# ---- block 1 ----
### The metal 1 layer, block 1

Scale bar: 20 um. Supply wires on this layer in gray.
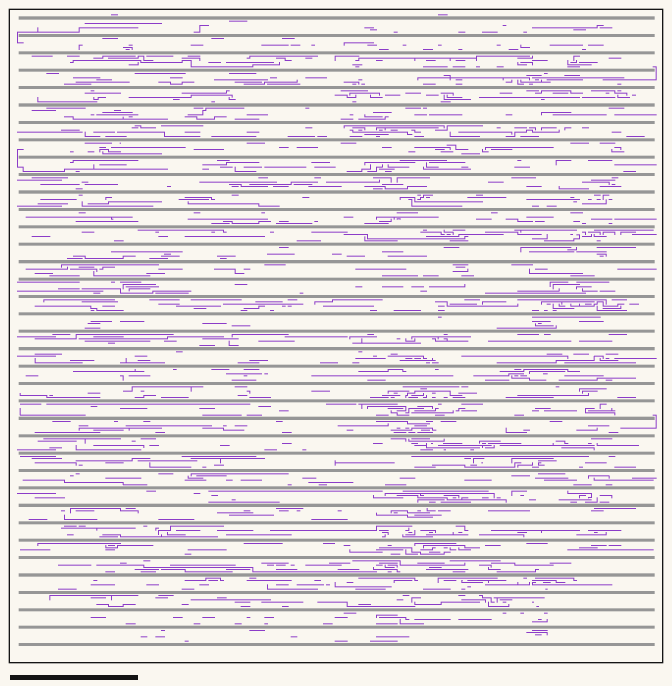
==> config.mk <==
export PLATFORM = sky130hd
export DESIGN_NAME = spi_master_4094
export DESIGN_NICKNAME = d
export VERILOG_FILES = /design/src/rtl/spi_master_pkg.sv /design/src/rtl/spi_tick_gen.sv /design/src/rtl/spi_master_4094.sv
export SDC_FILE = /design/constraint.sdc
export NUM_CORES = 1
export LEC_CHECK = 0
export CORE_MARGIN = 1
export CORE_UTILIZATION = 50
export DETAILED_ROUTE_END_ITERATION = 6
export GPL_TIMING_DRIVEN = 0
export MAX_ROUTING_LAYER = met4
export PLACE_DENSITY_LB_ADDON = 0.08
export SKIP_CTS_REPAIR_TIMING = 1
export SYNTH_ARGS = -nofsm -noshare
export SYNTH_HDL_FRONTEND = slang
export SYNTH_SLANG_ARGS = --single-unit
==> constraint.sdc <==
create_clock -name clk -period 7.1 [get_ports clk]
set_input_delay 1.775 -clock clk [delete_from_list [all_inputs] [get_ports clk]]
set_output_delay 1.775 -clock clk [all_outputs]
set_load 0.03 [all_outputs]
==> src/rtl/spi_master_pkg.sv <==
// Shared definitions for the internal SPI master driving the 4094 chain and the DAC.
package spi_master_pkg;

  typedef enum logic [2:0] {
    StIdle,
    StSetup,
    StShift,
    StLatch,
    StDone
  } state_e;

  localparam logic TGT_4094 = 1'b0;
  localparam logic TGT_DAC  = 1'b1;

  // Bits needed to hold the values 0..n.
  function automatic int unsigned cnt_bits(input int unsigned n);
    return $clog2(n + 1);
  endfunction

endpackage

==> src/rtl/spi_tick_gen.sv <==
// Half-period tick generator: asserts tick on the last cycle of every CLK_DIV-cycle window.
module spi_tick_gen
  import spi_master_pkg::*;
#(
  parameter int unsigned CLK_DIV = 4
) (
  input  logic clk,
  input  logic reset,
  input  logic clear,
  output logic tick
);

  localparam int unsigned TW = cnt_bits(CLK_DIV);
  localparam logic [TW-1:0] LOAD = TW'(CLK_DIV - 1);

  logic [TW-1:0] cnt_q;

  assign tick = (cnt_q == '0);

  // Reloading on tick starts each new window without needing an explicit clear.
  always_ff @(posedge clk or posedge reset) begin
    if (reset) begin
      cnt_q <= LOAD;
    end else if (clear || tick) begin
      cnt_q <= LOAD;
    end else begin
      cnt_q <= cnt_q - TW'(1);
    end
  end

endmodule

==> src/rtl/spi_master_4094.sv <==
// SPI initiator for the 4094 shift-register chain (strobed) and the SPI DAC (cs_n framed).
module spi_master_4094
  import spi_master_pkg::*;
#(
  parameter int unsigned WIDTH   = 32,
  parameter int unsigned CLK_DIV = 4
) (
  input  logic             clk,
  input  logic             reset,
  input  logic             start_i,
  input  logic             target_i,
  input  logic [WIDTH-1:0] data_i,
  output logic [WIDTH-1:0] data_o,
  output logic             busy_o,
  output logic             done_o,
  output logic             sclk_o,
  output logic             mosi_o,
  input  logic             miso_i,
  output logic             strobe_o,
  output logic             cs_n_o
);

  localparam int unsigned BW = cnt_bits(WIDTH);
  localparam logic [BW-1:0] LAST_BIT = BW'(WIDTH - 1);

  state_e           state_q;
  logic             tgt_q;
  logic             half_q;
  logic [BW-1:0]    bit_cnt_q;
  logic [WIDTH-1:0] shift_q;
  logic [WIDTH-1:0] cap_q;
  logic [WIDTH-1:0] shift_nxt;
  logic [WIDTH-1:0] cap_nxt;
  logic             tick;
  logic             tick_clear;

  assign shift_nxt  = shift_q << 1;
  assign cap_nxt    = (cap_q << 1) | WIDTH'(miso_i);
  // Hold the divider at its reload value whenever no timed phase is running.
  assign tick_clear = (state_q == StIdle) || (state_q == StDone);

  spi_tick_gen #(
    .CLK_DIV(CLK_DIV)
  ) u_tick (
    .clk  (clk),
    .reset(reset),
    .clear(tick_clear),
    .tick (tick)
  );

  always_ff @(posedge clk or posedge reset) begin
    if (reset) begin
      state_q   <= StIdle;
      tgt_q     <= TGT_4094;
      half_q    <= 1'b0;
      bit_cnt_q <= '0;
      shift_q   <= '0;
      cap_q     <= '0;
      data_o    <= '0;
      busy_o    <= 1'b0;
      done_o    <= 1'b0;
      sclk_o    <= 1'b1;
      mosi_o    <= 1'b1;
      strobe_o  <= 1'b0;
      cs_n_o    <= 1'b1;
    end else begin
      unique case (state_q)
        StIdle: begin
          if (start_i) begin
            state_q <= StSetup;
            shift_q <= data_i;
            tgt_q   <= target_i;
            busy_o  <= 1'b1;
            mosi_o  <= data_i[WIDTH-1];
            cs_n_o  <= (target_i != TGT_DAC);
          end
        end
        StSetup: begin
          if (tick) begin
            state_q   <= StShift;
            sclk_o    <= 1'b0;
            half_q    <= 1'b0;
            bit_cnt_q <= '0;
          end
        end
        StShift: begin
          if (tick) begin
            if (!half_q) begin
              // Rising SCLK: capture the chain's serial output.
              sclk_o <= 1'b1;
              half_q <= 1'b1;
              cap_q  <= cap_nxt;
            end else if (bit_cnt_q == LAST_BIT) begin
              state_q  <= StLatch;
              mosi_o   <= 1'b1;
              cs_n_o   <= 1'b1;
              strobe_o <= (tgt_q == TGT_4094);
            end else begin
              sclk_o    <= 1'b0;
              half_q    <= 1'b0;
              bit_cnt_q <= bit_cnt_q + BW'(1);
              shift_q   <= shift_nxt;
              mosi_o    <= shift_nxt[WIDTH-1];
            end
          end
        end
        StLatch: begin
          if (tick) begin
            state_q  <= StDone;
            strobe_o <= 1'b0;
            busy_o   <= 1'b0;
            done_o   <= 1'b1;
            data_o   <= cap_q;
          end
        end
        StDone: begin
          state_q <= StIdle;
          done_o  <= 1'b0;
        end
        default: state_q <= StIdle;
      endcase
    end
  end

endmodule

==> Changelog: implementation <==
## Flow update

* R2R setup slack at 4.88 ns
* H-tree levels at 4
* Simple-gate portion of the synthesized area at 10.8%
* Cell type with the largest total area: dfrtp_1
* Worst Path Buf+Inv at 1
* Status: finished clean
* Routed vias at 3230
* Die y size at 102 um
* Synth top area share at 55.2%
* Die area at 10400 sq um
* Storage element area at 2880 sq um
* # Taps at 133
* Die span in x at 102 um
* Area Growth Syn to Fin at 31.1%
* Tcrit/Tclk final at between 40% and 50%
* Multiplexer share at 23.0%
* CTS Root Cell: clkbuf_8
Notes on 'The metal 1 layer' of block 1 above:
main direction	horizontal
wire length on this layer	4320 um
longest straight run	31.7 um
share of all routed wire	46%

-- metrics by stage --
step / power [uW] / setup slack [ns] / area, sq um / hold WS [ns]
6_report: 2240 / 3.61 / 6540 / 0.449
5_1_grt: 2360 / 3.56 / 6540 / 0.466
4_1_cts: 2260 / 3.58 / 6540 / 0.449
3_5_place_dp: 1370 / 3.53 / 5930 / 0.439
3_3_place_gp: 1350 / 0.658 / 5900 / 0.427
2_1_floorplan: 1230 / 2.29 / 4990 / 0.421

# ---- block 2 ----
==> src/rtl/cam_match_scanner.sv <==
`default_nettype none
// ============================================================================
// Module   : cam_match_scanner
// Purpose  : Captures a 32-bit CAM match-line vector, presents it to an
//            external 32:1 mux and walks the mux select from 0 upward,
//            using the returned mux bit to count matches and find the
//            lowest matching entry. Also cross-checks the returned bit
//            against the captured vector and flags any disagreement.
// Revision : 1.0 - initial release
// ----------------------------------------------------------------------------
// Parameters
//   STOP_ON_FIRST  1: end the scan at the first returned match
//                  0: always walk all 32 lines
// Ports
//   clk_i          rising-edge clock for all state
//   reset_i        synchronous, active-high reset
//   start_i        capture match_lines_i and begin a scan (IDLE only)
//   match_lines_i  CAM match-line vector, bit i = entry i matched
//   mux_out_i      single-bit result from the external 32:1 mux
//   mux_lines_o    captured match vector, drives the mux data inputs
//   mux_sel_o      mux select, equals the index under test while scanning
//   busy_o         high while scanning
//   done_o         one-cycle pulse when a scan completes
//   hit_o          at least one match seen in the last scan
//   hit_index_o    lowest matching index seen
//   hit_count_o    number of matches seen (0..32)
//   mux_err_o      sticky: mux_out_i disagreed with mux_lines_o[mux_sel_o]
// ============================================================================
module cam_match_scanner #(
    parameter logic STOP_ON_FIRST = 1'b0
) (
    input  logic        clk_i,
    input  logic        reset_i,
    input  logic        start_i,
    input  logic [31:0] match_lines_i,
    input  logic        mux_out_i,
    output logic [31:0] mux_lines_o,
    output logic [4:0]  mux_sel_o,
    output logic        busy_o,
    output logic        done_o,
    output logic        hit_o,
    output logic [4:0]  hit_index_o,
    output logic [5:0]  hit_count_o,
    output logic        mux_err_o
);

    localparam logic [4:0] c_LAST_SEL = 5'd31;

    typedef enum logic [1:0] {
        ST_IDLE = 2'd0,
        ST_SCAN = 2'd1,
        ST_DONE = 2'd2
    } state_t;

    state_t      state_q,     state_d;
    logic [31:0] mux_lines_q, mux_lines_d;
    logic [4:0]  mux_sel_q,   mux_sel_d;
    logic        hit_q,       hit_d;
    logic [4:0]  hit_index_q, hit_index_d;
    logic [5:0]  hit_count_q, hit_count_d;
    logic        mux_err_q,   mux_err_d;

    // Bit the mux ought to be returning for the current select.
    logic        w_expected_bit;
    logic        w_last_line;
    logic        w_early_stop;

    assign w_expected_bit = mux_lines_q[mux_sel_q];
    assign w_last_line    = (mux_sel_q == c_LAST_SEL);
    assign w_early_stop   = STOP_ON_FIRST && mux_out_i;

    // ------------------------------------------------------------------------
    // State register
    // ------------------------------------------------------------------------
    always_ff @(posedge clk_i) begin
        if (reset_i) begin
            state_q     <= ST_IDLE;
            mux_lines_q <= 32'd0;
            mux_sel_q   <= 5'd0;
            hit_q       <= 1'b0;
            hit_index_q <= 5'd0;
            hit_count_q <= 6'd0;
            mux_err_q   <= 1'b0;
        end else begin
            state_q     <= state_d;
            mux_lines_q <= mux_lines_d;
            mux_sel_q   <= mux_sel_d;
            hit_q       <= hit_d;
            hit_index_q <= hit_index_d;
            hit_count_q <= hit_count_d;
            mux_err_q   <= mux_err_d;
        end
    end

    // ------------------------------------------------------------------------
    // Next-state logic. Result registers hold by default so they remain
    // readable through DONE and IDLE until the next accepted start.
    // ------------------------------------------------------------------------
    always_comb begin
        state_d     = state_q;
        mux_lines_d = mux_lines_q;
        mux_sel_d   = mux_sel_q;
        hit_d       = hit_q;
        hit_index_d = hit_index_q;
        hit_count_d = hit_count_q;
        mux_err_d   = mux_err_q;

        case (state_q)
            ST_IDLE: begin
                if (start_i) begin
                    mux_lines_d = match_lines_i;
                    mux_sel_d   = 5'd0;
                    hit_d       = 1'b0;
                    hit_index_d = 5'd0;
                    hit_count_d = 6'd0;
                    mux_err_d   = 1'b0;
                    state_d     = ST_SCAN;
                end
            end

            ST_SCAN: begin
                // Hit bookkeeping trusts the mux result even when it
                // disagrees with the captured vector; the disagreement is
                // reported separately through the error flag.
                if (mux_out_i) begin
                    hit_count_d = hit_count_q + 6'd1;
                    hit_d       = 1'b1;
                    if (!hit_q) begin
                        hit_index_d = mux_sel_q;
                    end
                end

                if (mux_out_i != w_expected_bit) begin
                    mux_err_d = 1'b1;
                end

                // Exit at the last line wins over the increment, so the
                // select never wraps back to zero.
                if (w_last_line || w_early_stop) begin
                    state_d = ST_DONE;
                end else begin
                    mux_sel_d = mux_sel_q + 5'd1;
                end
            end

            ST_DONE: begin
                state_d = ST_IDLE;
            end

            default: begin
                state_d = ST_IDLE;
            end
        endcase
    end

    // ------------------------------------------------------------------------
    // Outputs
    // ------------------------------------------------------------------------
    assign busy_o      = (state_q == ST_SCAN);
    assign done_o      = (state_q == ST_DONE);
    assign mux_lines_o = mux_lines_q;
    assign mux_sel_o   = mux_sel_q;
    assign hit_o       = hit_q;
    assign hit_index_o = hit_index_q;
    assign hit_count_o = hit_count_q;
    assign mux_err_o   = mux_err_q;

endmodule
`default_nettype wire

==> config.mk <==
export PLATFORM = sky130hd
export DESIGN_NAME = cam_match_scanner
export DESIGN_NICKNAME = d
export VERILOG_FILES = /design/src/rtl/cam_match_scanner.sv
export SDC_FILE = /design/constraint.sdc
export NUM_CORES = 1
export LEC_CHECK = 0
export ABC_CLOCK_PERIOD_IN_PS = 1810
export CORE_MARGIN = 1.5
export CORE_UTILIZATION = 25
export DETAILED_ROUTE_END_ITERATION = 6
export PLACE_DENSITY = 0.52
export SLEW_MARGIN = 40
export SYNTH_ARGS = -nofsm -noshare
export SYNTH_HDL_FRONTEND = slang
export SYNTH_SLANG_ARGS = --single-unit
==> constraint.sdc <==
create_clock -name clk_i -period 1.81 [get_ports clk_i]
set_clock_uncertainty 0.1 [all_clocks]
set_input_delay 0.543 -clock clk_i [delete_from_list [all_inputs] [get_ports clk_i]]
set_output_delay 0.543 -clock clk_i [all_outputs]
set_load 0.02 [all_outputs]
### The metal 1 layer, block 2

Scale bar: 20 um. Supply wires on this layer in gray.
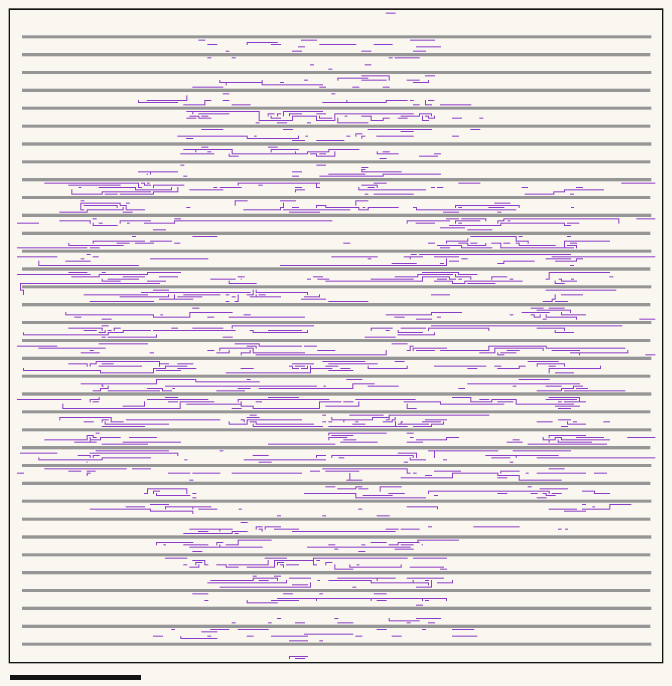
share of all routed wire	48%
nets with wire on the layer	374
longest straight run	29.0 um
main direction	horizontal
wire length on this layer	3210 um
routed wire length: 6740 um
met1 usage: 18.4%
routed vias: 2272

==> Changelog: implementation <==
## Flow update

* Max-slew headroom at 79.5%
* Ys cells at 280
* Power density over the cells at 741 nW/um^2
* Int Power at around 1900 uW
* Syn nets at around 320
* Worst path max stage delay at around 0.37 ns
* GR Overflow Total at 0
* Critical path class: flip-flop to primary output
* Share of cells above drive strength 1 at 14.9%
* End point of the critical path: done_o
* Combinational power share at 18.4%
* Clock latency (worst-skew pair) at 0.30 ns
* Synth top area share at around 45%
* Post-Synth Adder-Cell Area at under 10%
* Worst reg2reg startpoint: mux_sel_o[0]$_SDFFE_PP0P_
* Unique cell types at 39
* Post-place setup slack at -0.233 ns
* Reg-to-Reg End: mux_sel_o[3]$_SDFFE_PP0P_
* Post-DP HPWL at 5140 um
* Met2 Resource Use GR at 24.0%
* Avg Synthesized Cell Area at slightly above 8 sq um
* TritonCTS clock tree: built
* CTS Root Cell: clkbuf_8
* First-pass GRT wire length at between 10000 and 15000 um
* Met2 wire length at 3230 um
* Final hold vios at 0
* RSZ-0062 raised after global routing: false
* H-tree levels at 2
* Sw frac at 26.5%
* Commonest flop: dfxtp_1
* FF-to-FF path depth at 7
* CTS max path bufs at 2
* Max-cap viol count at 0
* Post-Synth AOI/OAI Area at 14.4%
* Critical path's slowest cell: dfxtp_4
* Comb group at 478 uW
* Status: finished clean
* Tcrit/Tclk final at 97.9%
* Final worst-path setup slack at between 0.03 and 0.04 ns
-- stage by stage --
stage / util, % / instances / setup TNS (ns)
3_5_place_dp: 38.6 / 483 / -8.09
4_1_cts: 39.3 / 491 / 0
2_1_floorplan: - / 280 / 0
3_3_place_gp: 38.6 / 483 / -8.85
5_1_grt: 39.5 / 491 / 0
6_report: 39.5 / 491 / 0
-- worst min-delay path: stages, from the launching register on --
cell and delay, ns:
dfxtp_1 0.32, nand2_1 0.05, a21oi_1 0.05

# ---- block 3 ----
### The metal 1 layer, block 3

Scale bar: 20 um. Supply wires on this layer in gray.
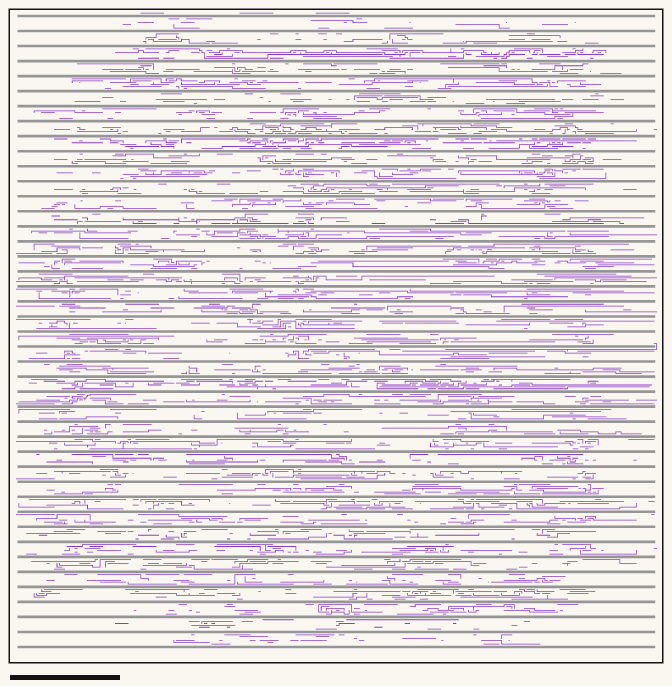
### M2 wires, block 3

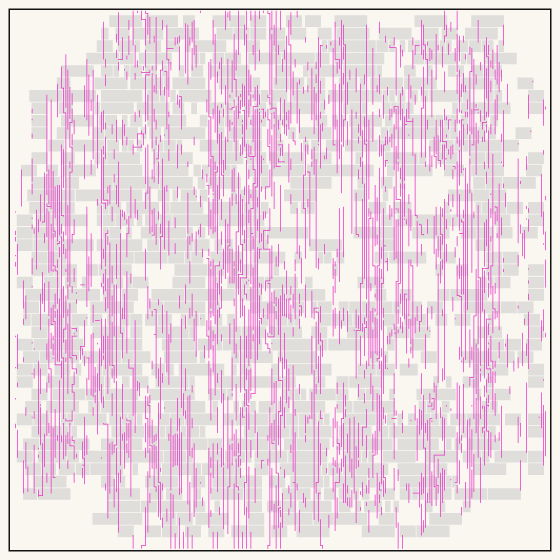
`config.mk`:
```
export PLATFORM = sky130hd
export DESIGN_NAME = dm_pipeline_stage
export DESIGN_NICKNAME = d
export VERILOG_FILES = /design/src/rtl/dm_pipeline_stage_pkg.sv /design/src/rtl/dm_pipeline_stage_load_data_extract.sv /design/src/rtl/dm_pipeline_stage.sv
export SDC_FILE = /design/constraint.sdc
export NUM_CORES = 1
export LEC_CHECK = 0
export CAP_MARGIN = 5
export CORE_UTILIZATION = 51
export CTS_CLUSTER_DIAMETER = 80
export DETAILED_ROUTE_END_ITERATION = 10
export PLACE_DENSITY = 0.79
export SLEW_MARGIN = 20
export SYNTH_ARGS = -nofsm -noshare
export SYNTH_HDL_FRONTEND = slang
export SYNTH_HIERARCHICAL = 1
export SYNTH_SLANG_ARGS = --single-unit
```
`constraint.sdc`:
```
create_clock -name CLK -period 2.2 [get_ports CLK]
set_input_delay 0.44 -clock CLK [delete_from_list [all_inputs] [get_ports CLK]]
set_output_delay 0.44 -clock CLK [all_outputs]
set_load 0.03 [all_outputs]
```
`src/rtl/dm_pipeline_stage_pkg.sv`:
```
// dm_pipeline_stage_pkg: load-type codes and shared constants for the data-memory pipeline.
package dm_pipeline_stage_pkg;
    localparam logic HIGH = 1'b1;
    localparam logic LOW  = 1'b0;
    localparam logic [2:0] DATA_CACHE_LOAD_NONE = 3'b000;
    localparam logic [2:0] DATA_CACHE_LOAD_LB   = 3'b001;
    localparam logic [2:0] DATA_CACHE_LOAD_LH   = 3'b010;
    localparam logic [2:0] DATA_CACHE_LOAD_LW   = 3'b011;
    localparam logic [2:0] DATA_CACHE_LOAD_LBU  = 3'b100;
    localparam logic [2:0] DATA_CACHE_LOAD_LHU  = 3'b101;
    localparam logic [4:0] BUBBLE_RD = 5'd0;
endpackage

```
`src/rtl/dm_pipeline_stage_load_data_extract.sv`:
```
// load_data_extract: selects and extends the byte/halfword of a cache word; flags misaligned halfword/word loads.
module load_data_extract
    import dm_pipeline_stage_pkg::*;
#(
    parameter int DATA_WIDTH = 32
) (
    input  logic [2:0]            load,
    input  logic [1:0]            off,
    input  logic [DATA_WIDTH-1:0] word,
    output logic [DATA_WIDTH-1:0] data,
    output logic                  misaligned
);
    logic [7:0]  b;
    logic [15:0] h;
    always_comb begin
        b = word[{off, 3'b000} +: 8];
        h = off[1] ? word[31:16] : word[15:0];
        data = (load == DATA_CACHE_LOAD_LB)  ? {{(DATA_WIDTH-8){b[7]}}, b} :
               (load == DATA_CACHE_LOAD_LBU) ? {{(DATA_WIDTH-8){LOW}}, b} :
               (load == DATA_CACHE_LOAD_LH)  ? {{(DATA_WIDTH-16){h[15]}}, h} :
               (load == DATA_CACHE_LOAD_LHU) ? {{(DATA_WIDTH-16){LOW}}, h} : word;
        // reserved codes 110/111 behave as LW
        misaligned = (load == DATA_CACHE_LOAD_LH || load == DATA_CACHE_LOAD_LHU) ? off[0] :
                     (load == DATA_CACHE_LOAD_LW || load[2:1] == 2'b11) ? (off != 2'b00) : LOW;
    end
endmodule

```
`src/rtl/dm_pipeline_stage.sv`:
```
// dm_pipeline_stage: DM1->DM2->DM3 data-memory pipe plus writeback register.
// Optional macro LOAD_MISALIGN_DETECT_EN adds MISALIGNED_LOAD_WB and suppresses writes of misaligned loads.
module dm_pipeline_stage
    import dm_pipeline_stage_pkg::*;
#(
    parameter int DATA_WIDTH       = 32,
    parameter int REG_ADD_WIDTH    = 5,
    parameter int D_CACHE_LW_WIDTH = 3
) (
    input  logic                        CLK,
    input  logic                        RST_N,
    input  logic                        STALL_DATA_MEMORY_STAGE,
    input  logic                        CLEAR_EXECUTION_STAGE,
    input  logic                        DATA_CACHE_READY,
    input  logic [REG_ADD_WIDTH-1:0]    RD_ADDRESS_EXECUTION,
    input  logic [D_CACHE_LW_WIDTH-1:0] DATA_CACHE_LOAD_EXECUTION,
    input  logic                        WB_EN_EXECUTION,
    input  logic [DATA_WIDTH-1:0]       ALU_RESULT_EXECUTION,
    input  logic [DATA_WIDTH-1:0]       DATA_CACHE_DATA_DM3,
    output logic [D_CACHE_LW_WIDTH-1:0] DATA_CACHE_LOAD_DM1,
    output logic [D_CACHE_LW_WIDTH-1:0] DATA_CACHE_LOAD_DM2,
    output logic [D_CACHE_LW_WIDTH-1:0] DATA_CACHE_LOAD_DM3,
    output logic [REG_ADD_WIDTH-1:0]    RD_ADDRESS_DM1,
    output logic [REG_ADD_WIDTH-1:0]    RD_ADDRESS_DM2,
    output logic [REG_ADD_WIDTH-1:0]    RD_ADDRESS_DM3,
    output logic [REG_ADD_WIDTH-1:0]    RD_ADDRESS_WB,
    output logic                        WB_EN_WB,
`ifdef LOAD_MISALIGN_DETECT_EN
    output logic                        MISALIGNED_LOAD_WB,
`endif
    output logic [DATA_WIDTH-1:0]       WB_DATA_WB
);
`ifdef LOAD_MISALIGN_DETECT_EN
    localparam logic MIS_EN = HIGH;
`else
    localparam logic MIS_EN = LOW;
`endif
    logic                  adv, mis;
    logic                  we1, we2, we3;
    logic [DATA_WIDTH-1:0] res1, res2, res3, ext, wb_data;
    assign adv = DATA_CACHE_READY & ~STALL_DATA_MEMORY_STAGE;
    assign wb_data = (DATA_CACHE_LOAD_DM3 == DATA_CACHE_LOAD_NONE) ? res3 : ext;
    load_data_extract #(.DATA_WIDTH(DATA_WIDTH)) u_extract (
        .load       (DATA_CACHE_LOAD_DM3),
        .off        (res3[1:0]),
        .word       (DATA_CACHE_DATA_DM3),
        .data       (ext),
        .misaligned (mis)
    );
    always_ff @(posedge CLK) begin
        if (RST_N == LOW) begin
            {RD_ADDRESS_DM1, RD_ADDRESS_DM2, RD_ADDRESS_DM3, RD_ADDRESS_WB} <= '0;
            {DATA_CACHE_LOAD_DM1, DATA_CACHE_LOAD_DM2, DATA_CACHE_LOAD_DM3} <= '0;
            {we1, we2, we3, WB_EN_WB} <= '0;
            {res1, res2, res3, WB_DATA_WB} <= '0;
`ifdef LOAD_MISALIGN_DETECT_EN
            MISALIGNED_LOAD_WB <= LOW;
`endif
        end else begin
            // strobe only on the advancing cycle so each instruction writes once
            WB_EN_WB <= adv & we3 & (RD_ADDRESS_DM3 != '0) & ~(MIS_EN & mis);
`ifdef LOAD_MISALIGN_DETECT_EN
            MISALIGNED_LOAD_WB <= adv & mis;
`endif
            if (adv) begin
                RD_ADDRESS_DM1      <= CLEAR_EXECUTION_STAGE ? REG_ADD_WIDTH'(BUBBLE_RD) : RD_ADDRESS_EXECUTION;
                DATA_CACHE_LOAD_DM1 <= CLEAR_EXECUTION_STAGE ? DATA_CACHE_LOAD_NONE : DATA_CACHE_LOAD_EXECUTION;
                we1                 <= CLEAR_EXECUTION_STAGE ? LOW : WB_EN_EXECUTION;
                res1                <= CLEAR_EXECUTION_STAGE ? '0 : ALU_RESULT_EXECUTION;
                RD_ADDRESS_DM2      <= RD_ADDRESS_DM1;
                DATA_CACHE_LOAD_DM2 <= DATA_CACHE_LOAD_DM1;
                we2                 <= we1;
                res2                <= res1;
                RD_ADDRESS_DM3      <= RD_ADDRESS_DM2;
                DATA_CACHE_LOAD_DM3 <= DATA_CACHE_LOAD_DM2;
                we3                 <= we2;
                res3                <= res2;
                RD_ADDRESS_WB       <= RD_ADDRESS_DM3;
                WB_DATA_WB          <= wb_data;
            end
        end
    end
endmodule

```
==> Changelog: implementation <==
## Flow update

* Max-slew headroom at a little over half
* Top Layout Cells: 206 x nand2_1, 161 x dfxtp_1, 137 x clkdlybuf4s50_1, 89 x a21oi_1, 87 x a21boi_0
* Filler cells at between 1000 and 1500
* Final setup viols at 0
* M1 wire length at 8080 um
* Max Slew Vio Count at 0
* Pleak at 0.00316 uW
* Crit path depth at 1
* Clock latency (worst-skew pair) at 0.42 ns
* First-pass GRT wire length at 29300 um
* PostCTS Resize Cnt at 0
* Cell total after placement at 1050
* Setup bufs post-CTS at 0
* Worst reg2reg startpoint: res3[1]$_SDFFE_PN0P_
* # Taps at between 150 and 200
* Antenna diodes at 0
* Row count at approximately 42
* Peak supply drop at 578 uV
* Storage element area at roughly 3200 sq um
* FP Util at 52.1%
* Worst slew pin tran at 0.705 ns
* ClkCell Share at 6.87%
* Final worst-path setup slack at roughly 0.096 ns
* Final hold vios at 0
* Status: finished clean
About 'The metal 1 layer' of block 3:
wire length on this layer	8080 um
main direction	horizontal
longest straight run	38.6 um
routed wire length: 17900 um
routed vias: 6059

About 'M2 wires' of block 3:
wire length on this layer	8210 um
share of all routed wire	46%
main direction	vertical
longest straight run	45.2 um

==> routing by layer <==
metal / global-route usage (%) / vias up
met5: 0 / -
met4: 9.29 / 0
met3: 7.70 / 18
met2: 41.3 / 234
met1: 35.2 / 2883
li1: - / 2924
==> report_power, final <==
part / leakage [uW] / switching [uW] / internal (uW) / total [uW]
Combinational: 0.00155 / 328 / 315 / 643
Sequential: 0.00130 / 40.7 / 2980 / 3020
Clock: 0.000301 / 1130 / 1920 / 3050
Total: 0.00316 / 1500 / 5220 / 6710

# ---- block 4 ----
### Metal 4, block 4

Scale bar: 100 um. Supply wires on this layer in gray.
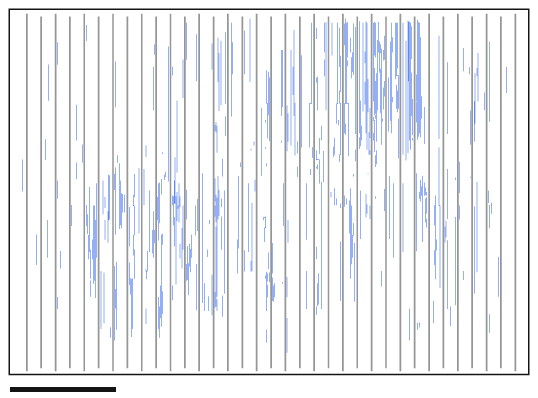
### Routing congestion, block 4

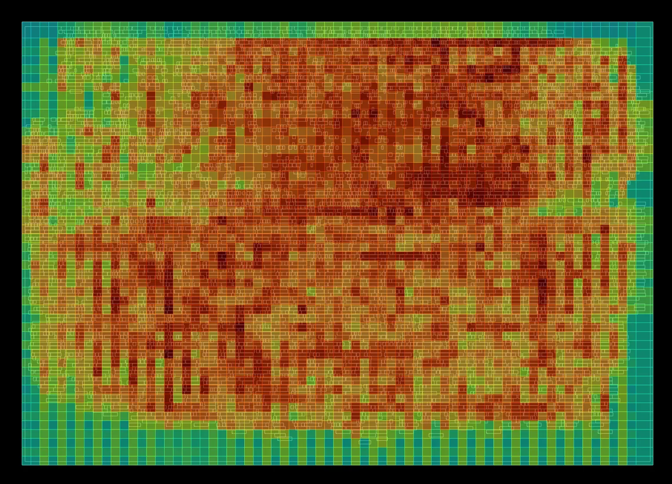
===== src/rtl/mips32_pipe_core_p.sv =====
`default_nettype none
// ============================================================================
// Module   : mips32_pipe_core_p
// Brief    : 5-stage in-order MIPS32-subset core with bypass or stall-only mode
// Revision : 1.0 - initial release
// ============================================================================
module mips32_pipe_core_p #(
    parameter int XLEN       = 32,
    parameter int ADDR_W     = 10,
    parameter int RESET_PC   = 0,
    parameter int FORWARD_EN = 1,
    parameter int CNT_W      = 32
) (
    input  logic              clock,
    input  logic              reset,
    output logic [ADDR_W-1:0] imem_addr,
    input  logic [31:0]       imem_rdata,
    output logic [ADDR_W-1:0] dmem_addr,
    output logic [XLEN-1:0]   dmem_wdata,
    output logic              dmem_we,
    input  logic [XLEN-1:0]   dmem_rdata,
    output logic              halted,
    output logic [CNT_W-1:0]  retired
);
    localparam logic [5:0] c_OP_ADD   = 6'b000000, c_OP_SUB  = 6'b000001, c_OP_AND  = 6'b000010;
    localparam logic [5:0] c_OP_OR    = 6'b000100, c_OP_SLT  = 6'b000101, c_OP_MUL  = 6'b000110;
    localparam logic [5:0] c_OP_LW    = 6'b001000, c_OP_SW   = 6'b001001, c_OP_ADDI = 6'b001010;
    localparam logic [5:0] c_OP_SUBI  = 6'b001011, c_OP_SLTI = 6'b001100, c_OP_BNEQZ = 6'b001101;
    localparam logic [5:0] c_OP_BEQZ  = 6'b001110, c_OP_HLT  = 6'b111111;

    logic [XLEN-1:0]   r_rf [32];
    logic [ADDR_W-1:0] r_pc;
    logic              r_fetch_stop, r_halted;
    logic [CNT_W-1:0]  r_retired;

    logic              r_ifid_valid;
    logic [31:0]       r_ifid_ir;
    logic [ADDR_W-1:0] r_ifid_pc;

    logic              r_idex_valid, r_idex_we, r_idex_cnt;
    logic [5:0]        r_idex_op;
    logic [4:0]        r_idex_rs, r_idex_rt, r_idex_dst;
    logic [XLEN-1:0]   r_idex_a, r_idex_b, r_idex_imm;
    logic [ADDR_W-1:0] r_idex_npc;

    logic              r_exmem_valid, r_exmem_we, r_exmem_cnt;
    logic [5:0]        r_exmem_op;
    logic [4:0]        r_exmem_dst;
    logic [XLEN-1:0]   r_exmem_alu, r_exmem_sdata;

    logic              r_memwb_valid, r_memwb_we, r_memwb_cnt, r_memwb_hlt;
    logic [4:0]        r_memwb_dst;
    logic [XLEN-1:0]   r_memwb_wdata;

    // ---------------- ID: decode, register read, hazard detection ----------
    logic [5:0]      w_op;
    logic [4:0]      w_rs, w_rt, w_rd, w_dst;
    logic            w_use_rs, w_use_rt, w_we, w_cnt;
    logic [XLEN-1:0] w_imm, w_rs_val, w_rt_val;
    logic            w_wb_wr, w_hit_ex, w_hit_mem, w_hit_wb, w_hazard, w_stall, w_id_hlt;

    assign w_op  = r_ifid_ir[31:26];
    assign w_rs  = r_ifid_ir[25:21];
    assign w_rt  = r_ifid_ir[20:16];
    assign w_rd  = r_ifid_ir[15:11];
    assign w_imm = XLEN'($signed(r_ifid_ir[15:0]));

    always_comb begin
        w_use_rs = 1'b0;
        w_use_rt = 1'b0;
        w_we     = 1'b0;
        w_cnt    = 1'b1;
        w_dst    = w_rd;
        case (w_op)
            c_OP_ADD, c_OP_SUB, c_OP_AND, c_OP_OR, c_OP_SLT, c_OP_MUL: begin
                w_use_rs = 1'b1;
                w_use_rt = 1'b1;
                w_we     = 1'b1;
            end
            c_OP_ADDI, c_OP_SUBI, c_OP_SLTI, c_OP_LW: begin
                w_use_rs = 1'b1;
                w_we     = 1'b1;
                w_dst    = w_rt;
            end
            c_OP_SW: begin
                w_use_rs = 1'b1;
                w_use_rt = 1'b1;
            end
            c_OP_BNEQZ, c_OP_BEQZ: w_use_rs = 1'b1;
            c_OP_HLT:              w_cnt    = 1'b1;
            default:               w_cnt    = 1'b0;
        endcase
        // r0 destinations never write and so never feed a bypass or hazard
        if (w_dst == 5'd0) w_we = 1'b0;
    end

    assign w_wb_wr  = r_memwb_valid && r_memwb_we;
    assign w_rs_val = (w_rs == 5'd0) ? '0 :
                      (w_wb_wr && r_memwb_dst == w_rs) ? r_memwb_wdata : r_rf[w_rs];
    assign w_rt_val = (w_rt == 5'd0) ? '0 :
                      (w_wb_wr && r_memwb_dst == w_rt) ? r_memwb_wdata : r_rf[w_rt];

    assign w_hit_ex  = r_idex_valid && r_idex_we &&
                       ((w_use_rs && w_rs == r_idex_dst) || (w_use_rt && w_rt == r_idex_dst));
    assign w_hit_mem = r_exmem_valid && r_exmem_we &&
                       ((w_use_rs && w_rs == r_exmem_dst) || (w_use_rt && w_rt == r_exmem_dst));
    assign w_hit_wb  = r_memwb_valid && r_memwb_we &&
                       ((w_use_rs && w_rs == r_memwb_dst) || (w_use_rt && w_rt == r_memwb_dst));
    assign w_hazard  = (FORWARD_EN != 0) ? (w_hit_ex && r_idex_op == c_OP_LW)
                                         : (w_hit_ex || w_hit_mem || w_hit_wb);

    // ---------------- EX: bypass, ALU, branch resolution --------------------
    logic            w_fa_mem, w_fa_wb, w_fb_mem, w_fb_wb, w_taken;
    logic [XLEN-1:0] w_ex_a, w_ex_b, w_alu;
    logic [ADDR_W-1:0] w_target;

    assign w_fa_mem = (FORWARD_EN != 0) && r_exmem_valid && r_exmem_we &&
                      r_exmem_op != c_OP_LW && r_exmem_dst == r_idex_rs;
    assign w_fa_wb  = (FORWARD_EN != 0) && w_wb_wr && r_memwb_dst == r_idex_rs;
    assign w_fb_mem = (FORWARD_EN != 0) && r_exmem_valid && r_exmem_we &&
                      r_exmem_op != c_OP_LW && r_exmem_dst == r_idex_rt;
    assign w_fb_wb  = (FORWARD_EN != 0) && w_wb_wr && r_memwb_dst == r_idex_rt;
    assign w_ex_a   = w_fa_mem ? r_exmem_alu : (w_fa_wb ? r_memwb_wdata : r_idex_a);
    assign w_ex_b   = w_fb_mem ? r_exmem_alu : (w_fb_wb ? r_memwb_wdata : r_idex_b);

    always_comb begin
        w_alu = '0;
        case (r_idex_op)
            c_OP_ADD:           w_alu = w_ex_a + w_ex_b;
            c_OP_SUB:           w_alu = w_ex_a - w_ex_b;
            c_OP_AND:           w_alu = w_ex_a & w_ex_b;
            c_OP_OR:            w_alu = w_ex_a | w_ex_b;
            c_OP_SLT:           w_alu = XLEN'($signed(w_ex_a) < $signed(w_ex_b));
            c_OP_MUL:           w_alu = w_ex_a * w_ex_b;
            c_OP_ADDI, c_OP_LW, c_OP_SW: w_alu = w_ex_a + r_idex_imm;
            c_OP_SUBI:          w_alu = w_ex_a - r_idex_imm;
            c_OP_SLTI:          w_alu = XLEN'($signed(w_ex_a) < $signed(r_idex_imm));
            default:            w_alu = '0;
        endcase
    end

    assign w_taken  = r_idex_valid && ((r_idex_op == c_OP_BEQZ  && w_ex_a == '0) ||
                                       (r_idex_op == c_OP_BNEQZ && w_ex_a != '0));
    assign w_target = r_idex_npc + ADDR_W'(r_idex_imm);
    // a taken branch squashes the ID instruction, so its stall/halt requests are void
    assign w_stall  = r_ifid_valid && w_hazard && !w_taken;
    assign w_id_hlt = r_ifid_valid && w_op == c_OP_HLT && !w_taken;

    // ---------------- state update -----------------------------------------
    always_ff @(posedge clock) begin
        if (reset) begin
            r_pc          <= ADDR_W'(RESET_PC);
            r_fetch_stop  <= 1'b0;
            r_halted      <= 1'b0;
            r_retired     <= '0;
            r_ifid_valid  <= 1'b0;
            r_idex_valid  <= 1'b0;
            r_exmem_valid <= 1'b0;
            r_memwb_valid <= 1'b0;
            for (int i = 0; i < 32; i++) r_rf[i] <= '0;
        end else if (!r_halted) begin
            if (w_taken) begin
                r_pc         <= w_target;
                r_ifid_valid <= 1'b0;
            end else if (!w_stall) begin
                if (w_id_hlt || r_fetch_stop) begin
                    r_ifid_valid <= 1'b0;
                end else begin
                    r_ifid_valid <= 1'b1;
                    r_ifid_ir    <= imem_rdata;
                    r_ifid_pc    <= r_pc;
                    r_pc         <= r_pc + ADDR_W'(1);
                end
            end
            if (w_id_hlt) r_fetch_stop <= 1'b1;

            r_idex_valid <= r_ifid_valid && !w_taken && !w_stall;
            r_idex_op    <= w_op;
            r_idex_rs    <= w_rs;
            r_idex_rt    <= w_rt;
            r_idex_dst   <= w_dst;
            r_idex_we    <= w_we;
            r_idex_cnt   <= w_cnt;
            r_idex_a     <= w_rs_val;
            r_idex_b     <= w_rt_val;
            r_idex_imm   <= w_imm;
            r_idex_npc   <= r_ifid_pc + ADDR_W'(1);

            r_exmem_valid <= r_idex_valid;
            r_exmem_op    <= r_idex_op;
            r_exmem_dst   <= r_idex_dst;
            r_exmem_we    <= r_idex_we;
            r_exmem_cnt   <= r_idex_cnt;
            r_exmem_alu   <= w_alu;
            r_exmem_sdata <= w_ex_b;

            r_memwb_valid <= r_exmem_valid;
            r_memwb_dst   <= r_exmem_dst;
            r_memwb_we    <= r_exmem_we;
            r_memwb_cnt   <= r_exmem_cnt;
            r_memwb_hlt   <= r_exmem_op == c_OP_HLT;
            r_memwb_wdata <= (r_exmem_op == c_OP_LW) ? dmem_rdata : r_exmem_alu;

            if (w_wb_wr) r_rf[r_memwb_dst] <= r_memwb_wdata;
            if (r_memwb_valid && r_memwb_cnt && r_retired != '1) r_retired <= r_retired + CNT_W'(1);
            if (r_memwb_valid && r_memwb_hlt) r_halted <= 1'b1;
        end
    end

    assign imem_addr  = r_pc;
    assign dmem_addr  = ADDR_W'(r_exmem_alu);
    assign dmem_wdata = r_exmem_sdata;
    assign dmem_we    = r_exmem_valid && r_exmem_op == c_OP_SW && !r_halted && !reset;
    assign halted     = r_halted;
    assign retired    = r_retired;
endmodule
`default_nettype wire


===== config.mk =====
export PLATFORM = sky130hd
export DESIGN_NAME = mips32_pipe_core_p
export DESIGN_NICKNAME = d
export VERILOG_FILES = /design/src/rtl/mips32_pipe_core_p.sv
export SDC_FILE = /design/constraint.sdc
export NUM_CORES = 2
export LEC_CHECK = 0
export CORE_ASPECT_RATIO = 0.7
export CORE_MARGIN = 2
export CORE_UTILIZATION = 55
export DETAILED_ROUTE_END_ITERATION = 6
export PLACE_DENSITY = 0.78
export SYNTH_ARGS = -nofsm -noshare
export SYNTH_HDL_FRONTEND = slang
export SYNTH_SLANG_ARGS = --single-unit

===== constraint.sdc =====
create_clock -name clock -period 32.1 [get_ports clock]
set_input_delay 6.42 -clock clock [delete_from_list [all_inputs] [get_ports clock]]
set_output_delay 6.42 -clock clock [all_outputs]
set_load 0.005 [all_outputs]

==> Changelog: implementation <==
## Flow update

* Critical path's slowest cell: clkdlybuf4s50_1
* Clock latency (worst-skew pair) at 0.79 ns
* Synth Seq Share at ~44%
* Syn nets at a little over 8000
* H-tree levels at 4
* CP Max Fanout at 24
* Vias in the first global route at 63200
* Final Util at between 60% and 70%
* Post-route cell area at approximately 99000 sq um
* Commonest flop: edfxtp_1
* FF-to-FF path depth at 30
* Starting DRT DRC Count at about 12000
* Final setup viols at 0
* Global route hottest layer: met1
* Reg-to-Reg End: r_exmem_alu[30]$_DFFE_PP_
* WHS Path Cells at 0
* GR Overflow Total at 0
* Synth Warn # at 0
* Share of cells above drive strength 1 at 16.1%
* Drt wl/cell at between 30 and 40 um
* Status: finished clean
* Commonest cells in the netlist: 1296 x edfxtp_1, 1008 x and2_1, 560 x nor2_1, 540 x mux4_2, 467 x inv_1
* Uppermost layer routed: met5
* Final worst-path setup slack at between 15 and 20 ns
* Final hold vios at 0
* Setup TNS at 0 ns
* Post-Synth Adder-Cell Area at 13.2%
* Max-slew headroom at 10.9%
* Unique cell types at about 95
* WHS at 0.418 ns
* Tcrit/Tclk final at between 40% and 50%
* Routed wire length at 324000 um
* Die span in x at 489 um
* Worst reg2reg startpoint: r_exmem_op[4]$_DFFE_PP_
* Multiplexer share at 16.2%
* CP Cell Sequence: buf_2, nor2_4, nand3_1, nor3_1, clkdlybuf4s50_1
* Req. time, crit path at 25.68 ns
## Picture notes: 'Metal 4' of block 4
share of all routed wire	4.0%
longest straight run	127 um
main direction	vertical
nets with wire on the layer	261
wire length on this layer	12900 um

## Picture notes: 'Routing congestion' of block 4
met3 Use GR: 18.2%
GR Util All Layers: 38.5%
met1 usage: 56.7%

final cells by class:
cell class,instances,area [sq um]
fillers,12500,64700
repair buffers,352,3140
clock buffers,163,3580
well taps,2205,2760
multi-input cells,4887,46700
clock inverters,79,831
flip-flops and latches,1344,39900
inverters,496,1870
diodes,6,15.0

# ---- block 5 ----
### The metal 1 layer, block 5

Scale bar: 50 um. Supply wires on this layer in gray.
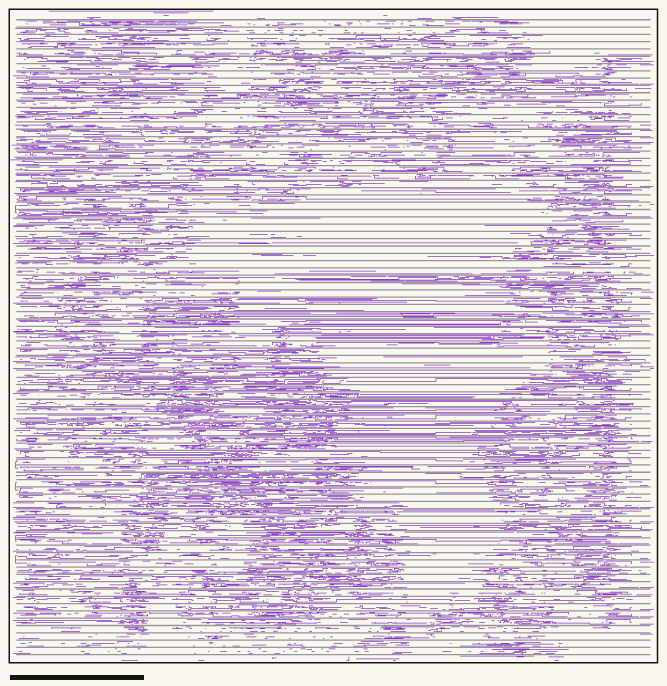
### M2 wires, block 5

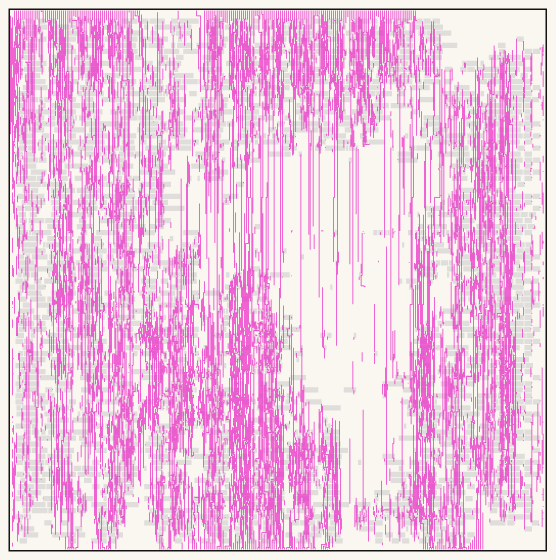
==> src/rtl/fp6_result_drain.sv <==
// fp6_result_drain: packs FP6 systolic-array result beats into register-file
// rows. Each FP6 lane becomes one zero-extended byte. Bytes accumulate into
// the current row, and a full or final row is flushed as one masked row write.
// Lanes that overflow the row wait in a small carry buffer. They become the
// head of the next row.
//
// state | meaning
// ------+----------------------------------------------------------------
// IDLE  | waiting for start; no buffered data
// FILL  | accepting array beats into the row buffer
// FLUSH | presenting the row write; carry bytes move down on handshake
module fp6_result_drain #(
  parameter int NUM_LANES = 3,
  parameter int ELEM_W    = 6,
  parameter int BYTE_W    = 8,
  parameter int ROW_BYTES = 64,
  parameter int NUM_ROWS  = 16,
  parameter int NUM_REGS  = 8
) (
  input  logic                              clk,
  input  logic                              reset,
  input  logic                              start,
  input  logic [$clog2(NUM_REGS)-1:0]       dst_reg,
  input  logic [$clog2(NUM_ROWS)-1:0]       dst_row,
  input  logic                              in_valid,
  output logic                              in_ready,
  input  logic [NUM_LANES*ELEM_W-1:0]       in_data,
  input  logic                              in_last,
  output logic                              wr_valid,
  input  logic                              wr_ready,
  output logic [$clog2(NUM_REGS)-1:0]       wr_reg,
  output logic [$clog2(NUM_ROWS)-1:0]       wr_row,
  output logic [ROW_BYTES*BYTE_W-1:0]       wr_data,
  output logic [ROW_BYTES-1:0]              wr_be,
  output logic                              busy,
  output logic                              done
);

  localparam int REG_W       = $clog2(NUM_REGS);
  localparam int ROW_W       = $clog2(NUM_ROWS);
  localparam int PTR_W       = $clog2(ROW_BYTES + 1);
  localparam int CARRY_BYTES = (NUM_LANES > 1) ? NUM_LANES - 1 : 1;
  localparam int EXT_BYTES   = ROW_BYTES + CARRY_BYTES;

  typedef enum logic [1:0] {IDLE, FILL, FLUSH} state_t;

  state_t                      state, state_n;
  logic [PTR_W-1:0]            ptr, carry_cnt;
  logic [CARRY_BYTES*BYTE_W-1:0] carry_data;
  logic [CARRY_BYTES-1:0]      carry_be;
  logic                        last_pend;

  logic [EXT_BYTES*BYTE_W-1:0] beat_ext, placed_data;
  logic [EXT_BYTES-1:0]        placed_be;
  logic [PTR_W-1:0]            fill_ptr, fill_carry;
  logic                        row_full;
  int                          fill_sum;

  assign in_ready = (state == FILL);
  assign wr_valid = (state == FLUSH);
  assign busy     = (state != IDLE);

  // Place the incoming beat at the current byte pointer. Bytes past the row end land in the carry region.
  always_comb begin
    beat_ext = '0;
    for (int i = 0; i < NUM_LANES; i++) begin
      beat_ext[i*BYTE_W +: BYTE_W] = BYTE_W'(in_data[i*ELEM_W +: ELEM_W]);
    end
    placed_data = beat_ext << (int'(ptr) * BYTE_W);
    placed_be   = EXT_BYTES'({NUM_LANES{1'b1}}) << ptr;
    fill_sum    = int'(ptr) + NUM_LANES;
    row_full    = (fill_sum >= ROW_BYTES);
    fill_ptr    = row_full ? PTR_W'(ROW_BYTES) : PTR_W'(fill_sum);
    fill_carry  = row_full ? PTR_W'(fill_sum - ROW_BYTES) : '0;
  end

  // State register.
  always_ff @(posedge clk) begin
    if (reset) state <= IDLE;
    else       state <= state_n;
  end

  // Next-state logic.
  always_comb begin
    state_n = state;
    case (state)
      IDLE:  if (start) state_n = FILL;
      FILL:  if (in_valid && (row_full || in_last)) state_n = FLUSH;
      FLUSH: if (wr_ready) begin
               if (!last_pend)           state_n = FILL;
               else if (carry_cnt != '0) state_n = FLUSH;
               else                      state_n = IDLE;
             end
      default: state_n = IDLE;
    endcase
  end

  // Row buffer, carry buffer, destination address and completion pulse.
  always_ff @(posedge clk) begin
    if (reset) begin
      wr_data    <= '0;
      wr_be      <= '0;
      wr_reg     <= '0;
      wr_row     <= '0;
      ptr        <= '0;
      carry_cnt  <= '0;
      carry_data <= '0;
      carry_be   <= '0;
      last_pend  <= 1'b0;
      done       <= 1'b0;
    end else begin
      done <= 1'b0;
      case (state)
        IDLE: if (start) begin
          wr_reg     <= dst_reg;
          wr_row     <= dst_row;
          wr_data    <= '0;
          wr_be      <= '0;
          ptr        <= '0;
          carry_cnt  <= '0;
          carry_data <= '0;
          carry_be   <= '0;
          last_pend  <= 1'b0;
        end
        FILL: if (in_valid) begin
          // Unwritten row bytes are zero, so OR-merging is safe.
          wr_data    <= wr_data | placed_data[ROW_BYTES*BYTE_W-1:0];
          wr_be      <= wr_be | placed_be[ROW_BYTES-1:0];
          carry_data <= placed_data[EXT_BYTES*BYTE_W-1:ROW_BYTES*BYTE_W];
          carry_be   <= placed_be[EXT_BYTES-1:ROW_BYTES];
          ptr        <= fill_ptr;
          carry_cnt  <= fill_carry;
          last_pend  <= in_last;
        end
        FLUSH: if (wr_ready) begin
          wr_data    <= (ROW_BYTES*BYTE_W)'(carry_data);
          wr_be      <= ROW_BYTES'(carry_be);
          ptr        <= carry_cnt;
          carry_cnt  <= '0;
          carry_data <= '0;
          carry_be   <= '0;
          if (wr_row == ROW_W'(NUM_ROWS - 1)) begin
            wr_row <= '0;
            wr_reg <= (wr_reg == REG_W'(NUM_REGS - 1)) ? '0 : wr_reg + 1'b1;
          end else begin
            wr_row <= wr_row + 1'b1;
          end
          done <= last_pend && (carry_cnt == '0);
        end
        default: ;
      endcase
    end
  end

endmodule

==> config.mk <==
export PLATFORM = sky130hd
export DESIGN_NAME = fp6_result_drain
export DESIGN_NICKNAME = d
export VERILOG_FILES = /design/src/rtl/fp6_result_drain.sv
export SDC_FILE = /design/constraint.sdc
export NUM_CORES = 1
export LEC_CHECK = 0
export CAP_MARGIN = 20
export CORE_AREA = 2 2 239 241
export CTS_BUF_LIST = sky130_fd_sc_hd__clkbuf_16
export DETAILED_ROUTE_END_ITERATION = 8
export DIE_AREA = 0 0 241 243
export GPL_TIMING_DRIVEN = 0
export PLACE_DENSITY_LB_ADDON = 0.3
export SLEW_MARGIN = 40
export SYNTH_ARGS = -nofsm -noshare
export SYNTH_HDL_FRONTEND = slang
export SYNTH_SLANG_ARGS = --single-unit
==> constraint.sdc <==
create_clock -name clk -period 5.59 [get_ports clk]
set_input_delay 0.559 -clock clk [delete_from_list [all_inputs] [get_ports clk]]
set_output_delay 0.559 -clock clk [all_outputs]
set_load 0.01 [all_outputs]
==> Changelog: implementation <==
## Flow update

* WHS Path Cells at 2
* Final setup viols at 0
* Worst reg2reg startpoint: state[0]$_SDFFE_PP0P_
* TritonCTS Buffers at 66
* R2R setup slack at 1.59 ns
* Critical Path AT at 4.54 ns
* Max-slew headroom at 38.3%
* Initial antenna violation count at 5
* Post-DP HPWL at 66300 um
* Critical path class: flip-flop to flip-flop
* IO Pins at roughly 600
* Post-Synth AOI/OAI Area at 20.6%
* Post-Synth Adder-Cell Area at 0.788%
* Clock group at 4170 uW
* CP startpoint kind: flip-flop
* Post-place setup slack at 1.31 ns
* Biggest consumer: sequential cells
* First-pass GRT wire length at ~130000 um
* Synth top cell by count: dfxtp_1
* CTS Root Cell: clkbuf_16
* Cell area after technology mapping at 20700 sq um
* CP Cell Sequence: inv_1, ha_1, nand3b_1, nor4_1, nand3_1, nor2_1, buf_2, a22o_1
* Status: finished clean
* Most used logic cell in the final layout: clkdlybuf4s50_1
* Crit path depth at 8
* Row count at 87
* Min-Delay Path Class: flip-flop to flip-flop
About 'The metal 1 layer' of block 5:
wire length on this layer	34.7 mm
main direction	horizontal
longest straight run	105 um
nets with wire on the layer	2535
routed wire length: 87100 um
routed vias: 18700
met1 usage: 35.1%

About 'M2 wires' of block 5:
main direction	vertical
share of all routed wire	47%
wire length on this layer	40.9 mm
nets with wire on the layer	2372

## cell type report
type / instances / area (sq um)
inverter: 23 / 86.3
clock buffer: 66 / 1650
sequential: 615 / 12300
timing repair buffer: 619 / 6190
tap: 756 / 946
buffer: 163 / 703
fill: 4989 / 25900
multi-input combinational: 1197 / 7750
clock inverter: 51 / 404
## routing by layer
metal	vias up	GRT usage (%)	wire length, um
li1	8489	-	-
met1	9037	35.1	34700
met2	971	47.7	40900
met3	182	8.47	8280
met4	0	10.9	3160
met5	-	0	0

# ---- block 6 ----
==> src/rtl/periph_uart_pkg.sv <==
// Shared constants, register map and FSM encoding for the UART transmitter peripheral.
package periph_uart_pkg;

    localparam int unsigned ADDR_W = 4;
    localparam int unsigned DATA_W = 32;
    localparam int unsigned DIV_W  = 16;

    localparam logic [ADDR_W-1:0] UART_TXDATA_OFS  = 4'h0;
    localparam logic [ADDR_W-1:0] UART_STATUS_OFS  = 4'h4;
    localparam logic [ADDR_W-1:0] UART_BAUDDIV_OFS = 4'h8;

    localparam int unsigned STAT_BUSY_BIT  = 0;
    localparam int unsigned STAT_FULL_BIT  = 1;
    localparam int unsigned STAT_EMPTY_BIT = 2;
    localparam int unsigned STAT_OVF_BIT   = 3;

    typedef enum logic [1:0] {
        UART_IDLE  = 2'd0,
        UART_START = 2'd1,
        UART_DATA  = 2'd2,
        UART_STOP  = 2'd3
    } uart_state_t;

    // A divisor of zero would make the bit counter wrap, so it is stored as one.
    function automatic logic [DIV_W-1:0] div_sanitize(input logic [DIV_W-1:0] v);
        return (v == '0) ? DIV_W'(1) : v;
    endfunction

endpackage

==> src/rtl/periph_uart_tx_if.sv <==
// Peripheral store/load bus between the data-memory decoder and the UART.
interface periph_uart_tx_if;
    import periph_uart_pkg::*;

    logic [ADDR_W-1:0] per_addr_i;
    logic [DATA_W-1:0] per_wdata_i;
    logic              per_we_i;
    logic [DATA_W-1:0] per_rdata_o;

    modport master (output per_addr_i, output per_wdata_i, output per_we_i, input per_rdata_o);
    modport slave  (input per_addr_i, input per_wdata_i, input per_we_i, output per_rdata_o);
endinterface

==> src/rtl/periph_uart_tx_sync_fifo.sv <==
// Single-clock FIFO; pointers carry one extra wrap bit to tell full from empty.
module sync_fifo #(
    parameter int unsigned WIDTH = 8,
    parameter int unsigned DEPTH = 8
) (
    input  logic             clk_i,
    input  logic             rst_n_i,
    input  logic             push_i,
    input  logic             pop_i,
    input  logic [WIDTH-1:0] wdata_i,
    output logic [WIDTH-1:0] rdata_c,
    output logic             full_c,
    output logic             empty_c
);
    localparam int unsigned AW = $clog2(DEPTH);
    localparam int unsigned PW = AW + 1;

    logic [WIDTH-1:0] mem_q [DEPTH];
    logic [PW-1:0]    wr_ptr_q, wr_ptr_d;
    logic [PW-1:0]    rd_ptr_q, rd_ptr_d;

    always_comb begin
        wr_ptr_d = wr_ptr_q + PW'(push_i);
        rd_ptr_d = rd_ptr_q + PW'(pop_i);
    end

    always_ff @(posedge clk_i or negedge rst_n_i) begin
        if (!rst_n_i) begin
            wr_ptr_q <= '0;
            rd_ptr_q <= '0;
        end else begin
            wr_ptr_q <= wr_ptr_d;
            rd_ptr_q <= rd_ptr_d;
        end
    end

    always_ff @(posedge clk_i) begin
        if (push_i) mem_q[wr_ptr_q[AW-1:0]] <= wdata_i;
    end

    assign rdata_c = mem_q[rd_ptr_q[AW-1:0]];
    assign empty_c = (wr_ptr_q == rd_ptr_q);
    assign full_c  = (wr_ptr_q[AW] != rd_ptr_q[AW]) && (wr_ptr_q[AW-1:0] == rd_ptr_q[AW-1:0]);

endmodule

==> src/rtl/periph_uart_tx.sv <==
// Memory-mapped 8N1 UART transmitter: register decode, TX FIFO, baud counter and frame FSM.
module periph_uart_tx
    import periph_uart_pkg::*;
#(
    parameter int unsigned      FIFO_DEPTH = 8,
    parameter logic [DIV_W-1:0] DIV_RESET  = 16'd434
) (
    input  logic            clk_i,
    input  logic            rst_n_i,
    periph_uart_tx_if.slave bus,
    output logic            tx_o,
    output logic            irq_o
);
    localparam logic [1:0] ST_IDLE  = UART_IDLE;
    localparam logic [1:0] ST_START = UART_START;
    localparam logic [1:0] ST_DATA  = UART_DATA;
    localparam logic [1:0] ST_STOP  = UART_STOP;

    logic [1:0]       state_q, state_d;
    logic [DIV_W-1:0] div_q, div_d;
    logic [DIV_W-1:0] fdiv_q, fdiv_d;
    logic [DIV_W-1:0] baud_q, baud_d;
    logic [2:0]       bit_q, bit_d;
    logic [7:0]       shift_q, shift_d;
    logic             ovf_q, ovf_d;
    logic             tx_q, tx_d;
    logic             irq_q, irq_d;

    logic             wr_ok_c, wr_tx_c, wr_stat_c, wr_div_c;
    logic             fifo_push_c, fifo_pop_c, fifo_full_c, fifo_empty_c;
    logic [7:0]       fifo_rdata_c;
    logic             start_frame_c;
    logic [3:0]       status_c;
    logic [DATA_W-1:0] rdata_c;
    logic             unused_wdata_c;

    assign unused_wdata_c = ^bus.per_wdata_i[DATA_W-1:DIV_W];

    // Misaligned stores are dropped; byte/halfword stores to TXDATA still carry data in [7:0].
    always_comb begin
        wr_ok_c   = bus.per_we_i && (bus.per_addr_i[1:0] == 2'b00);
        wr_tx_c   = wr_ok_c && (bus.per_addr_i == UART_TXDATA_OFS);
        wr_stat_c = wr_ok_c && (bus.per_addr_i == UART_STATUS_OFS);
        wr_div_c  = wr_ok_c && (bus.per_addr_i == UART_BAUDDIV_OFS);
    end

    sync_fifo #(.WIDTH(8), .DEPTH(FIFO_DEPTH)) u_fifo (
        .clk_i   (clk_i),
        .rst_n_i (rst_n_i),
        .push_i  (fifo_push_c),
        .pop_i   (fifo_pop_c),
        .wdata_i (bus.per_wdata_i[7:0]),
        .rdata_c (fifo_rdata_c),
        .full_c  (fifo_full_c),
        .empty_c (fifo_empty_c)
    );

    // Register updates; a same-cycle pop frees the slot for a push to a full FIFO.
    always_comb begin
        div_d       = div_q;
        ovf_d       = ovf_q;
        fifo_push_c = wr_tx_c && (!fifo_full_c || fifo_pop_c);
        if (wr_div_c) div_d = div_sanitize(bus.per_wdata_i[DIV_W-1:0]);
        if (wr_stat_c && bus.per_wdata_i[STAT_OVF_BIT]) ovf_d = 1'b0;
        if (wr_tx_c && fifo_full_c && !fifo_pop_c) ovf_d = 1'b1;
    end

    always_comb begin
        status_c                 = '0;
        status_c[STAT_BUSY_BIT]  = (state_q != ST_IDLE);
        status_c[STAT_FULL_BIT]  = fifo_full_c;
        status_c[STAT_EMPTY_BIT] = fifo_empty_c;
        status_c[STAT_OVF_BIT]   = ovf_q;
        case (bus.per_addr_i)
            UART_STATUS_OFS:  rdata_c = DATA_W'(status_c);
            UART_BAUDDIV_OFS: rdata_c = DATA_W'(div_q);
            default:          rdata_c = '0;
        endcase
    end

    assign bus.per_rdata_o = rdata_c;

    // Frame FSM; the divisor is latched per frame so mid-frame BAUDDIV writes wait.
    always_comb begin
        state_d       = state_q;
        fdiv_d        = fdiv_q;
        baud_d        = baud_q;
        bit_d         = bit_q;
        shift_d       = shift_q;
        tx_d          = tx_q;
        fifo_pop_c    = 1'b0;
        start_frame_c = 1'b0;
        irq_d         = fifo_empty_c && (state_q == ST_IDLE);
        case (state_q)
            ST_IDLE: start_frame_c = !fifo_empty_c;
            ST_START: begin
                if (baud_q == '0) begin
                    state_d = ST_DATA;
                    baud_d  = fdiv_q - DIV_W'(1);
                    bit_d   = 3'd0;
                    tx_d    = shift_q[0];
                end else begin
                    baud_d = baud_q - DIV_W'(1);
                end
            end
            ST_DATA: begin
                if (baud_q == '0) begin
                    baud_d = fdiv_q - DIV_W'(1);
                    if (bit_q == 3'd7) begin
                        state_d = ST_STOP;
                        tx_d    = 1'b1;
                    end else begin
                        bit_d   = bit_q + 3'd1;
                        shift_d = {1'b0, shift_q[7:1]};
                        tx_d    = shift_q[1];
                    end
                end else begin
                    baud_d = baud_q - DIV_W'(1);
                end
            end
            ST_STOP: begin
                if (baud_q == '0) begin
                    if (!fifo_empty_c) begin
                        start_frame_c = 1'b1;
                    end else begin
                        state_d = ST_IDLE;
                        tx_d    = 1'b1;
                    end
                end else begin
                    baud_d = baud_q - DIV_W'(1);
                end
            end
            default: begin
                state_d = ST_IDLE;
                tx_d    = 1'b1;
            end
        endcase
        if (start_frame_c) begin
            fifo_pop_c = 1'b1;
            shift_d    = fifo_rdata_c;
            fdiv_d     = div_q;
            baud_d     = div_q - DIV_W'(1);
            state_d    = ST_START;
            tx_d       = 1'b0;
        end
    end

    always_ff @(posedge clk_i or negedge rst_n_i) begin
        if (!rst_n_i) begin
            state_q <= ST_IDLE;
            div_q   <= DIV_RESET;
            fdiv_q  <= DIV_RESET;
            baud_q  <= '0;
            bit_q   <= '0;
            shift_q <= '0;
            ovf_q   <= 1'b0;
            tx_q    <= 1'b1;
            irq_q   <= 1'b1;
        end else begin
            state_q <= state_d;
            div_q   <= div_d;
            fdiv_q  <= fdiv_d;
            baud_q  <= baud_d;
            bit_q   <= bit_d;
            shift_q <= shift_d;
            ovf_q   <= ovf_d;
            tx_q    <= tx_d;
            irq_q   <= irq_d;
        end
    end

    assign tx_o  = tx_q;
    assign irq_o = irq_q;

endmodule

==> src/flat_wrapper.sv <==
// flat-port wrapper written by rule: the top's interface ports become plain ports
module periph_uart_tx_flat import periph_uart_pkg::*;
#(
    parameter int unsigned      FIFO_DEPTH = 8,
    parameter logic [DIV_W-1:0] DIV_RESET  = 16'd434
)
  (clk_i, rst_n_i, tx_o, irq_o, bus_per_addr_i, bus_per_wdata_i, bus_per_we_i, bus_per_rdata_o);
  periph_uart_tx_if bus_i ();
  input  logic clk_i;
  input  logic rst_n_i;
  output logic tx_o;
  output logic irq_o;
  input wire logic [$bits(bus_i.per_addr_i)-1:0] bus_per_addr_i;
  input wire logic [$bits(bus_i.per_wdata_i)-1:0] bus_per_wdata_i;
  input wire logic [$bits(bus_i.per_we_i)-1:0] bus_per_we_i;
  output wire logic [$bits(bus_i.per_rdata_o)-1:0] bus_per_rdata_o;
  assign bus_i.per_addr_i = bus_per_addr_i;
  assign bus_i.per_wdata_i = bus_per_wdata_i;
  assign bus_i.per_we_i = bus_per_we_i;
  assign bus_per_rdata_o = bus_i.per_rdata_o;
  periph_uart_tx #(.FIFO_DEPTH(FIFO_DEPTH), .DIV_RESET(DIV_RESET)) u_core (.clk_i(clk_i), .rst_n_i(rst_n_i), .bus(bus_i), .tx_o(tx_o), .irq_o(irq_o));
endmodule
==> config.mk <==
export PLATFORM = sky130hd
export DESIGN_NAME = periph_uart_tx_flat
export DESIGN_NICKNAME = d
export VERILOG_FILES = /design/src/rtl/periph_uart_pkg.sv /design/src/rtl/periph_uart_tx_if.sv /design/src/rtl/periph_uart_tx_sync_fifo.sv /design/src/rtl/periph_uart_tx.sv /design/src/flat_wrapper.sv
export SDC_FILE = /design/constraint.sdc
export NUM_CORES = 1
export LEC_CHECK = 0
export ABC_CLOCK_PERIOD_IN_PS = 3400
export CORE_MARGIN = 3
export CORE_UTILIZATION = 57
export CTS_BUF_LIST = sky130_fd_sc_hd__clkbuf_4 sky130_fd_sc_hd__clkbuf_8 sky130_fd_sc_hd__clkbuf_16
export DETAILED_ROUTE_END_ITERATION = 16
export GPL_ROUTABILITY_DRIVEN = 0
export PLACE_DENSITY_LB_ADDON = 0.05
export SYNTH_ARGS = -nofsm -noshare
export SYNTH_HDL_FRONTEND = slang
export SYNTH_SLANG_ARGS = --single-unit
==> constraint.sdc <==
create_clock -name clk_i -period 3.4 [get_ports clk_i]
set_input_delay 0.51 -clock clk_i [delete_from_list [all_inputs] [get_ports clk_i]]
set_output_delay 0.51 -clock clk_i [all_outputs]
set_load 0.005 [all_outputs]
==> Changelog: implementation <==
## Flow update

* Initial antenna violation count at 0
* Post-Synth Adder-Cell Area at under 10%
* Simple-gate portion of the synthesized area at 16.1%
* Clock power share at 29.2%
* Status: finished clean
* Main area contributors: edfxtp_1 27%, dfrtp_1 21%, mux4_2 5.1%, dfstp_2 4.5%, nand2_1 4.1%
* Stage-log warning count at 45
* Critical path's slowest cell: clkdlybuf4s50_1
* TritonCTS Buffers at 17
* Setup TNS at 0 ns
* Combinational gates at 430
* Drt wl/cell at approximately 19 um
* CLK BUF at 19
* Final Skew at roughly 0.0056 ns
* Commonest flop: edfxtp_1
* Routed Antenna Nets at 0
* Reg-to-Reg End: u_core.u_fifo.mem_q[2][3]$_DFFE_PP_
* Die y size at 117 um
* Psw at 2160 uW
* Yosys stat area at 7010 sq um
* Post-synth regs at 136
* ClkCell Share at 7.24%
* Logic area at 2980 sq um
* Nets at 712
* End point of the critical path: bus_per_rdata_o[6]
* Critical Path AT at around 2.3 ns
* Most used logic cell in the final layout: nand2_1
* Share of synthesized registers carrying an async set or reset at 52.9%
* Storage element area at roughly 3700 sq um
* Worst Path Buf+Inv at 3
* Critical path class: input port to primary output
* Combinational power share at 31.3%
* Synth top cell by count: nand2_1
* Worst path max stage delay at 0.50 ns
* Inverters at 12
* Post-DP HPWL at 10800 um
[metrics by stage]
step / utilization (%) / cells / setup WS [ns] / power (uW) / hold WS (ns)
after global placement: 64.2 / 785 / 0.614 / 4300 / 0.462
after detailed placement: 64.2 / 785 / 0.545 / 4370 / 0.476
after CTS: 69.2 / 817 / 0.533 / 6200 / 0.0521
final: 69.2 / 817 / 0.555 / 6190 / 0.0513
after floorplan: - / 627 / 0.597 / 3840 / 0.214
after global routing: 69.2 / 817 / 0.326 / 6560 / 0.0679
### The metal 1 layer, block 6

Scale bar: 20 um. Supply wires on this layer in gray.
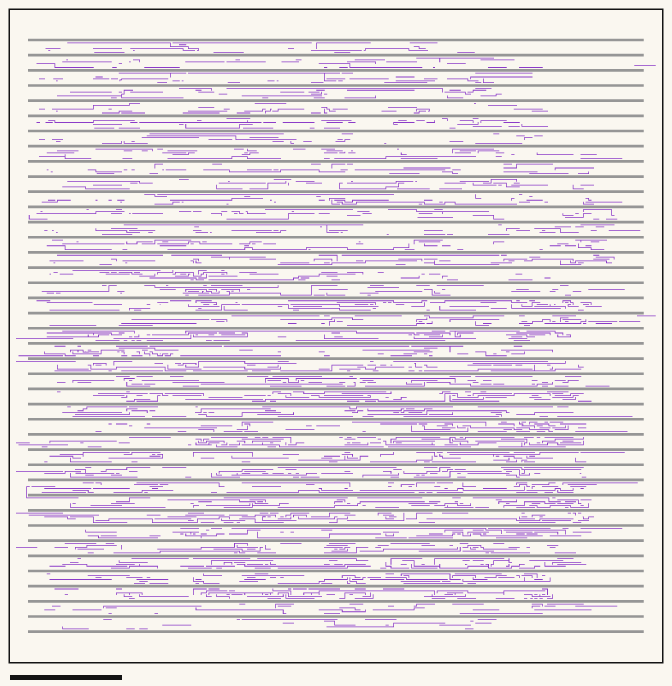
main direction	horizontal
nets with wire on the layer	618
wire length on this layer	7160 um
share of all routed wire	46%
met1 usage: 35.8%
routed vias: 4853

### M2 wires, block 6

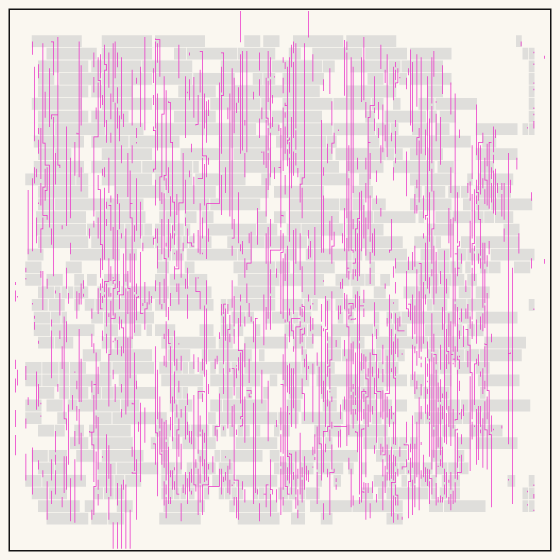
longest straight run	62.9 um
share of all routed wire	44%
wire length on this layer	6790 um
nets with wire on the layer	570
main direction	vertical
met2 Resource Use GR: 35.1%
routed wire length: 15400 um

### Metal 3, block 6

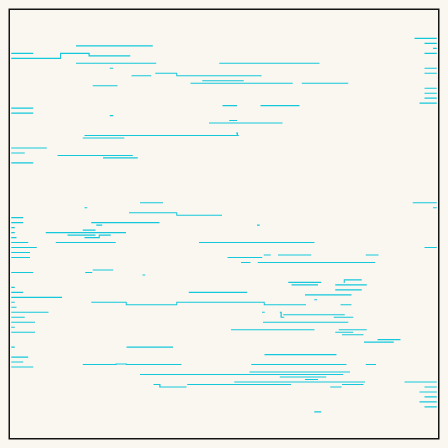
nets with wire on the layer	103
wire length on this layer	1210 um


# ---- block 7 ----
[src/rtl/gol_timing_pkg.sv]
// Shared timing definitions for the generation-tick path of the Game of Life engine.
package gol_timing_pkg;

    // Receiver tracking state: waiting for a first edge, measuring, or source lost.
    typedef enum logic [1:0] {
        IDLE    = 2'd0,
        MEASURE = 2'd1,
        STALLED = 2'd2
    } rx_state_e;

    // Rejected-edge counter width and the value it sticks at.
    localparam int                  GLITCH_W   = 8;
    localparam logic [GLITCH_W-1:0] GLITCH_MAX = '1;

    // Saturating increment for the glitch counter.
    function automatic logic [GLITCH_W-1:0] glitch_inc(input logic [GLITCH_W-1:0] value);
        return (value == GLITCH_MAX) ? value : value + GLITCH_W'(1);
    endfunction

endpackage

[src/rtl/gen_tick_receiver_sync_edge_detect.sv]
// Three-flop synchronizer for an asynchronous level, with a rising-edge strobe
// taken from the two settled stages.
module sync_edge_detect (
    input  logic clock_in,
    input  logic reset,
    input  logic async_i,
    output logic rise_o
);

    logic s1_q;
    logic s2_q;
    logic s3_q;

    // Shift the asynchronous level through three flops; s1 absorbs metastability.
    always_ff @(posedge clock_in) begin
        if (reset) begin
            s1_q <= 1'b0;
            s2_q <= 1'b0;
            s3_q <= 1'b0;
        end else begin
            s1_q <= async_i;
            s2_q <= s1_q;
            s3_q <= s2_q;
        end
    end

    // Rising edge seen between the two stable stages.
    assign rise_o = s2_q & ~s3_q;

endmodule

[src/rtl/gen_tick_receiver.sv]
// Receives the divided slow clock, turns its rising edges into one-cycle
// generation ticks, measures the edge-to-edge period, rejects edges that come
// too soon after an accepted one, and flags a source that has stopped.
module gen_tick_receiver
    import gol_timing_pkg::*;
#(
    parameter int TIMEOUT    = 1024,
    parameter int MIN_PERIOD = 2,
    parameter int CNT_W      = $clog2(TIMEOUT + 1)
) (
    input  logic                clock_in,
    input  logic                reset,
    input  logic                slow_clock,
    input  logic                run,
    input  logic                step,
    output logic                tick,
    output logic                gen_step,
    output logic [CNT_W-1:0]    period,
    output logic                period_valid,
    output logic                stalled,
    output logic [GLITCH_W-1:0] glitch_count
);

    localparam logic [CNT_W-1:0] TIMEOUT_C = CNT_W'(TIMEOUT);
    localparam logic [CNT_W-1:0] MIN_C     = CNT_W'(MIN_PERIOD);

    logic                raw_edge;
    rx_state_e           state_q;
    logic [CNT_W-1:0]    cnt_q;
    logic [CNT_W-1:0]    cnt_d;
    logic                armed_q;
    logic                armed_d;
    logic                tick_q;
    logic                gen_step_q;
    logic [CNT_W-1:0]    period_q;
    logic                period_valid_q;
    logic                stalled_q;
    logic [GLITCH_W-1:0] glitch_q;
    logic [GLITCH_W-1:0] glitch_d;
    logic                accept;
    logic                reject;
    logic                fire;

    sync_edge_detect u_sync (
        .clock_in (clock_in),
        .reset    (reset),
        .async_i  (slow_clock),
        .rise_o   (raw_edge)
    );

    // Classify the raw edge, work out gating and the next counter values.
    always_comb begin
        accept = 1'b0;
        reject = 1'b0;
        case (state_q)
            IDLE, STALLED: accept = raw_edge;
            MEASURE: begin
                if (raw_edge) begin
                    if (cnt_q >= MIN_C) begin
                        accept = 1'b1;
                    end else begin
                        reject = 1'b1;
                    end
                end
            end
            default: begin
                accept = 1'b0;
                reject = 1'b0;
            end
        endcase

        // A step arriving with the edge counts, as does one armed earlier.
        fire = accept & (run | armed_q | step);

        // Firing in single-step mode consumes the arm, even a same-cycle step.
        armed_d = armed_q;
        if (fire && !run) begin
            armed_d = 1'b0;
        end else if (step) begin
            armed_d = 1'b1;
        end

        if (accept) begin
            cnt_d = CNT_W'(1);
        end else if (cnt_q == TIMEOUT_C) begin
            cnt_d = cnt_q;
        end else begin
            cnt_d = cnt_q + CNT_W'(1);
        end

        glitch_d = reject ? glitch_inc(glitch_q) : glitch_q;
    end

    // Tracking FSM with all outputs registered.
    always_ff @(posedge clock_in) begin
        if (reset) begin
            state_q        <= IDLE;
            cnt_q          <= '0;
            armed_q        <= 1'b0;
            tick_q         <= 1'b0;
            gen_step_q     <= 1'b0;
            period_q       <= '0;
            period_valid_q <= 1'b0;
            stalled_q      <= 1'b0;
            glitch_q       <= '0;
        end else begin
            cnt_q      <= cnt_d;
            armed_q    <= armed_d;
            tick_q     <= accept;
            gen_step_q <= fire;
            glitch_q   <= glitch_d;
            case (state_q)
                IDLE: begin
                    // No earlier edge, so there is no period to latch yet.
                    if (accept) begin
                        state_q <= MEASURE;
                    end
                end
                MEASURE: begin
                    if (accept) begin
                        period_q       <= cnt_q;
                        period_valid_q <= 1'b1;
                    end else if (cnt_q == TIMEOUT_C) begin
                        state_q        <= STALLED;
                        stalled_q      <= 1'b1;
                        period_valid_q <= 1'b0;
                    end
                end
                STALLED: begin
                    // The gap that ends here is meaningless; keep the old period.
                    if (accept) begin
                        state_q   <= MEASURE;
                        stalled_q <= 1'b0;
                    end
                end
                default: state_q <= IDLE;
            endcase
        end
    end

    assign tick         = tick_q;
    assign gen_step     = gen_step_q;
    assign period       = period_q;
    assign period_valid = period_valid_q;
    assign stalled      = stalled_q;
    assign glitch_count = glitch_q;

endmodule
[config.mk]
export PLATFORM = sky130hd
export DESIGN_NAME = gen_tick_receiver
export DESIGN_NICKNAME = d
export VERILOG_FILES = /design/src/rtl/gol_timing_pkg.sv /design/src/rtl/gen_tick_receiver_sync_edge_detect.sv /design/src/rtl/gen_tick_receiver.sv
export SDC_FILE = /design/constraint.sdc
export NUM_CORES = 1
export LEC_CHECK = 0
export CORE_MARGIN = 2
export CORE_UTILIZATION = 35
export CTS_CLUSTER_SIZE = 25
export DETAILED_ROUTE_END_ITERATION = 7
export GPL_ROUTABILITY_DRIVEN = 0
export GPL_TIMING_DRIVEN = 0
export SYNTH_ARGS = -nofsm -noshare
export SYNTH_HDL_FRONTEND = slang
export SYNTH_SLANG_ARGS = --single-unit
[constraint.sdc]
create_clock -name clock_in -period 5.8 [get_ports clock_in]
set_input_delay 1.74 -clock clock_in [delete_from_list [all_inputs] [get_ports clock_in]]
set_output_delay 1.74 -clock clock_in [all_outputs]
set_load 0.05 [all_outputs]
### The metal 1 layer, block 7

Scale bar: 20 um. Supply wires on this layer in gray.
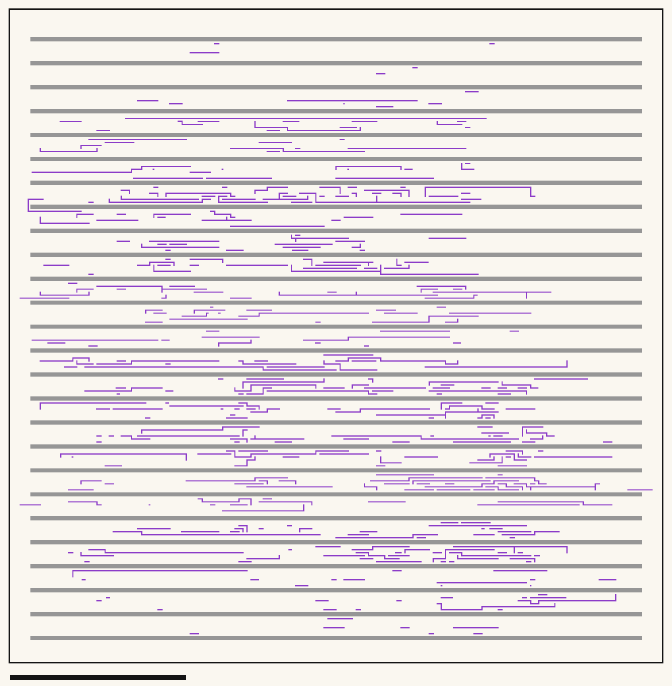
nets with wire on the layer	193
wire length on this layer	1690 um
share of all routed wire	52%

### M2 wires, block 7

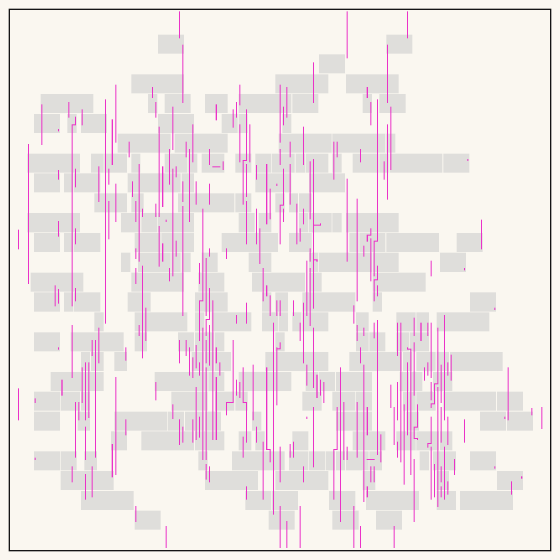
wire length on this layer	1370 um
share of all routed wire	42%
main direction	vertical
longest straight run	30.6 um
nets with wire on the layer	177

### Metal 3, block 7

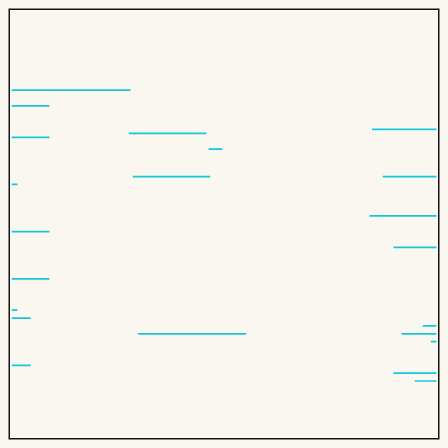
longest straight run	20.2 um
main direction	horizontal
share of all routed wire	4.8%
nets with wire on the layer	19
wire length on this layer	157 um
routed wire length: 3260 um
met3 Use GR: 4.07%
routed vias: 1350

==> Changelog: implementation <==
## Flow update

* 1st-pass router iterations at 4
* Global route hottest layer: met2
* CTS Root Cell: clkbuf_8
* Non-clk bufs at 35
* Max Slew Vio Count at 0
* Critical path class: flip-flop to primary output
* Status: finished clean
* Multiplexer share at under 10%
* Critical Path AT at between 1.5 and 2 ns
* IO Pins at 28
* Final Skew at 0.00593 ns
* WHS Path Cells at 1
* Largest net degree at the start of global routing at 12
* Nets at 224
* Die span in x at 74.0 um
* Post-route cell area at 2170 sq um
* Synth Warn # at 0
* Drc violations at 0
* Setup bufs post-CTS at 0
* Tcrit/Tclk final at 57.3%
* Final setup viols at 0
* FF-to-FF path depth at 7
-- synth_stat cells, types with 2 or more instances --
cell,instances
xnor2_1,5
nand2_1,7
ha_1,4
nor3_1,4
dfxtp_1,40
xor2_1,4
or4_1,4
nand2b_1,4
mux2i_1,12
o31ai_1,4
a21oi_1,13
o21ai_0,3
nand3_1,5
nor4_4,2
clkbuf_1,5
nor2b_1,4
nand4_1,5
or3_1,4
a211oi_1,2
buf_2,3
and4_1,3
inv_1,5
nand3b_1,2
nor2_1,26

# ---- block 8 ----
[config.mk]
export PLATFORM = sky130hd
export DESIGN_NAME = xor_share_arb
export DESIGN_NICKNAME = d
export VERILOG_FILES = /design/src/rtl/xor_share_arb.sv
export SDC_FILE = /design/constraint.sdc
export NUM_CORES = 1
export LEC_CHECK = 0
export CAP_MARGIN = 20
export CORE_AREA = 4 4 41 43
export CTS_BUF_LIST = sky130_fd_sc_hd__clkbuf_16
export DETAILED_ROUTE_END_ITERATION = 7
export DIE_AREA = 0 0 45 47
export DONT_BUFFER_PORTS = 1
export GPL_ROUTABILITY_DRIVEN = 0
export HOLD_SLACK_MARGIN = 0.05
export MAX_ROUTING_LAYER = met4
export SYNTH_ARGS = -nofsm -noshare
export SYNTH_HDL_FRONTEND = slang
export SYNTH_SLANG_ARGS = --single-unit
[constraint.sdc]
create_clock -name clock -period 1.7 [get_ports clock]
set_clock_uncertainty 0.2 [all_clocks]
set_input_delay 0.17 -clock clock [delete_from_list [all_inputs] [get_ports clock]]
set_output_delay 0.17 -clock clock [all_outputs]
set_load 0.02 [all_outputs]
[src/rtl/xor_share_arb.sv]
// Round-robin arbiter feeding one shared XOR mask unit with a registered result.
// Optional per-requester grant counters under `ARB_STATS_EN.
module xor_share_arb #(
  parameter int             WIDTH      = 2,
  parameter logic [WIDTH-1:0] MASK_RESET = '0
) (
  input  logic             clock,
  input  logic             reset_n,
  input  logic             req0_valid,
  input  logic [WIDTH-1:0] req0_data,
  output logic             req0_ready,
  input  logic             req1_valid,
  input  logic [WIDTH-1:0] req1_data,
  output logic             req1_ready,
  input  logic             cfg_we,
  input  logic [WIDTH-1:0] cfg_mask,
  output logic             res_valid,
  output logic [WIDTH-1:0] res_data,
  output logic             res_id,
`ifdef ARB_STATS_EN
  output logic [7:0]       gnt_cnt0,
  output logic [7:0]       gnt_cnt1,
`endif
  input  logic             res_ready
);

  typedef enum logic {EMPTY, FULL} state_t;

  state_t           state;
  logic [WIDTH-1:0] mask;
  logic             prio;
  logic             space;
  logic             gnt0;
  logic             gnt1;
  logic             accept;
  logic [WIDTH-1:0] op;

  assign res_valid = (state == FULL);
  assign space     = !res_valid || res_ready;

  // Contention is settled by prio; a lone requester always wins.
  assign gnt0 = req0_valid && (!req1_valid || !prio);
  assign gnt1 = req1_valid && (!req0_valid || prio);

  assign req0_ready = space && gnt0;
  assign req1_ready = space && gnt1;
  assign accept     = req0_ready || req1_ready;
  assign op         = gnt1 ? req1_data : req0_data;

  always_ff @(posedge clock or negedge reset_n) begin
    if (!reset_n) begin
      state    <= EMPTY;
      res_data <= '0;
      res_id   <= 1'b0;
      mask     <= MASK_RESET;
      prio     <= 1'b0;
    end else begin
      if (cfg_we)
        mask <= cfg_mask;
      unique case (1'b1)
        accept: begin
          state    <= FULL;
          res_data <= op ^ mask;
          res_id   <= gnt1;
          prio     <= ~gnt1;
        end
        (!accept && res_valid && res_ready):
          state <= EMPTY;
        default: ;
      endcase
    end
  end

`ifdef ARB_STATS_EN
  always_ff @(posedge clock or negedge reset_n) begin
    if (!reset_n) begin
      gnt_cnt0 <= '0;
      gnt_cnt1 <= '0;
    end else begin
      if (req0_ready && gnt_cnt0 != 8'hff)
        gnt_cnt0 <= gnt_cnt0 + 8'd1;
      if (req1_ready && gnt_cnt1 != 8'hff)
        gnt_cnt1 <= gnt_cnt1 + 8'd1;
    end
  end
`endif

endmodule

### The metal 1 layer, block 8

Scale bar: 10 um. Supply wires on this layer in gray.
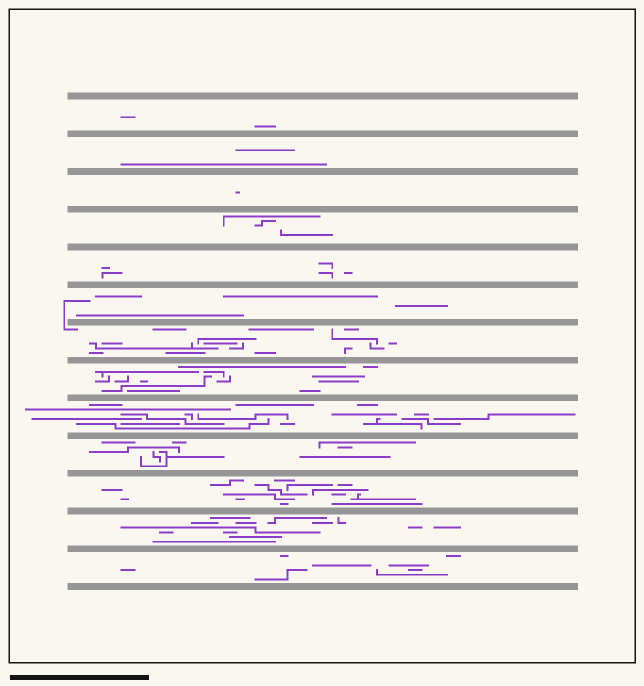
main direction	horizontal
nets with wire on the layer	62
share of all routed wire	43%
met1 usage: 11.9%
routed vias: 329
routed wire length: 897 um

==> Changelog: implementation <==
## Flow update

* CLK BUF at 3
* Crit path depth at 5
* Unique cell types at 18
* WHS at 0.0617 ns
* Final setup viols at 0
* Post-place setup slack at roughly 0.14 ns
* Synth Seq Share at 47.6%
* Critical path class: flip-flop to flip-flop
* Buffering overhead at 16.7%
* Crit path launch: res_valid$_DFFE_PN0P_
* Largest net degree at the start of global routing at 9
* ClkCell Share at roughly 14%
* Die y size at 47 um
* Clock group at approximately 400 uW
* Status: finished clean
* R2R setup slack at 0.07 ns
* Worst path max stage delay at 0.56 ns
### M2 wires, block 8

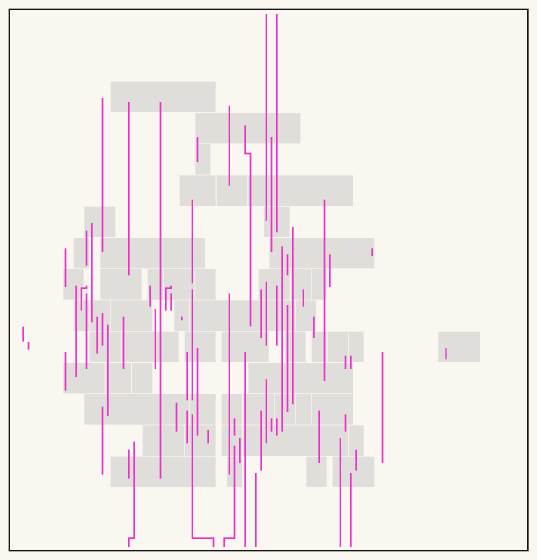
nets with wire on the layer	55
wire length on this layer	443 um
longest straight run	32.6 um
met2 Resource Use GR: 16.4%

-- synthesized netlist by cell type --
cell type  n  area share, %
buf_2      1            1.4
nor2_1     2            2.0
and3_1     1            1.7
inv_1      2            2.0
nor2b_1    1            1.7
and3_2     1            2.0
nand2b_2   1            2.4
nor3_1     2            2.7
or4_1      2            4.1
nand2_1    6            6.1
o21ai_0    5            6.8
a31oi_1    1            1.7
nand3_1    2            2.7
nand2b_4   1            3.7
a21boi_0   2            4.1
and3_4     1            3.1
a21oi_1    3            4.1
dfrtp_1    7             48

# ---- block 9 ----
### The metal 1 layer, block 9

Scale bar: 50 um. Supply wires on this layer in gray.
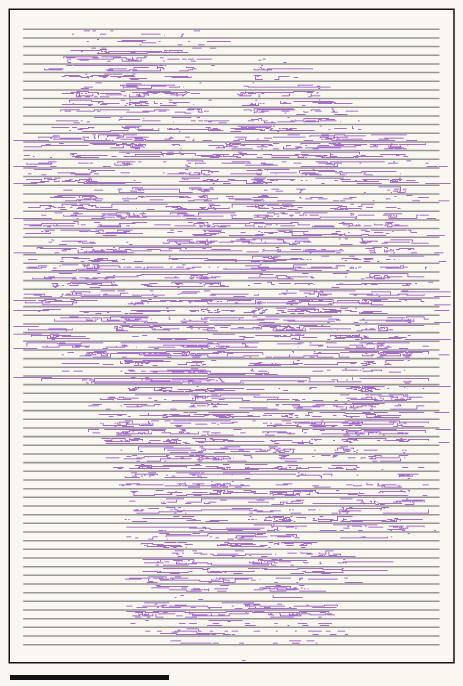
### M2 wires, block 9

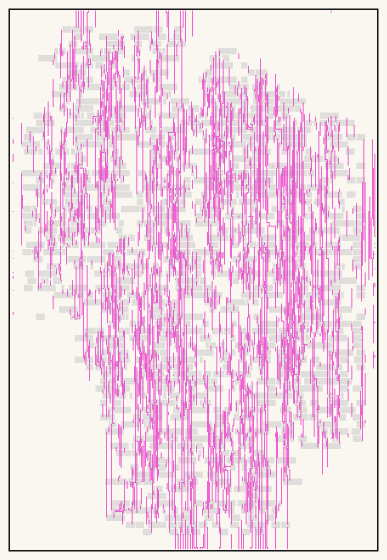
[src/rtl/black_target_locator_if.sv]
// black_target_locator_if: binarized pixel stream from the black-threshold stage
interface black_target_locator_if;
  logic bin_vsync;
  logic bin_href;
  logic bin_de;
  logic bin_monoc;
  modport master (output bin_vsync, bin_href, bin_de, bin_monoc);
  modport slave (input bin_vsync, bin_href, bin_de, bin_monoc);
endinterface

[src/rtl/black_target_locator.sv]
// black_target_locator: per-frame bounding box, centre and count of dark pixels
module black_target_locator #(
  parameter int H_ACTIVE = 1280,
  parameter int V_ACTIVE = 720,
  parameter int MIN_PIXELS = 64
) (
  input  logic clk,
  input  logic rst,
  black_target_locator_if.slave bin,
  output logic obj_valid,
  output logic obj_found,
  output logic [10:0] x_min,
  output logic [10:0] x_max,
  output logic [10:0] y_min,
  output logic [10:0] y_max,
  output logic [10:0] x_center,
  output logic [10:0] y_center,
  output logic [19:0] pix_cnt,
  output logic frame_err
);
  typedef enum logic [1:0] {IDLE, ACTIVE, REPORT} state_t;
  state_t state;
  logic vs_q, de_q;
  logic [10:0] col, row, xmn, xmx, ymn, ymx;
  logic [19:0] acc;
  logic err;
  logic [11:0] xs, ys;
  logic ovr, found;
  // centre sums are 12 bits wide so min+max never wraps; overrun and threshold tests
  always_comb begin
    xs = {1'b0, xmn} + {1'b0, xmx};
    ys = {1'b0, ymn} + {1'b0, ymx};
    ovr = (col == 11'(H_ACTIVE)) || (row == 11'(V_ACTIVE));
    found = acc >= 20'(MIN_PIXELS);
  end
  // edge-detect registers; vs_q resets high so a frame already in progress is skipped
  always_ff @(posedge clk) begin
    if (rst) begin
      vs_q <= 1'b1;
      de_q <= 1'b0;
    end else begin
      vs_q <= bin.bin_vsync;
      de_q <= bin.bin_de;
    end
  end
  // frame FSM: arm on vsync rise, accumulate while active, publish for one cycle
  always_ff @(posedge clk) begin
    if (rst) begin
      state <= IDLE;
      col <= '0;
      row <= '0;
      xmn <= '1;
      xmx <= '0;
      ymn <= '1;
      ymx <= '0;
      acc <= '0;
      err <= 1'b0;
      obj_valid <= 1'b0;
      obj_found <= 1'b0;
      x_min <= '0;
      x_max <= '0;
      y_min <= '0;
      y_max <= '0;
      x_center <= '0;
      y_center <= '0;
      pix_cnt <= '0;
      frame_err <= 1'b0;
    end else begin
      obj_valid <= 1'b0;
      case (state)
        IDLE: begin
          if (bin.bin_vsync && !vs_q) begin
            state <= ACTIVE;
            col <= '0;
            row <= '0;
            xmn <= '1;
            xmx <= '0;
            ymn <= '1;
            ymx <= '0;
            acc <= '0;
            err <= 1'b0;
          end
        end
        ACTIVE: begin
          if (!bin.bin_vsync) begin
            state <= REPORT;
          end else if (bin.bin_de) begin
            if (ovr) begin
              err <= 1'b1;
            end else begin
              col <= col + 11'd1;
              if (bin.bin_monoc) begin
                acc <= &acc ? acc : acc + 20'd1;
                xmn <= col < xmn ? col : xmn;
                xmx <= col > xmx ? col : xmx;
                ymn <= row < ymn ? row : ymn;
                ymx <= row > ymx ? row : ymx;
              end
            end
          end else if (de_q) begin
            col <= '0;
            row <= row == 11'(V_ACTIVE) ? row : row + 11'd1;
          end
        end
        REPORT: begin
          state <= IDLE;
          obj_valid <= 1'b1;
          obj_found <= found;
          x_min <= found ? xmn : '0;
          x_max <= found ? xmx : '0;
          y_min <= found ? ymn : '0;
          y_max <= found ? ymx : '0;
          x_center <= found ? xs[11:1] : '0;
          y_center <= found ? ys[11:1] : '0;
          pix_cnt <= acc;
          frame_err <= err;
        end
        default: state <= IDLE;
      endcase
    end
  end
endmodule

[src/flat_wrapper.sv]
// flat-port wrapper written by rule: the top's interface ports become plain ports
module black_target_locator_flat 
#(
  parameter int H_ACTIVE = 1280,
  parameter int V_ACTIVE = 720,
  parameter int MIN_PIXELS = 64
)
  (clk, rst, obj_valid, obj_found, x_min, x_max, y_min, y_max, x_center, y_center, pix_cnt, frame_err, bin_bin_vsync, bin_bin_href, bin_bin_de, bin_bin_monoc);
  black_target_locator_if bin_i ();
  input  logic clk;
  input  logic rst;
  output logic obj_valid;
  output logic obj_found;
  output logic [10:0] x_min;
  output logic [10:0] x_max;
  output logic [10:0] y_min;
  output logic [10:0] y_max;
  output logic [10:0] x_center;
  output logic [10:0] y_center;
  output logic [19:0] pix_cnt;
  output logic frame_err;
  input wire logic [$bits(bin_i.bin_vsync)-1:0] bin_bin_vsync;
  input wire logic [$bits(bin_i.bin_href)-1:0] bin_bin_href;
  input wire logic [$bits(bin_i.bin_de)-1:0] bin_bin_de;
  input wire logic [$bits(bin_i.bin_monoc)-1:0] bin_bin_monoc;
  assign bin_i.bin_vsync = bin_bin_vsync;
  assign bin_i.bin_href = bin_bin_href;
  assign bin_i.bin_de = bin_bin_de;
  assign bin_i.bin_monoc = bin_bin_monoc;
  black_target_locator #(.H_ACTIVE(H_ACTIVE), .V_ACTIVE(V_ACTIVE), .MIN_PIXELS(MIN_PIXELS)) u_core (.clk(clk), .rst(rst), .bin(bin_i), .obj_valid(obj_valid), .obj_found(obj_found), .x_min(x_min), .x_max(x_max), .y_min(y_min), .y_max(y_max), .x_center(x_center), .y_center(y_center), .pix_cnt(pix_cnt), .frame_err(frame_err));
endmodule
[config.mk]
export PLATFORM = sky130hd
export DESIGN_NAME = black_target_locator_flat
export DESIGN_NICKNAME = d
export VERILOG_FILES = /design/src/rtl/black_target_locator_if.sv /design/src/rtl/black_target_locator.sv /design/src/flat_wrapper.sv
export SDC_FILE = /design/constraint.sdc
export NUM_CORES = 1
export LEC_CHECK = 0
export CAP_MARGIN = 20
export CORE_ASPECT_RATIO = 1.5
export CORE_MARGIN = 4
export CORE_UTILIZATION = 34
export DETAILED_ROUTE_END_ITERATION = 6
export PLACE_DENSITY_LB_ADDON = 0.2
export SYNTH_ARGS = -nofsm -noshare
export SYNTH_HDL_FRONTEND = slang
export SYNTH_SLANG_ARGS = --single-unit
[constraint.sdc]
create_clock -name clk -period 2.1 [get_ports clk]
set_input_delay 0.21 -clock clk [delete_from_list [all_inputs] [get_ports clk]]
set_output_delay 0.21 -clock clk [all_outputs]
set_load 0.01 [all_outputs]
==> Changelog: implementation <==
## Flow update

* Status: finished, violations left
* Failing checks: negative setup slack
* Final setup viols at around 73
* Ys cells at 987
* Power Total at 7250 uW
* Syn nets at 1063
* Met3 Use GR at 2.59%
* Filler cells at 2436
* Final worst-path setup slack at -0.199 ns
* GP Congestion at 0.905
* Int Power at between 5000 and 6000 uW
* Final Util at between 40 and 50%
* Synth top area share at 41.1%
* Uppermost layer routed: met4
* Worst reg2reg startpoint: u_core.row[2]$_SDFFE_PP0P_
* Storage element area at between 3000 and 4000 sq um
* M1 wire length at 10800 um
* Min-Delay Path Class: input port to flip-flop
* GR Overflow Total at 0
* TritonCTS Buffers at 17
* Comb/total area at 40.7%
* Psw at 1550 uW
* Antenna diodes at 0
* Cell total after placement at ~1500
* Clock latency (worst-skew pair) at 0.44 ns
* Post-route cell area at approximately 12000 sq um
* Setup bufs post-CTS at 6
* Avg Synthesized Cell Area at 8.88 sq um
* IO Pins at 95
* CTS max path bufs at 2
* Power density over the cells at ~600 nW/um^2
* Crit path depth at 6
Notes on 'The metal 1 layer' of block 9 above:
wire length on this layer	10800 um
main direction	horizontal
share of all routed wire	42%
longest straight run	35.7 um
nets with wire on the layer	1213
routed vias: 7860
met1 usage: 20.5%
routed wire length: 25400 um

Notes on 'M2 wires' of block 9 above:
wire length on this layer	13300 um
nets with wire on the layer	1089
longest straight run	73.1 um
main direction	vertical
share of all routed wire	52%
met2 Resource Use GR: 32.9%

tightest hold or removal path, stage by stage:
cell     delay (ns)
buf_4          0.13
buf_4          0.17
a21oi_1        0.04
cells by family (layout without fill, tap and decap cells):
logic type / after synthesis / in the layout / share of synthesized area [%]
xor+xnor: 40 / 40 / 4.00
buf+inv: 107 / 350 / 5.46
compound gates: 232 / 232 / 19.2
simple gates: 352 / 352 / 19.4
fa+ha+maj: 70 / 70 / 10.2
mux: 6 / 6 / 0.743
flops: 180 / 180 / 41.1

# ---- block 10 ----
### The metal 1 layer, block 10

Scale bar: 50 um. Supply wires on this layer in gray.
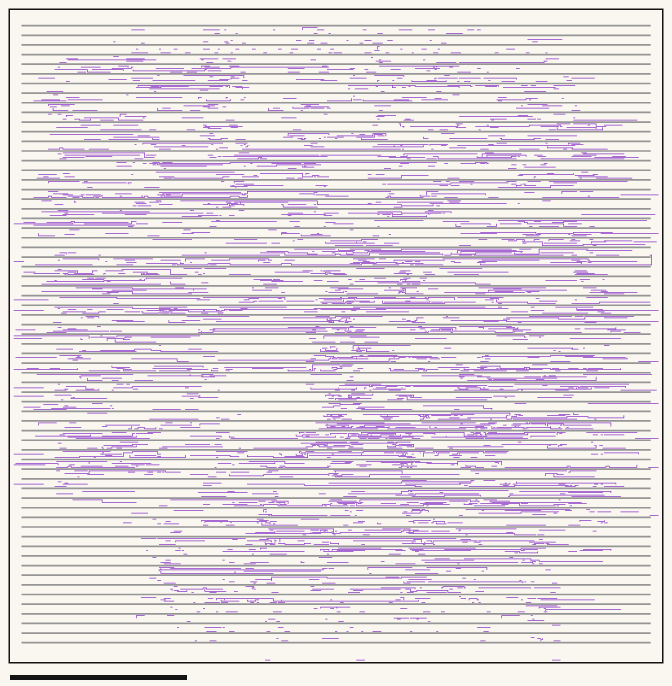
### M2 wires, block 10

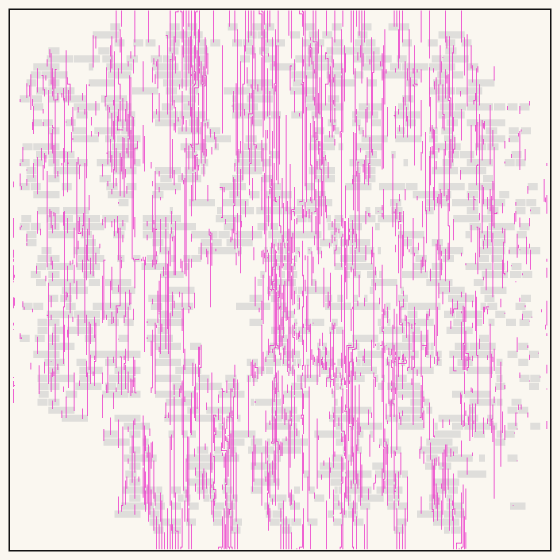
### Metal 3, block 10

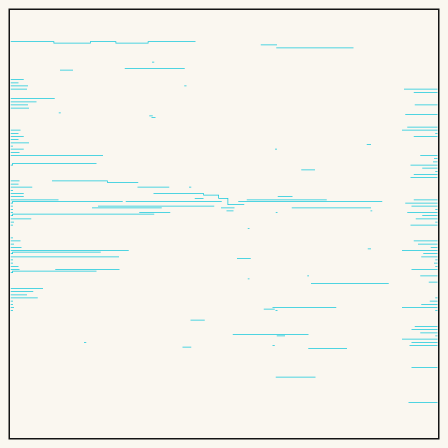
$ cat src/rtl/seq_chunk_adder.sv
// Multi-cycle WIDTH-bit adder: CHUNK bits per clock, low chunk first, registered carry between chunks.
// Result appears WIDTH/CHUNK edges after accept; held in DONE until out_ready, no transaction overlap.
module seq_chunk_adder #(
  parameter int WIDTH = 64,
  parameter int CHUNK = 4
) (
  input  logic             clk,
  input  logic             rst_n,
  input  logic             in_valid,
  output logic             in_ready,
  input  logic [WIDTH-1:0] a,
  input  logic [WIDTH-1:0] b,
  input  logic             c_in,
  output logic             out_valid,
  input  logic             out_ready,
  output logic [WIDTH-1:0] sum,
  output logic             c_out
);

  localparam int  CHUNK_SAFE = (CHUNK < 1) ? 1 : CHUNK;
  localparam bit  BAD_CFG    = (CHUNK < 1) || ((WIDTH % CHUNK_SAFE) != 0);
  localparam int  N          = WIDTH / CHUNK_SAFE;
  localparam int  CW         = (N > 1) ? $clog2(N) : 1;

  generate
    if (BAD_CFG) begin : g_bad_cfg
      $fatal(1, "seq_chunk_adder: WIDTH must be a positive multiple of CHUNK");
    end
  endgenerate

  typedef enum logic [1:0] {
    IDLE = 2'd0,
    RUN  = 2'd1,
    DONE = 2'd2
  } state_t;

  state_t           state;
  state_t           next_state;
  logic             live;
  logic [WIDTH-1:0] a_reg;
  logic [WIDTH-1:0] b_reg;
  logic [WIDTH-1:0] sum_reg;
  logic             carry;
  logic             c_out_reg;
  logic [CW-1:0]    cnt;

  logic [CHUNK-1:0] a_slice;
  logic [CHUNK-1:0] b_slice;
  logic [CHUNK:0]   chunk_sum;
  logic             last;
  logic             accept;

  // The only arithmetic path: one registered operand slice into the sum/carry registers.
  assign a_slice   = a_reg[int'(cnt)*CHUNK +: CHUNK];
  assign b_slice   = b_reg[int'(cnt)*CHUNK +: CHUNK];
  assign chunk_sum = {1'b0, a_slice} + {1'b0, b_slice} + {{CHUNK{1'b0}}, carry};
  assign last      = (cnt == CW'(N - 1));
  assign accept    = in_ready && in_valid;

  always_comb begin
    next_state = state;
    case (state)
      IDLE:    if (accept)    next_state = RUN;
      RUN:     if (last)      next_state = DONE;
      DONE:    if (out_ready) next_state = IDLE;
      default:                next_state = IDLE;
    endcase
  end

  always_ff @(posedge clk or negedge rst_n) begin
    if (!rst_n) begin
      state <= IDLE;
    end else begin
      state <= next_state;
    end
  end

  // live keeps in_ready low until the first edge after reset release.
  always_ff @(posedge clk or negedge rst_n) begin
    if (!rst_n) begin
      live      <= 1'b0;
      a_reg     <= '0;
      b_reg     <= '0;
      sum_reg   <= '0;
      carry     <= 1'b0;
      c_out_reg <= 1'b0;
      cnt       <= '0;
    end else begin
      live <= 1'b1;
      case (state)
        IDLE: begin
          if (accept) begin
            a_reg <= a;
            b_reg <= b;
            carry <= c_in;
            cnt   <= '0;
          end
        end
        RUN: begin
          sum_reg[int'(cnt)*CHUNK +: CHUNK] <= chunk_sum[CHUNK-1:0];
          carry <= chunk_sum[CHUNK];
          cnt   <= cnt + 1'b1;
          if (last) begin
            c_out_reg <= chunk_sum[CHUNK];
          end
        end
        default: begin
        end
      endcase
    end
  end

  assign in_ready  = live && (state == IDLE);
  assign out_valid = (state == DONE);
  assign sum       = out_valid ? sum_reg : '0;
  assign c_out     = out_valid && c_out_reg;

endmodule

$ cat config.mk
export PLATFORM = sky130hd
export DESIGN_NAME = seq_chunk_adder
export DESIGN_NICKNAME = d
export VERILOG_FILES = /design/src/rtl/seq_chunk_adder.sv
export SDC_FILE = /design/constraint.sdc
export NUM_CORES = 1
export LEC_CHECK = 0
export CORE_MARGIN = 3
export CORE_UTILIZATION = 30
export DETAILED_ROUTE_END_ITERATION = 8
export GPL_TIMING_DRIVEN = 0
export PLACE_DENSITY_LB_ADDON = 0.05
export SLEW_MARGIN = 20
export SYNTH_ARGS = -nofsm -noshare
export SYNTH_HDL_FRONTEND = slang
export SYNTH_SLANG_ARGS = --single-unit
$ cat constraint.sdc
create_clock -name clk -period 9.75 [get_ports clk]
set_input_delay 0.975 -clock clk [delete_from_list [all_inputs] [get_ports clk]]
set_output_delay 0.975 -clock clk [all_outputs]
set_load 0.02 [all_outputs]
==> Changelog: implementation <==
## Flow update

* CTS max path bufs at 3
* Peak supply drop at about 220 uV
* Syn nets at 850
* CP startpoint kind: flip-flop
* R2R setup slack at 5.10 ns
* Logic area at approximately 4200 sq um
* Unique cell types at 48
* CP Cell Sequence: buf_2, buf_1, nand2_1, o221ai_1, o21ai_0, fa_1, fa_1, xnor2_1, nor3_1, and3_1, mux2_2
* Max Slew Vio Count at 0
* Synth Seq Share at 53.0%
* Die area at 33800 sq um
* Post-synth regs at 201
* CP Max Fanout at 10
* Biggest consumer: combinational cells
* Commonest flop: dfrtp_1
* Critical path's top delay family: buffers and inverters
* Crit path depth at 11
* RSZ-0062 raised after global routing: false
* Tcrit/Tclk final at 47.7%
* DR WL met3 at 1690 um
* Nets at roughly 1100
* Max-slew headroom at around a quarter
* Synth top cell by count: dfrtp_1
* Largest net degree at the start of global routing at 73
* GP Congestion at 0.767
* Critical path's slowest cell: xnor2_1
* Starting DRT DRC Count at 258
* Stage-log warning count at 29
* Status: finished clean
* Worst reg2reg startpoint: cnt[2]$_DFFE_PN0P_
* TritonCTS clock tree: built
* Drt wl/cell at 20.6 um
* First-pass GRT wire length at 42900 um
* Clock group at between 800 and 900 uW
* GR Util All Layers at 16.4%
* Synth Warn # at 0
* Share of synthesized registers carrying an async set or reset at 100%
* Row count at 64
* Filler cells at 2906
* Share of total power in sequential cells at 33.2%
* PostCTS Resize Cnt at 0
* Min-Delay Path Class: input port to async pin
* Final std cells w/o fill at 1350
Notes on 'The metal 1 layer' of block 10 above:
wire length on this layer	12600 um
main direction	horizontal
share of all routed wire	45%
longest straight run	58.2 um

Notes on 'M2 wires' of block 10 above:
share of all routed wire	46%
nets with wire on the layer	978
main direction	vertical
wire length on this layer	12900 um
longest straight run	70.4 um
routed vias: 6548
routed wire length: 27800 um
met2 Resource Use GR: 26.1%

Notes on 'Metal 3' of block 10 above:
nets with wire on the layer	124
share of all routed wire	6.1%
main direction	horizontal
met3 Use GR: 3.62%

cells by family after synthesis:
family	after synthesis	share of synthesized area [%]
muxes	232	29.3
DFF	201	53.0
and+or+nand+nor	147	8.75
AOI/OAI and AO/OA	60	4.65
buffers and inverters	52	2.42
adders and majority gates	10	1.48
xor gates and xnor gates	4	0.448
other	1	0.0395
cell type report:
cell class / instances / area share, %
multi-input combinational: 454 / 33.0
inverter: 12 / 0.351
sequential: 201 / 39.2
clock inverter: 8 / 0.341
clock buffer: 37 / 5.85
antenna: 1 / 0.0195
buffer: 40 / 1.44
tap: 396 / 3.86
timing repair buffer: 201 / 16.0

# ---- block 11 ----
### The metal 1 layer, block 11

Scale bar: 20 um. Supply wires on this layer in gray.
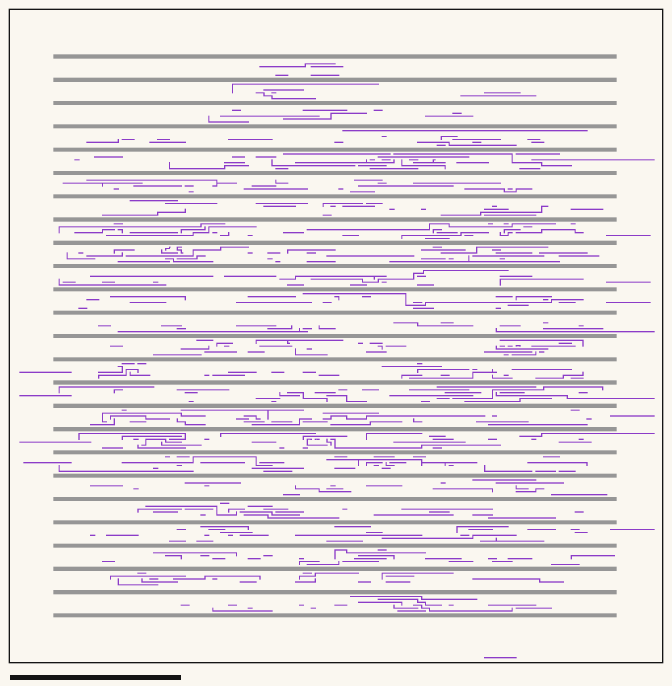
### M2 wires, block 11

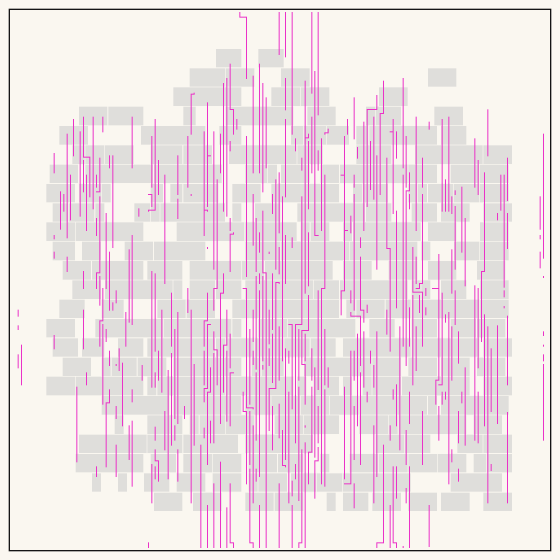
==> src/rtl/sipo_pkg.sv <==
// Shared definitions for the pixel window serial-in/parallel-out block.
package sipo_pkg;

  localparam int PIX_W_DEF = 8;
  localparam int DEPTH_DEF = 5;

  typedef logic [PIX_W_DEF-1:0] pixel_t;

  // Width needed to count 0..depth inclusive.
  function automatic int fill_w(input int depth);
    return $clog2(depth + 1);
  endfunction

endpackage

==> src/rtl/window_oreg.sv <==
// Output pipeline register for the flat window plus fill/valid.
// Updates every cycle so the valid pulse stays one cycle wide.
module window_oreg
  import sipo_pkg::*;
#(
  parameter int WIN_W  = PIX_W_DEF * DEPTH_DEF,
  parameter int FILL_W = fill_w(DEPTH_DEF)
) (
  input  logic              clk,
  input  logic              rst_n,
  input  logic [WIN_W-1:0]  window_d,
  input  logic [FILL_W-1:0] fill_d,
  input  logic              valid_d,
  output logic [WIN_W-1:0]  window_q,
  output logic [FILL_W-1:0] fill_q,
  output logic              valid_q
);

  // Unconditional one-cycle delay of all outputs, cleared by reset.
  always_ff @(posedge clk or negedge rst_n) begin
    if (!rst_n) begin
      window_q <= '0;
      fill_q   <= '0;
      valid_q  <= 1'b0;
    end else begin
      window_q <= window_d;
      fill_q   <= fill_d;
      valid_q  <= valid_d;
    end
  end

endmodule

==> src/rtl/pixel_window_sipo.sv <==
// Pixel window SIPO: shifts in one pixel per qualified clock and presents the
// last DEPTH pixels as a flat vector (slot 0 newest). Fill count restarts on
// start-of-line. Optional build macro PIXEL_WINDOW_OREG_EN adds one output
// register stage on all outputs.
module pixel_window_sipo
  import sipo_pkg::*;
#(
  parameter int PIX_W = PIX_W_DEF,
  parameter int DEPTH = DEPTH_DEF
) (
  input  logic                       clk,
  input  logic                       rst_n,
  input  logic                       i_valid,
  input  logic                       i_sol,
  input  logic [PIX_W-1:0]           i_pixel,
  output logic [PIX_W*DEPTH-1:0]     o_window,
  output logic [fill_w(DEPTH)-1:0]   o_fill,
  output logic                       o_valid
);

  localparam int FW = fill_w(DEPTH);
  localparam logic [FW-1:0] FILL_FULL = FW'(DEPTH);

  logic [PIX_W-1:0]       slot [DEPTH];
  logic [FW-1:0]          fill;
  logic [FW-1:0]          fill_nxt;
  logic                   valid_q;
  logic                   valid_nxt;
  logic [PIX_W*DEPTH-1:0] window_flat;

  // Next fill count: restart on line start, saturate at DEPTH while shifting.
  always_comb begin
    fill_nxt = fill;
    if (i_sol) begin
      fill_nxt = i_valid ? FW'(1) : '0;
    end else if (i_valid) begin
      fill_nxt = (fill == FILL_FULL) ? FILL_FULL : fill + FW'(1);
    end
    valid_nxt = i_valid && (fill_nxt == FILL_FULL);
  end

  // Window shift, line-start clear and fill tracking.
  always_ff @(posedge clk or negedge rst_n) begin
    if (!rst_n) begin
      for (int k = 0; k < DEPTH; k++) slot[k] <= '0;
      fill    <= '0;
      valid_q <= 1'b0;
    end else begin
      if (i_sol) begin
        for (int k = 1; k < DEPTH; k++) slot[k] <= '0;
        slot[0] <= i_valid ? i_pixel : '0;
      end else if (i_valid) begin
        for (int k = 1; k < DEPTH; k++) slot[k] <= slot[k-1];
        slot[0] <= i_pixel;
      end
      fill    <= fill_nxt;
      valid_q <= valid_nxt;
    end
  end

  // Flatten slots into the output vector.
  for (genvar g = 0; g < DEPTH; g++) begin : g_flat
    assign window_flat[g*PIX_W +: PIX_W] = slot[g];
  end

`ifdef PIXEL_WINDOW_OREG_EN
  window_oreg #(
    .WIN_W  (PIX_W*DEPTH),
    .FILL_W (FW)
  ) u_oreg (
    .clk      (clk),
    .rst_n    (rst_n),
    .window_d (window_flat),
    .fill_d   (fill),
    .valid_d  (valid_q),
    .window_q (o_window),
    .fill_q   (o_fill),
    .valid_q  (o_valid)
  );
`else
  assign o_window = window_flat;
  assign o_fill   = fill;
  assign o_valid  = valid_q;
`endif

endmodule

==> config.mk <==
export PLATFORM = sky130hd
export DESIGN_NAME = pixel_window_sipo
export DESIGN_NICKNAME = d
export VERILOG_FILES = /design/src/rtl/sipo_pkg.sv /design/src/rtl/window_oreg.sv /design/src/rtl/pixel_window_sipo.sv
export SDC_FILE = /design/constraint.sdc
export NUM_CORES = 1
export LEC_CHECK = 0
export CORE_MARGIN = 5
export CORE_UTILIZATION = 41
export DETAILED_ROUTE_END_ITERATION = 12
export GPL_ROUTABILITY_DRIVEN = 0
export PLACE_DENSITY = 0.85
export SETUP_SLACK_MARGIN = 0.05
export SYNTH_ARGS = -nofsm -noshare
export SYNTH_HDL_FRONTEND = slang
export SYNTH_SLANG_ARGS = --single-unit
==> constraint.sdc <==
create_clock -name clk -period 0.82 [get_ports clk]
set_input_delay 0.164 -clock clk [delete_from_list [all_inputs] [get_ports clk]]
set_output_delay 0.164 -clock clk [all_outputs]
set_load 0.03 [all_outputs]
==> Changelog: implementation <==
## Flow update

* Die y size at 76.2 um
* Initial antenna violation count at 0
* RSZ-0062 raised after global routing: true
* Antenna diodes at 0
* Crit path depth at 2
* Cts hold-fix bufs at 1
* Crit path time final at 1.12 ns
* TritonCTS Buffers at 5
* Stage-log warning count at 29
* Most used logic cell in the final layout: buf_6
* Critical path's top delay family: flip-flops
* Worst Path Buf+Inv at 2
* Cell type with the largest total area: dfrtp_1
* WHS Path Cells at 3
* Failing checks: negative setup slack
* CP startpoint kind: flip-flop
* Commonest flop: dfrtp_1
* IO Pins at 56
* Die area at 5800 sq um
* Post-DP HPWL at 2850 um
* Worst reg2reg startpoint: o_fill[2]$_DFF_PN0_
* Post-Syn Instances at 139
* End point of the critical path: o_fill[2]
* Clock power share at 29.7%
* Drt wl/cell at 17.7 um
* Final worst-path setup slack at -0.303 ns
* Routed Antenna Nets at 0
* EDFF count, synth at 0
* Clock Sinks at 44
* Req. time, crit path at around 0.66 ns
* Synth Warn # at 0
* Port Buf Inserts at approximately 55
* PostCTS Resize Cnt at 81
* Final setup viols at 85
* Uppermost layer routed: met4
* TritonCTS clock tree: built
* Status: finished, violations left
About 'The metal 1 layer' of block 11:
longest straight run	28.5 um
wire length on this layer	2130 um
main direction	horizontal
routed wire length: 5170 um
met1 usage: 21.6%
routed vias: 1432

About 'M2 wires' of block 11:
longest straight run	38.8 um
share of all routed wire	53%
main direction	vertical
wire length on this layer	2750 um

-- stage by stage --
step	setup WS [ns]	area (sq um)
floorplan	-0.152	1870
global placement	-0.323	2390
detailed placement	-0.370	2390
CTS	-0.308	3060
global route	-0.333	3080
finish	-0.303	3080
-- logic make-up after synthesis --
logic type      synth area share [%]
compound gates                  4.46
buf+inv                         5.72
simple gates                    9.55
xor+xnor                       0.488
mux                             18.4
flops                           61.4
-- layout make-up --
class                      instances  area [sq um]
inverter                           1          3.75
timing repair buffer             102          1150
fill                             287          1210
sequential                        44          1150
multi-input combinational         85           617
clock inverter                     2          10.0
tap                               52          65.1
clock buffer                       6          82.6

# ---- block 12 ----
### The metal 1 layer, block 12

Scale bar: 50 um. Supply wires on this layer in gray.
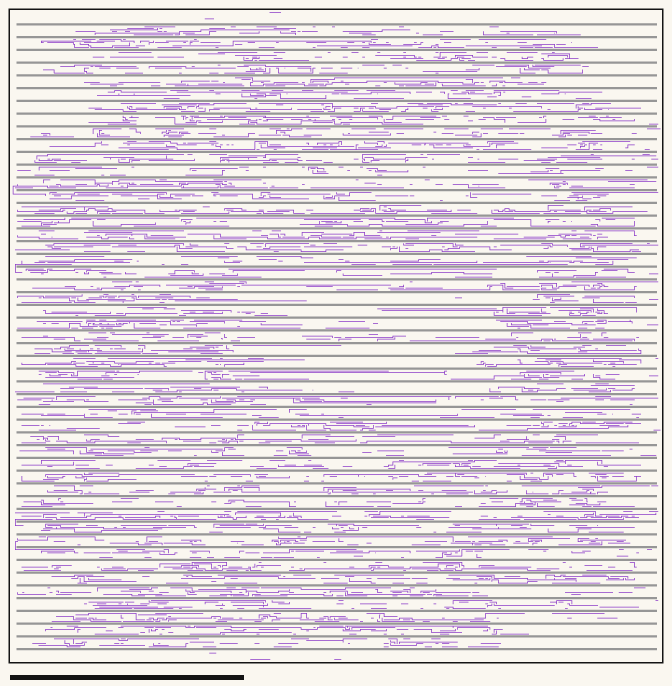
### M2 wires, block 12

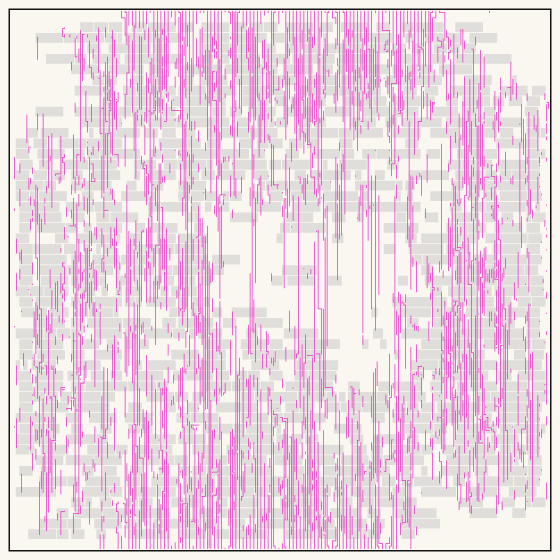
### Metal 3, block 12

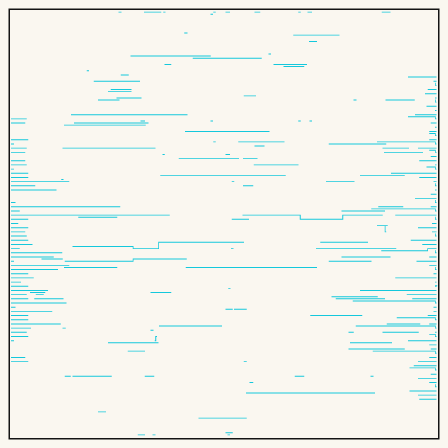
`src/rtl/data_in32_pkg.sv`:
```
// Shared constants and FSM state type for the 32-bit to 256-bit input packer.
package data_in32_pkg;

  localparam int WORD_W = 32;
  localparam int NWORDS = 8;
  localparam int BLK_W  = 256;

  typedef enum logic {
    FILL = 1'b0,
    FULL = 1'b1
  } state_e;

endpackage

```
`src/rtl/data_in32.sv`:
```
// Packs WORD_W-bit words into one WORD_W*NWORDS block; a short block ends on DI_last.
// Unused words are left zero.
module data_in32
  import data_in32_pkg::*;
#(
  parameter int WORD_W = data_in32_pkg::WORD_W,
  parameter int NWORDS = data_in32_pkg::NWORDS
) (
  input  logic                       CLK,
  input  logic                       rst,
  input  logic [WORD_W-1:0]          DI,
  input  logic                       DI_valid,
  input  logic                       DI_last,
  output logic                       DI_ready,
  output logic [WORD_W*NWORDS-1:0]   PDI,
  output logic                       PDI_valid,
  input  logic                       PDI_ready,
  output logic [$clog2(NWORDS+1)-1:0] PDI_nwords
);

  localparam int CNT_W = $clog2(NWORDS);
  localparam int NW_W  = $clog2(NWORDS+1);

  state_e                     state_q, state_d;
  logic [CNT_W-1:0]           wcnt_q, wcnt_d;
  logic [WORD_W*NWORDS-1:0]   pdi_q, pdi_d;
  logic [NW_W-1:0]            nwords_q, nwords_d;
  logic                       accept;

  assign DI_ready   = (state_q == FILL) & ~rst;
  assign PDI_valid  = (state_q == FULL);
  assign PDI        = pdi_q;
  assign PDI_nwords = nwords_q;
  assign accept     = DI_valid & DI_ready;

  always_comb begin
    state_d  = state_q;
    wcnt_d   = wcnt_q;
    pdi_d    = pdi_q;
    nwords_d = nwords_q;
    unique case (state_q)
      FILL: begin
        if (accept) begin
          for (int k = 0; k < NWORDS; k++) begin
            if (wcnt_q == CNT_W'(k)) pdi_d[k*WORD_W +: WORD_W] = DI;
          end
          if (wcnt_q == CNT_W'(NWORDS-1) || DI_last) begin
            state_d  = FULL;
            nwords_d = NW_W'(wcnt_q) + NW_W'(1);
            wcnt_d   = '0;
          end else begin
            wcnt_d = wcnt_q + CNT_W'(1);
          end
        end
      end
      FULL: begin
        // Clearing on delivery is what zero-pads the next short block.
        if (PDI_ready) begin
          state_d  = FILL;
          pdi_d    = '0;
          nwords_d = '0;
        end
      end
      default: state_d = FILL;
    endcase
  end

  always_ff @(posedge CLK) begin
    if (rst) begin
      state_q  <= FILL;
      wcnt_q   <= '0;
      pdi_q    <= '0;
      nwords_q <= '0;
    end else begin
      state_q  <= state_d;
      wcnt_q   <= wcnt_d;
      pdi_q    <= pdi_d;
      nwords_q <= nwords_d;
    end
  end

endmodule
```
`config.mk`:
```
export PLATFORM = sky130hd
export DESIGN_NAME = data_in32
export DESIGN_NICKNAME = d
export VERILOG_FILES = /design/src/rtl/data_in32_pkg.sv /design/src/rtl/data_in32.sv
export SDC_FILE = /design/constraint.sdc
export NUM_CORES = 1
export LEC_CHECK = 0
export ABC_AREA = 0
export CORE_UTILIZATION = 45
export DETAILED_ROUTE_END_ITERATION = 8
export GPL_TIMING_DRIVEN = 0
export PLACE_DENSITY = 0.8
export SLEW_MARGIN = 10
export SYNTH_ARGS = -nofsm -noshare
export SYNTH_HDL_FRONTEND = slang
export SYNTH_SLANG_ARGS = --single-unit
```
`constraint.sdc`:
```
create_clock -name CLK -period 2.2 [get_ports CLK]
set_clock_uncertainty 0.1 [all_clocks]
set_input_delay 0.22 -clock CLK [delete_from_list [all_inputs] [get_ports CLK]]
set_output_delay 0.22 -clock CLK [all_outputs]
set_load 0.02 [all_outputs]
```
==> Changelog: implementation <==
## Flow update

* Status: finished, violations left
* Failing checks: design-rule violations
* Drc violations at 19
* Worst path max stage delay at 0.46 ns
* Routed Antenna Nets at 0
* Setup crit end kind: flip-flop
* Synth top area share at 62.5%
* Yosys stat area at 8460 sq um
* Pleak at 0.00482 uW
* # Taps at 229
* Largest net degree at the start of global routing at 16
* CTS Root Cell: clkbuf_16
* Hold Path End: PDI[96]$_SDFFE_PP0P_
* GR Overflow Total at 0
* Area Growth Syn to Fin at 46.3%
* Vias/cell at 5.67
* Drt wl/cell at approximately 22 um
* Clock latency (worst-skew pair) at 0.52 ns
* Min-Delay Path Class: input port to flip-flop
* Comb group at 544 uW
* Combinational power share at 5.3%
Notes on 'The metal 1 layer' of block 12 above:
longest straight run	57.0 um
nets with wire on the layer	874
main direction	horizontal
share of all routed wire	44%
wire length on this layer	11700 um
routed vias: 6815
routed wire length: 26800 um
met1 usage: 36.2%

Notes on 'M2 wires' of block 12 above:
wire length on this layer	12300 um
share of all routed wire	46%
main direction	vertical
met2 Resource Use GR: 43.4%

Notes on 'Metal 3' of block 12 above:
longest straight run	51.3 um
wire length on this layer	1890 um
main direction	horizontal
met3 Use GR: 4.87%

==> stage by stage <==
step	power, uW	setup WS, ns
final	10300	0.193
after global routing	10600	0.0574
after CTS	10400	0.0595
after detailed placement	5490	-0.0856
after global placement	5480	-0.0723
after floorplan	5270	0.484
==> repair_timing <==
action / CTS / global route
endpoints found under the setup margin: 1 / 48
resized: 1 / 2
hold buffers: 1 / 0
setup buffers: 0 / 0
hold endpoints to repair: 4 / 0
gates cloned: 0 / 0
==> sequential cells by signal, indices dropped and copies added, names as in the netlist <==
signal,count
wcnt_q,3
PDI,256
PDI_nwords,4
PDI_valid,1


==> layout pictures side by side <==
Placement by cell class.
Plate I
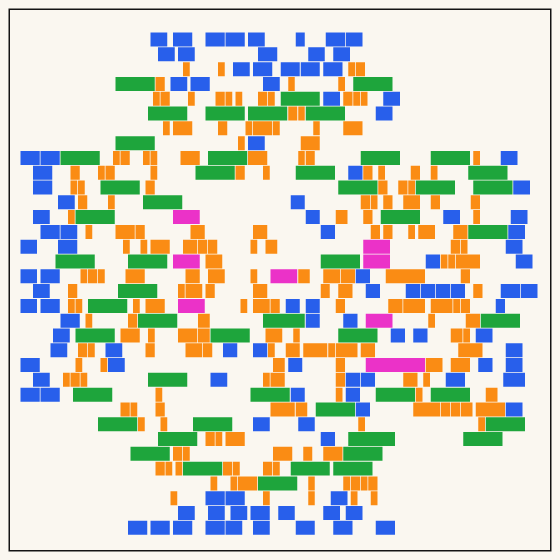
Plate II
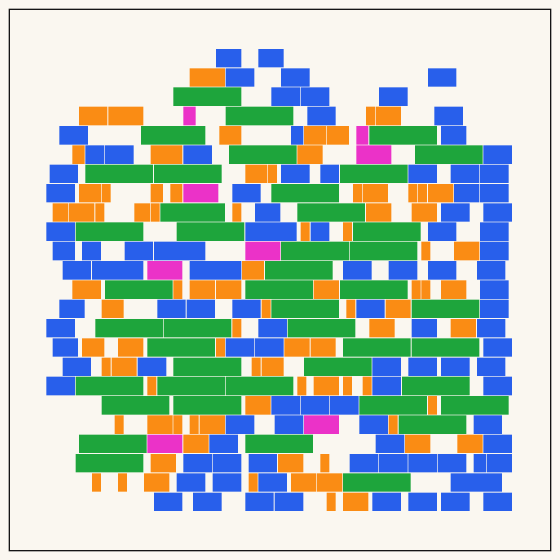
Plate III
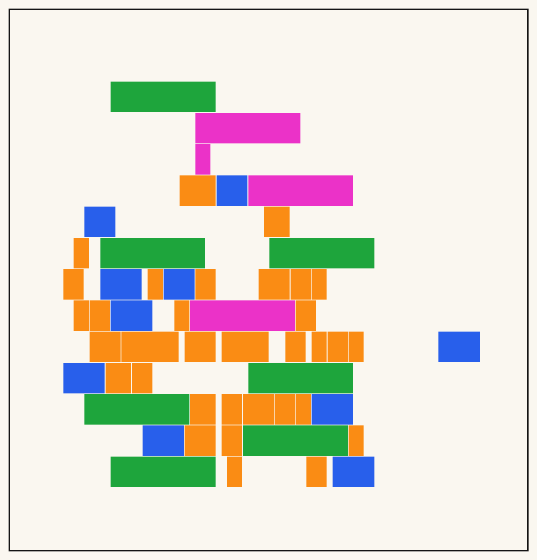
Plate IV
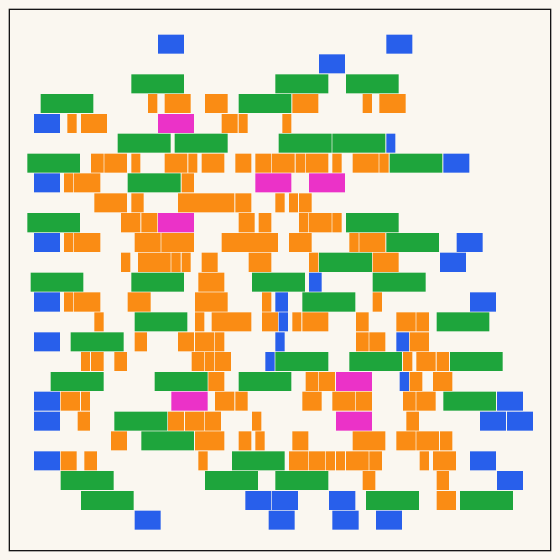
- highest utilization: Plate II
- block 11 = Plate II
- block 8 = Plate III
- block 7 = Plate IV
- block 2 = Plate I


==> screenshots <==
Metal 4.
(a)
Scale bar: 20 um. Supply wires on this layer in gray.
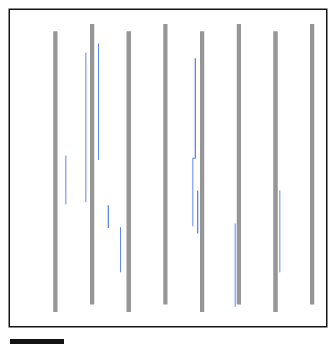
(b)
Scale bar: 50 um. Supply wires on this layer in gray.
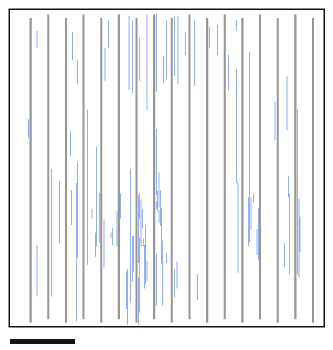
(c)
Scale bar: 50 um. Supply wires on this layer in gray.
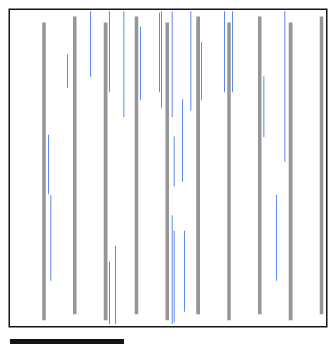
(d)
Scale bar: 50 um. Supply wires on this layer in gray.
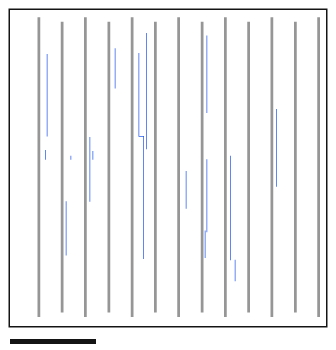
(e)
Scale bar: 50 um. Supply wires on this layer in gray.
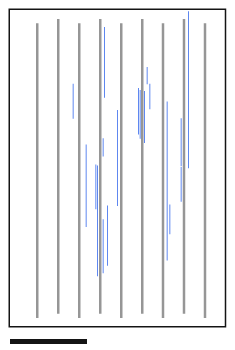
(f)
Scale bar: 20 um. Supply wires on this layer in gray.
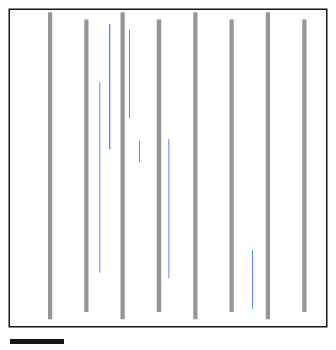
- (d) = block 10
- (f) = block 3
- (a) = block 6
- (e) = block 9
- (c) = block 12
- (b) = block 5
- largest die: (b)

Power and IR drop assume default switching activity.
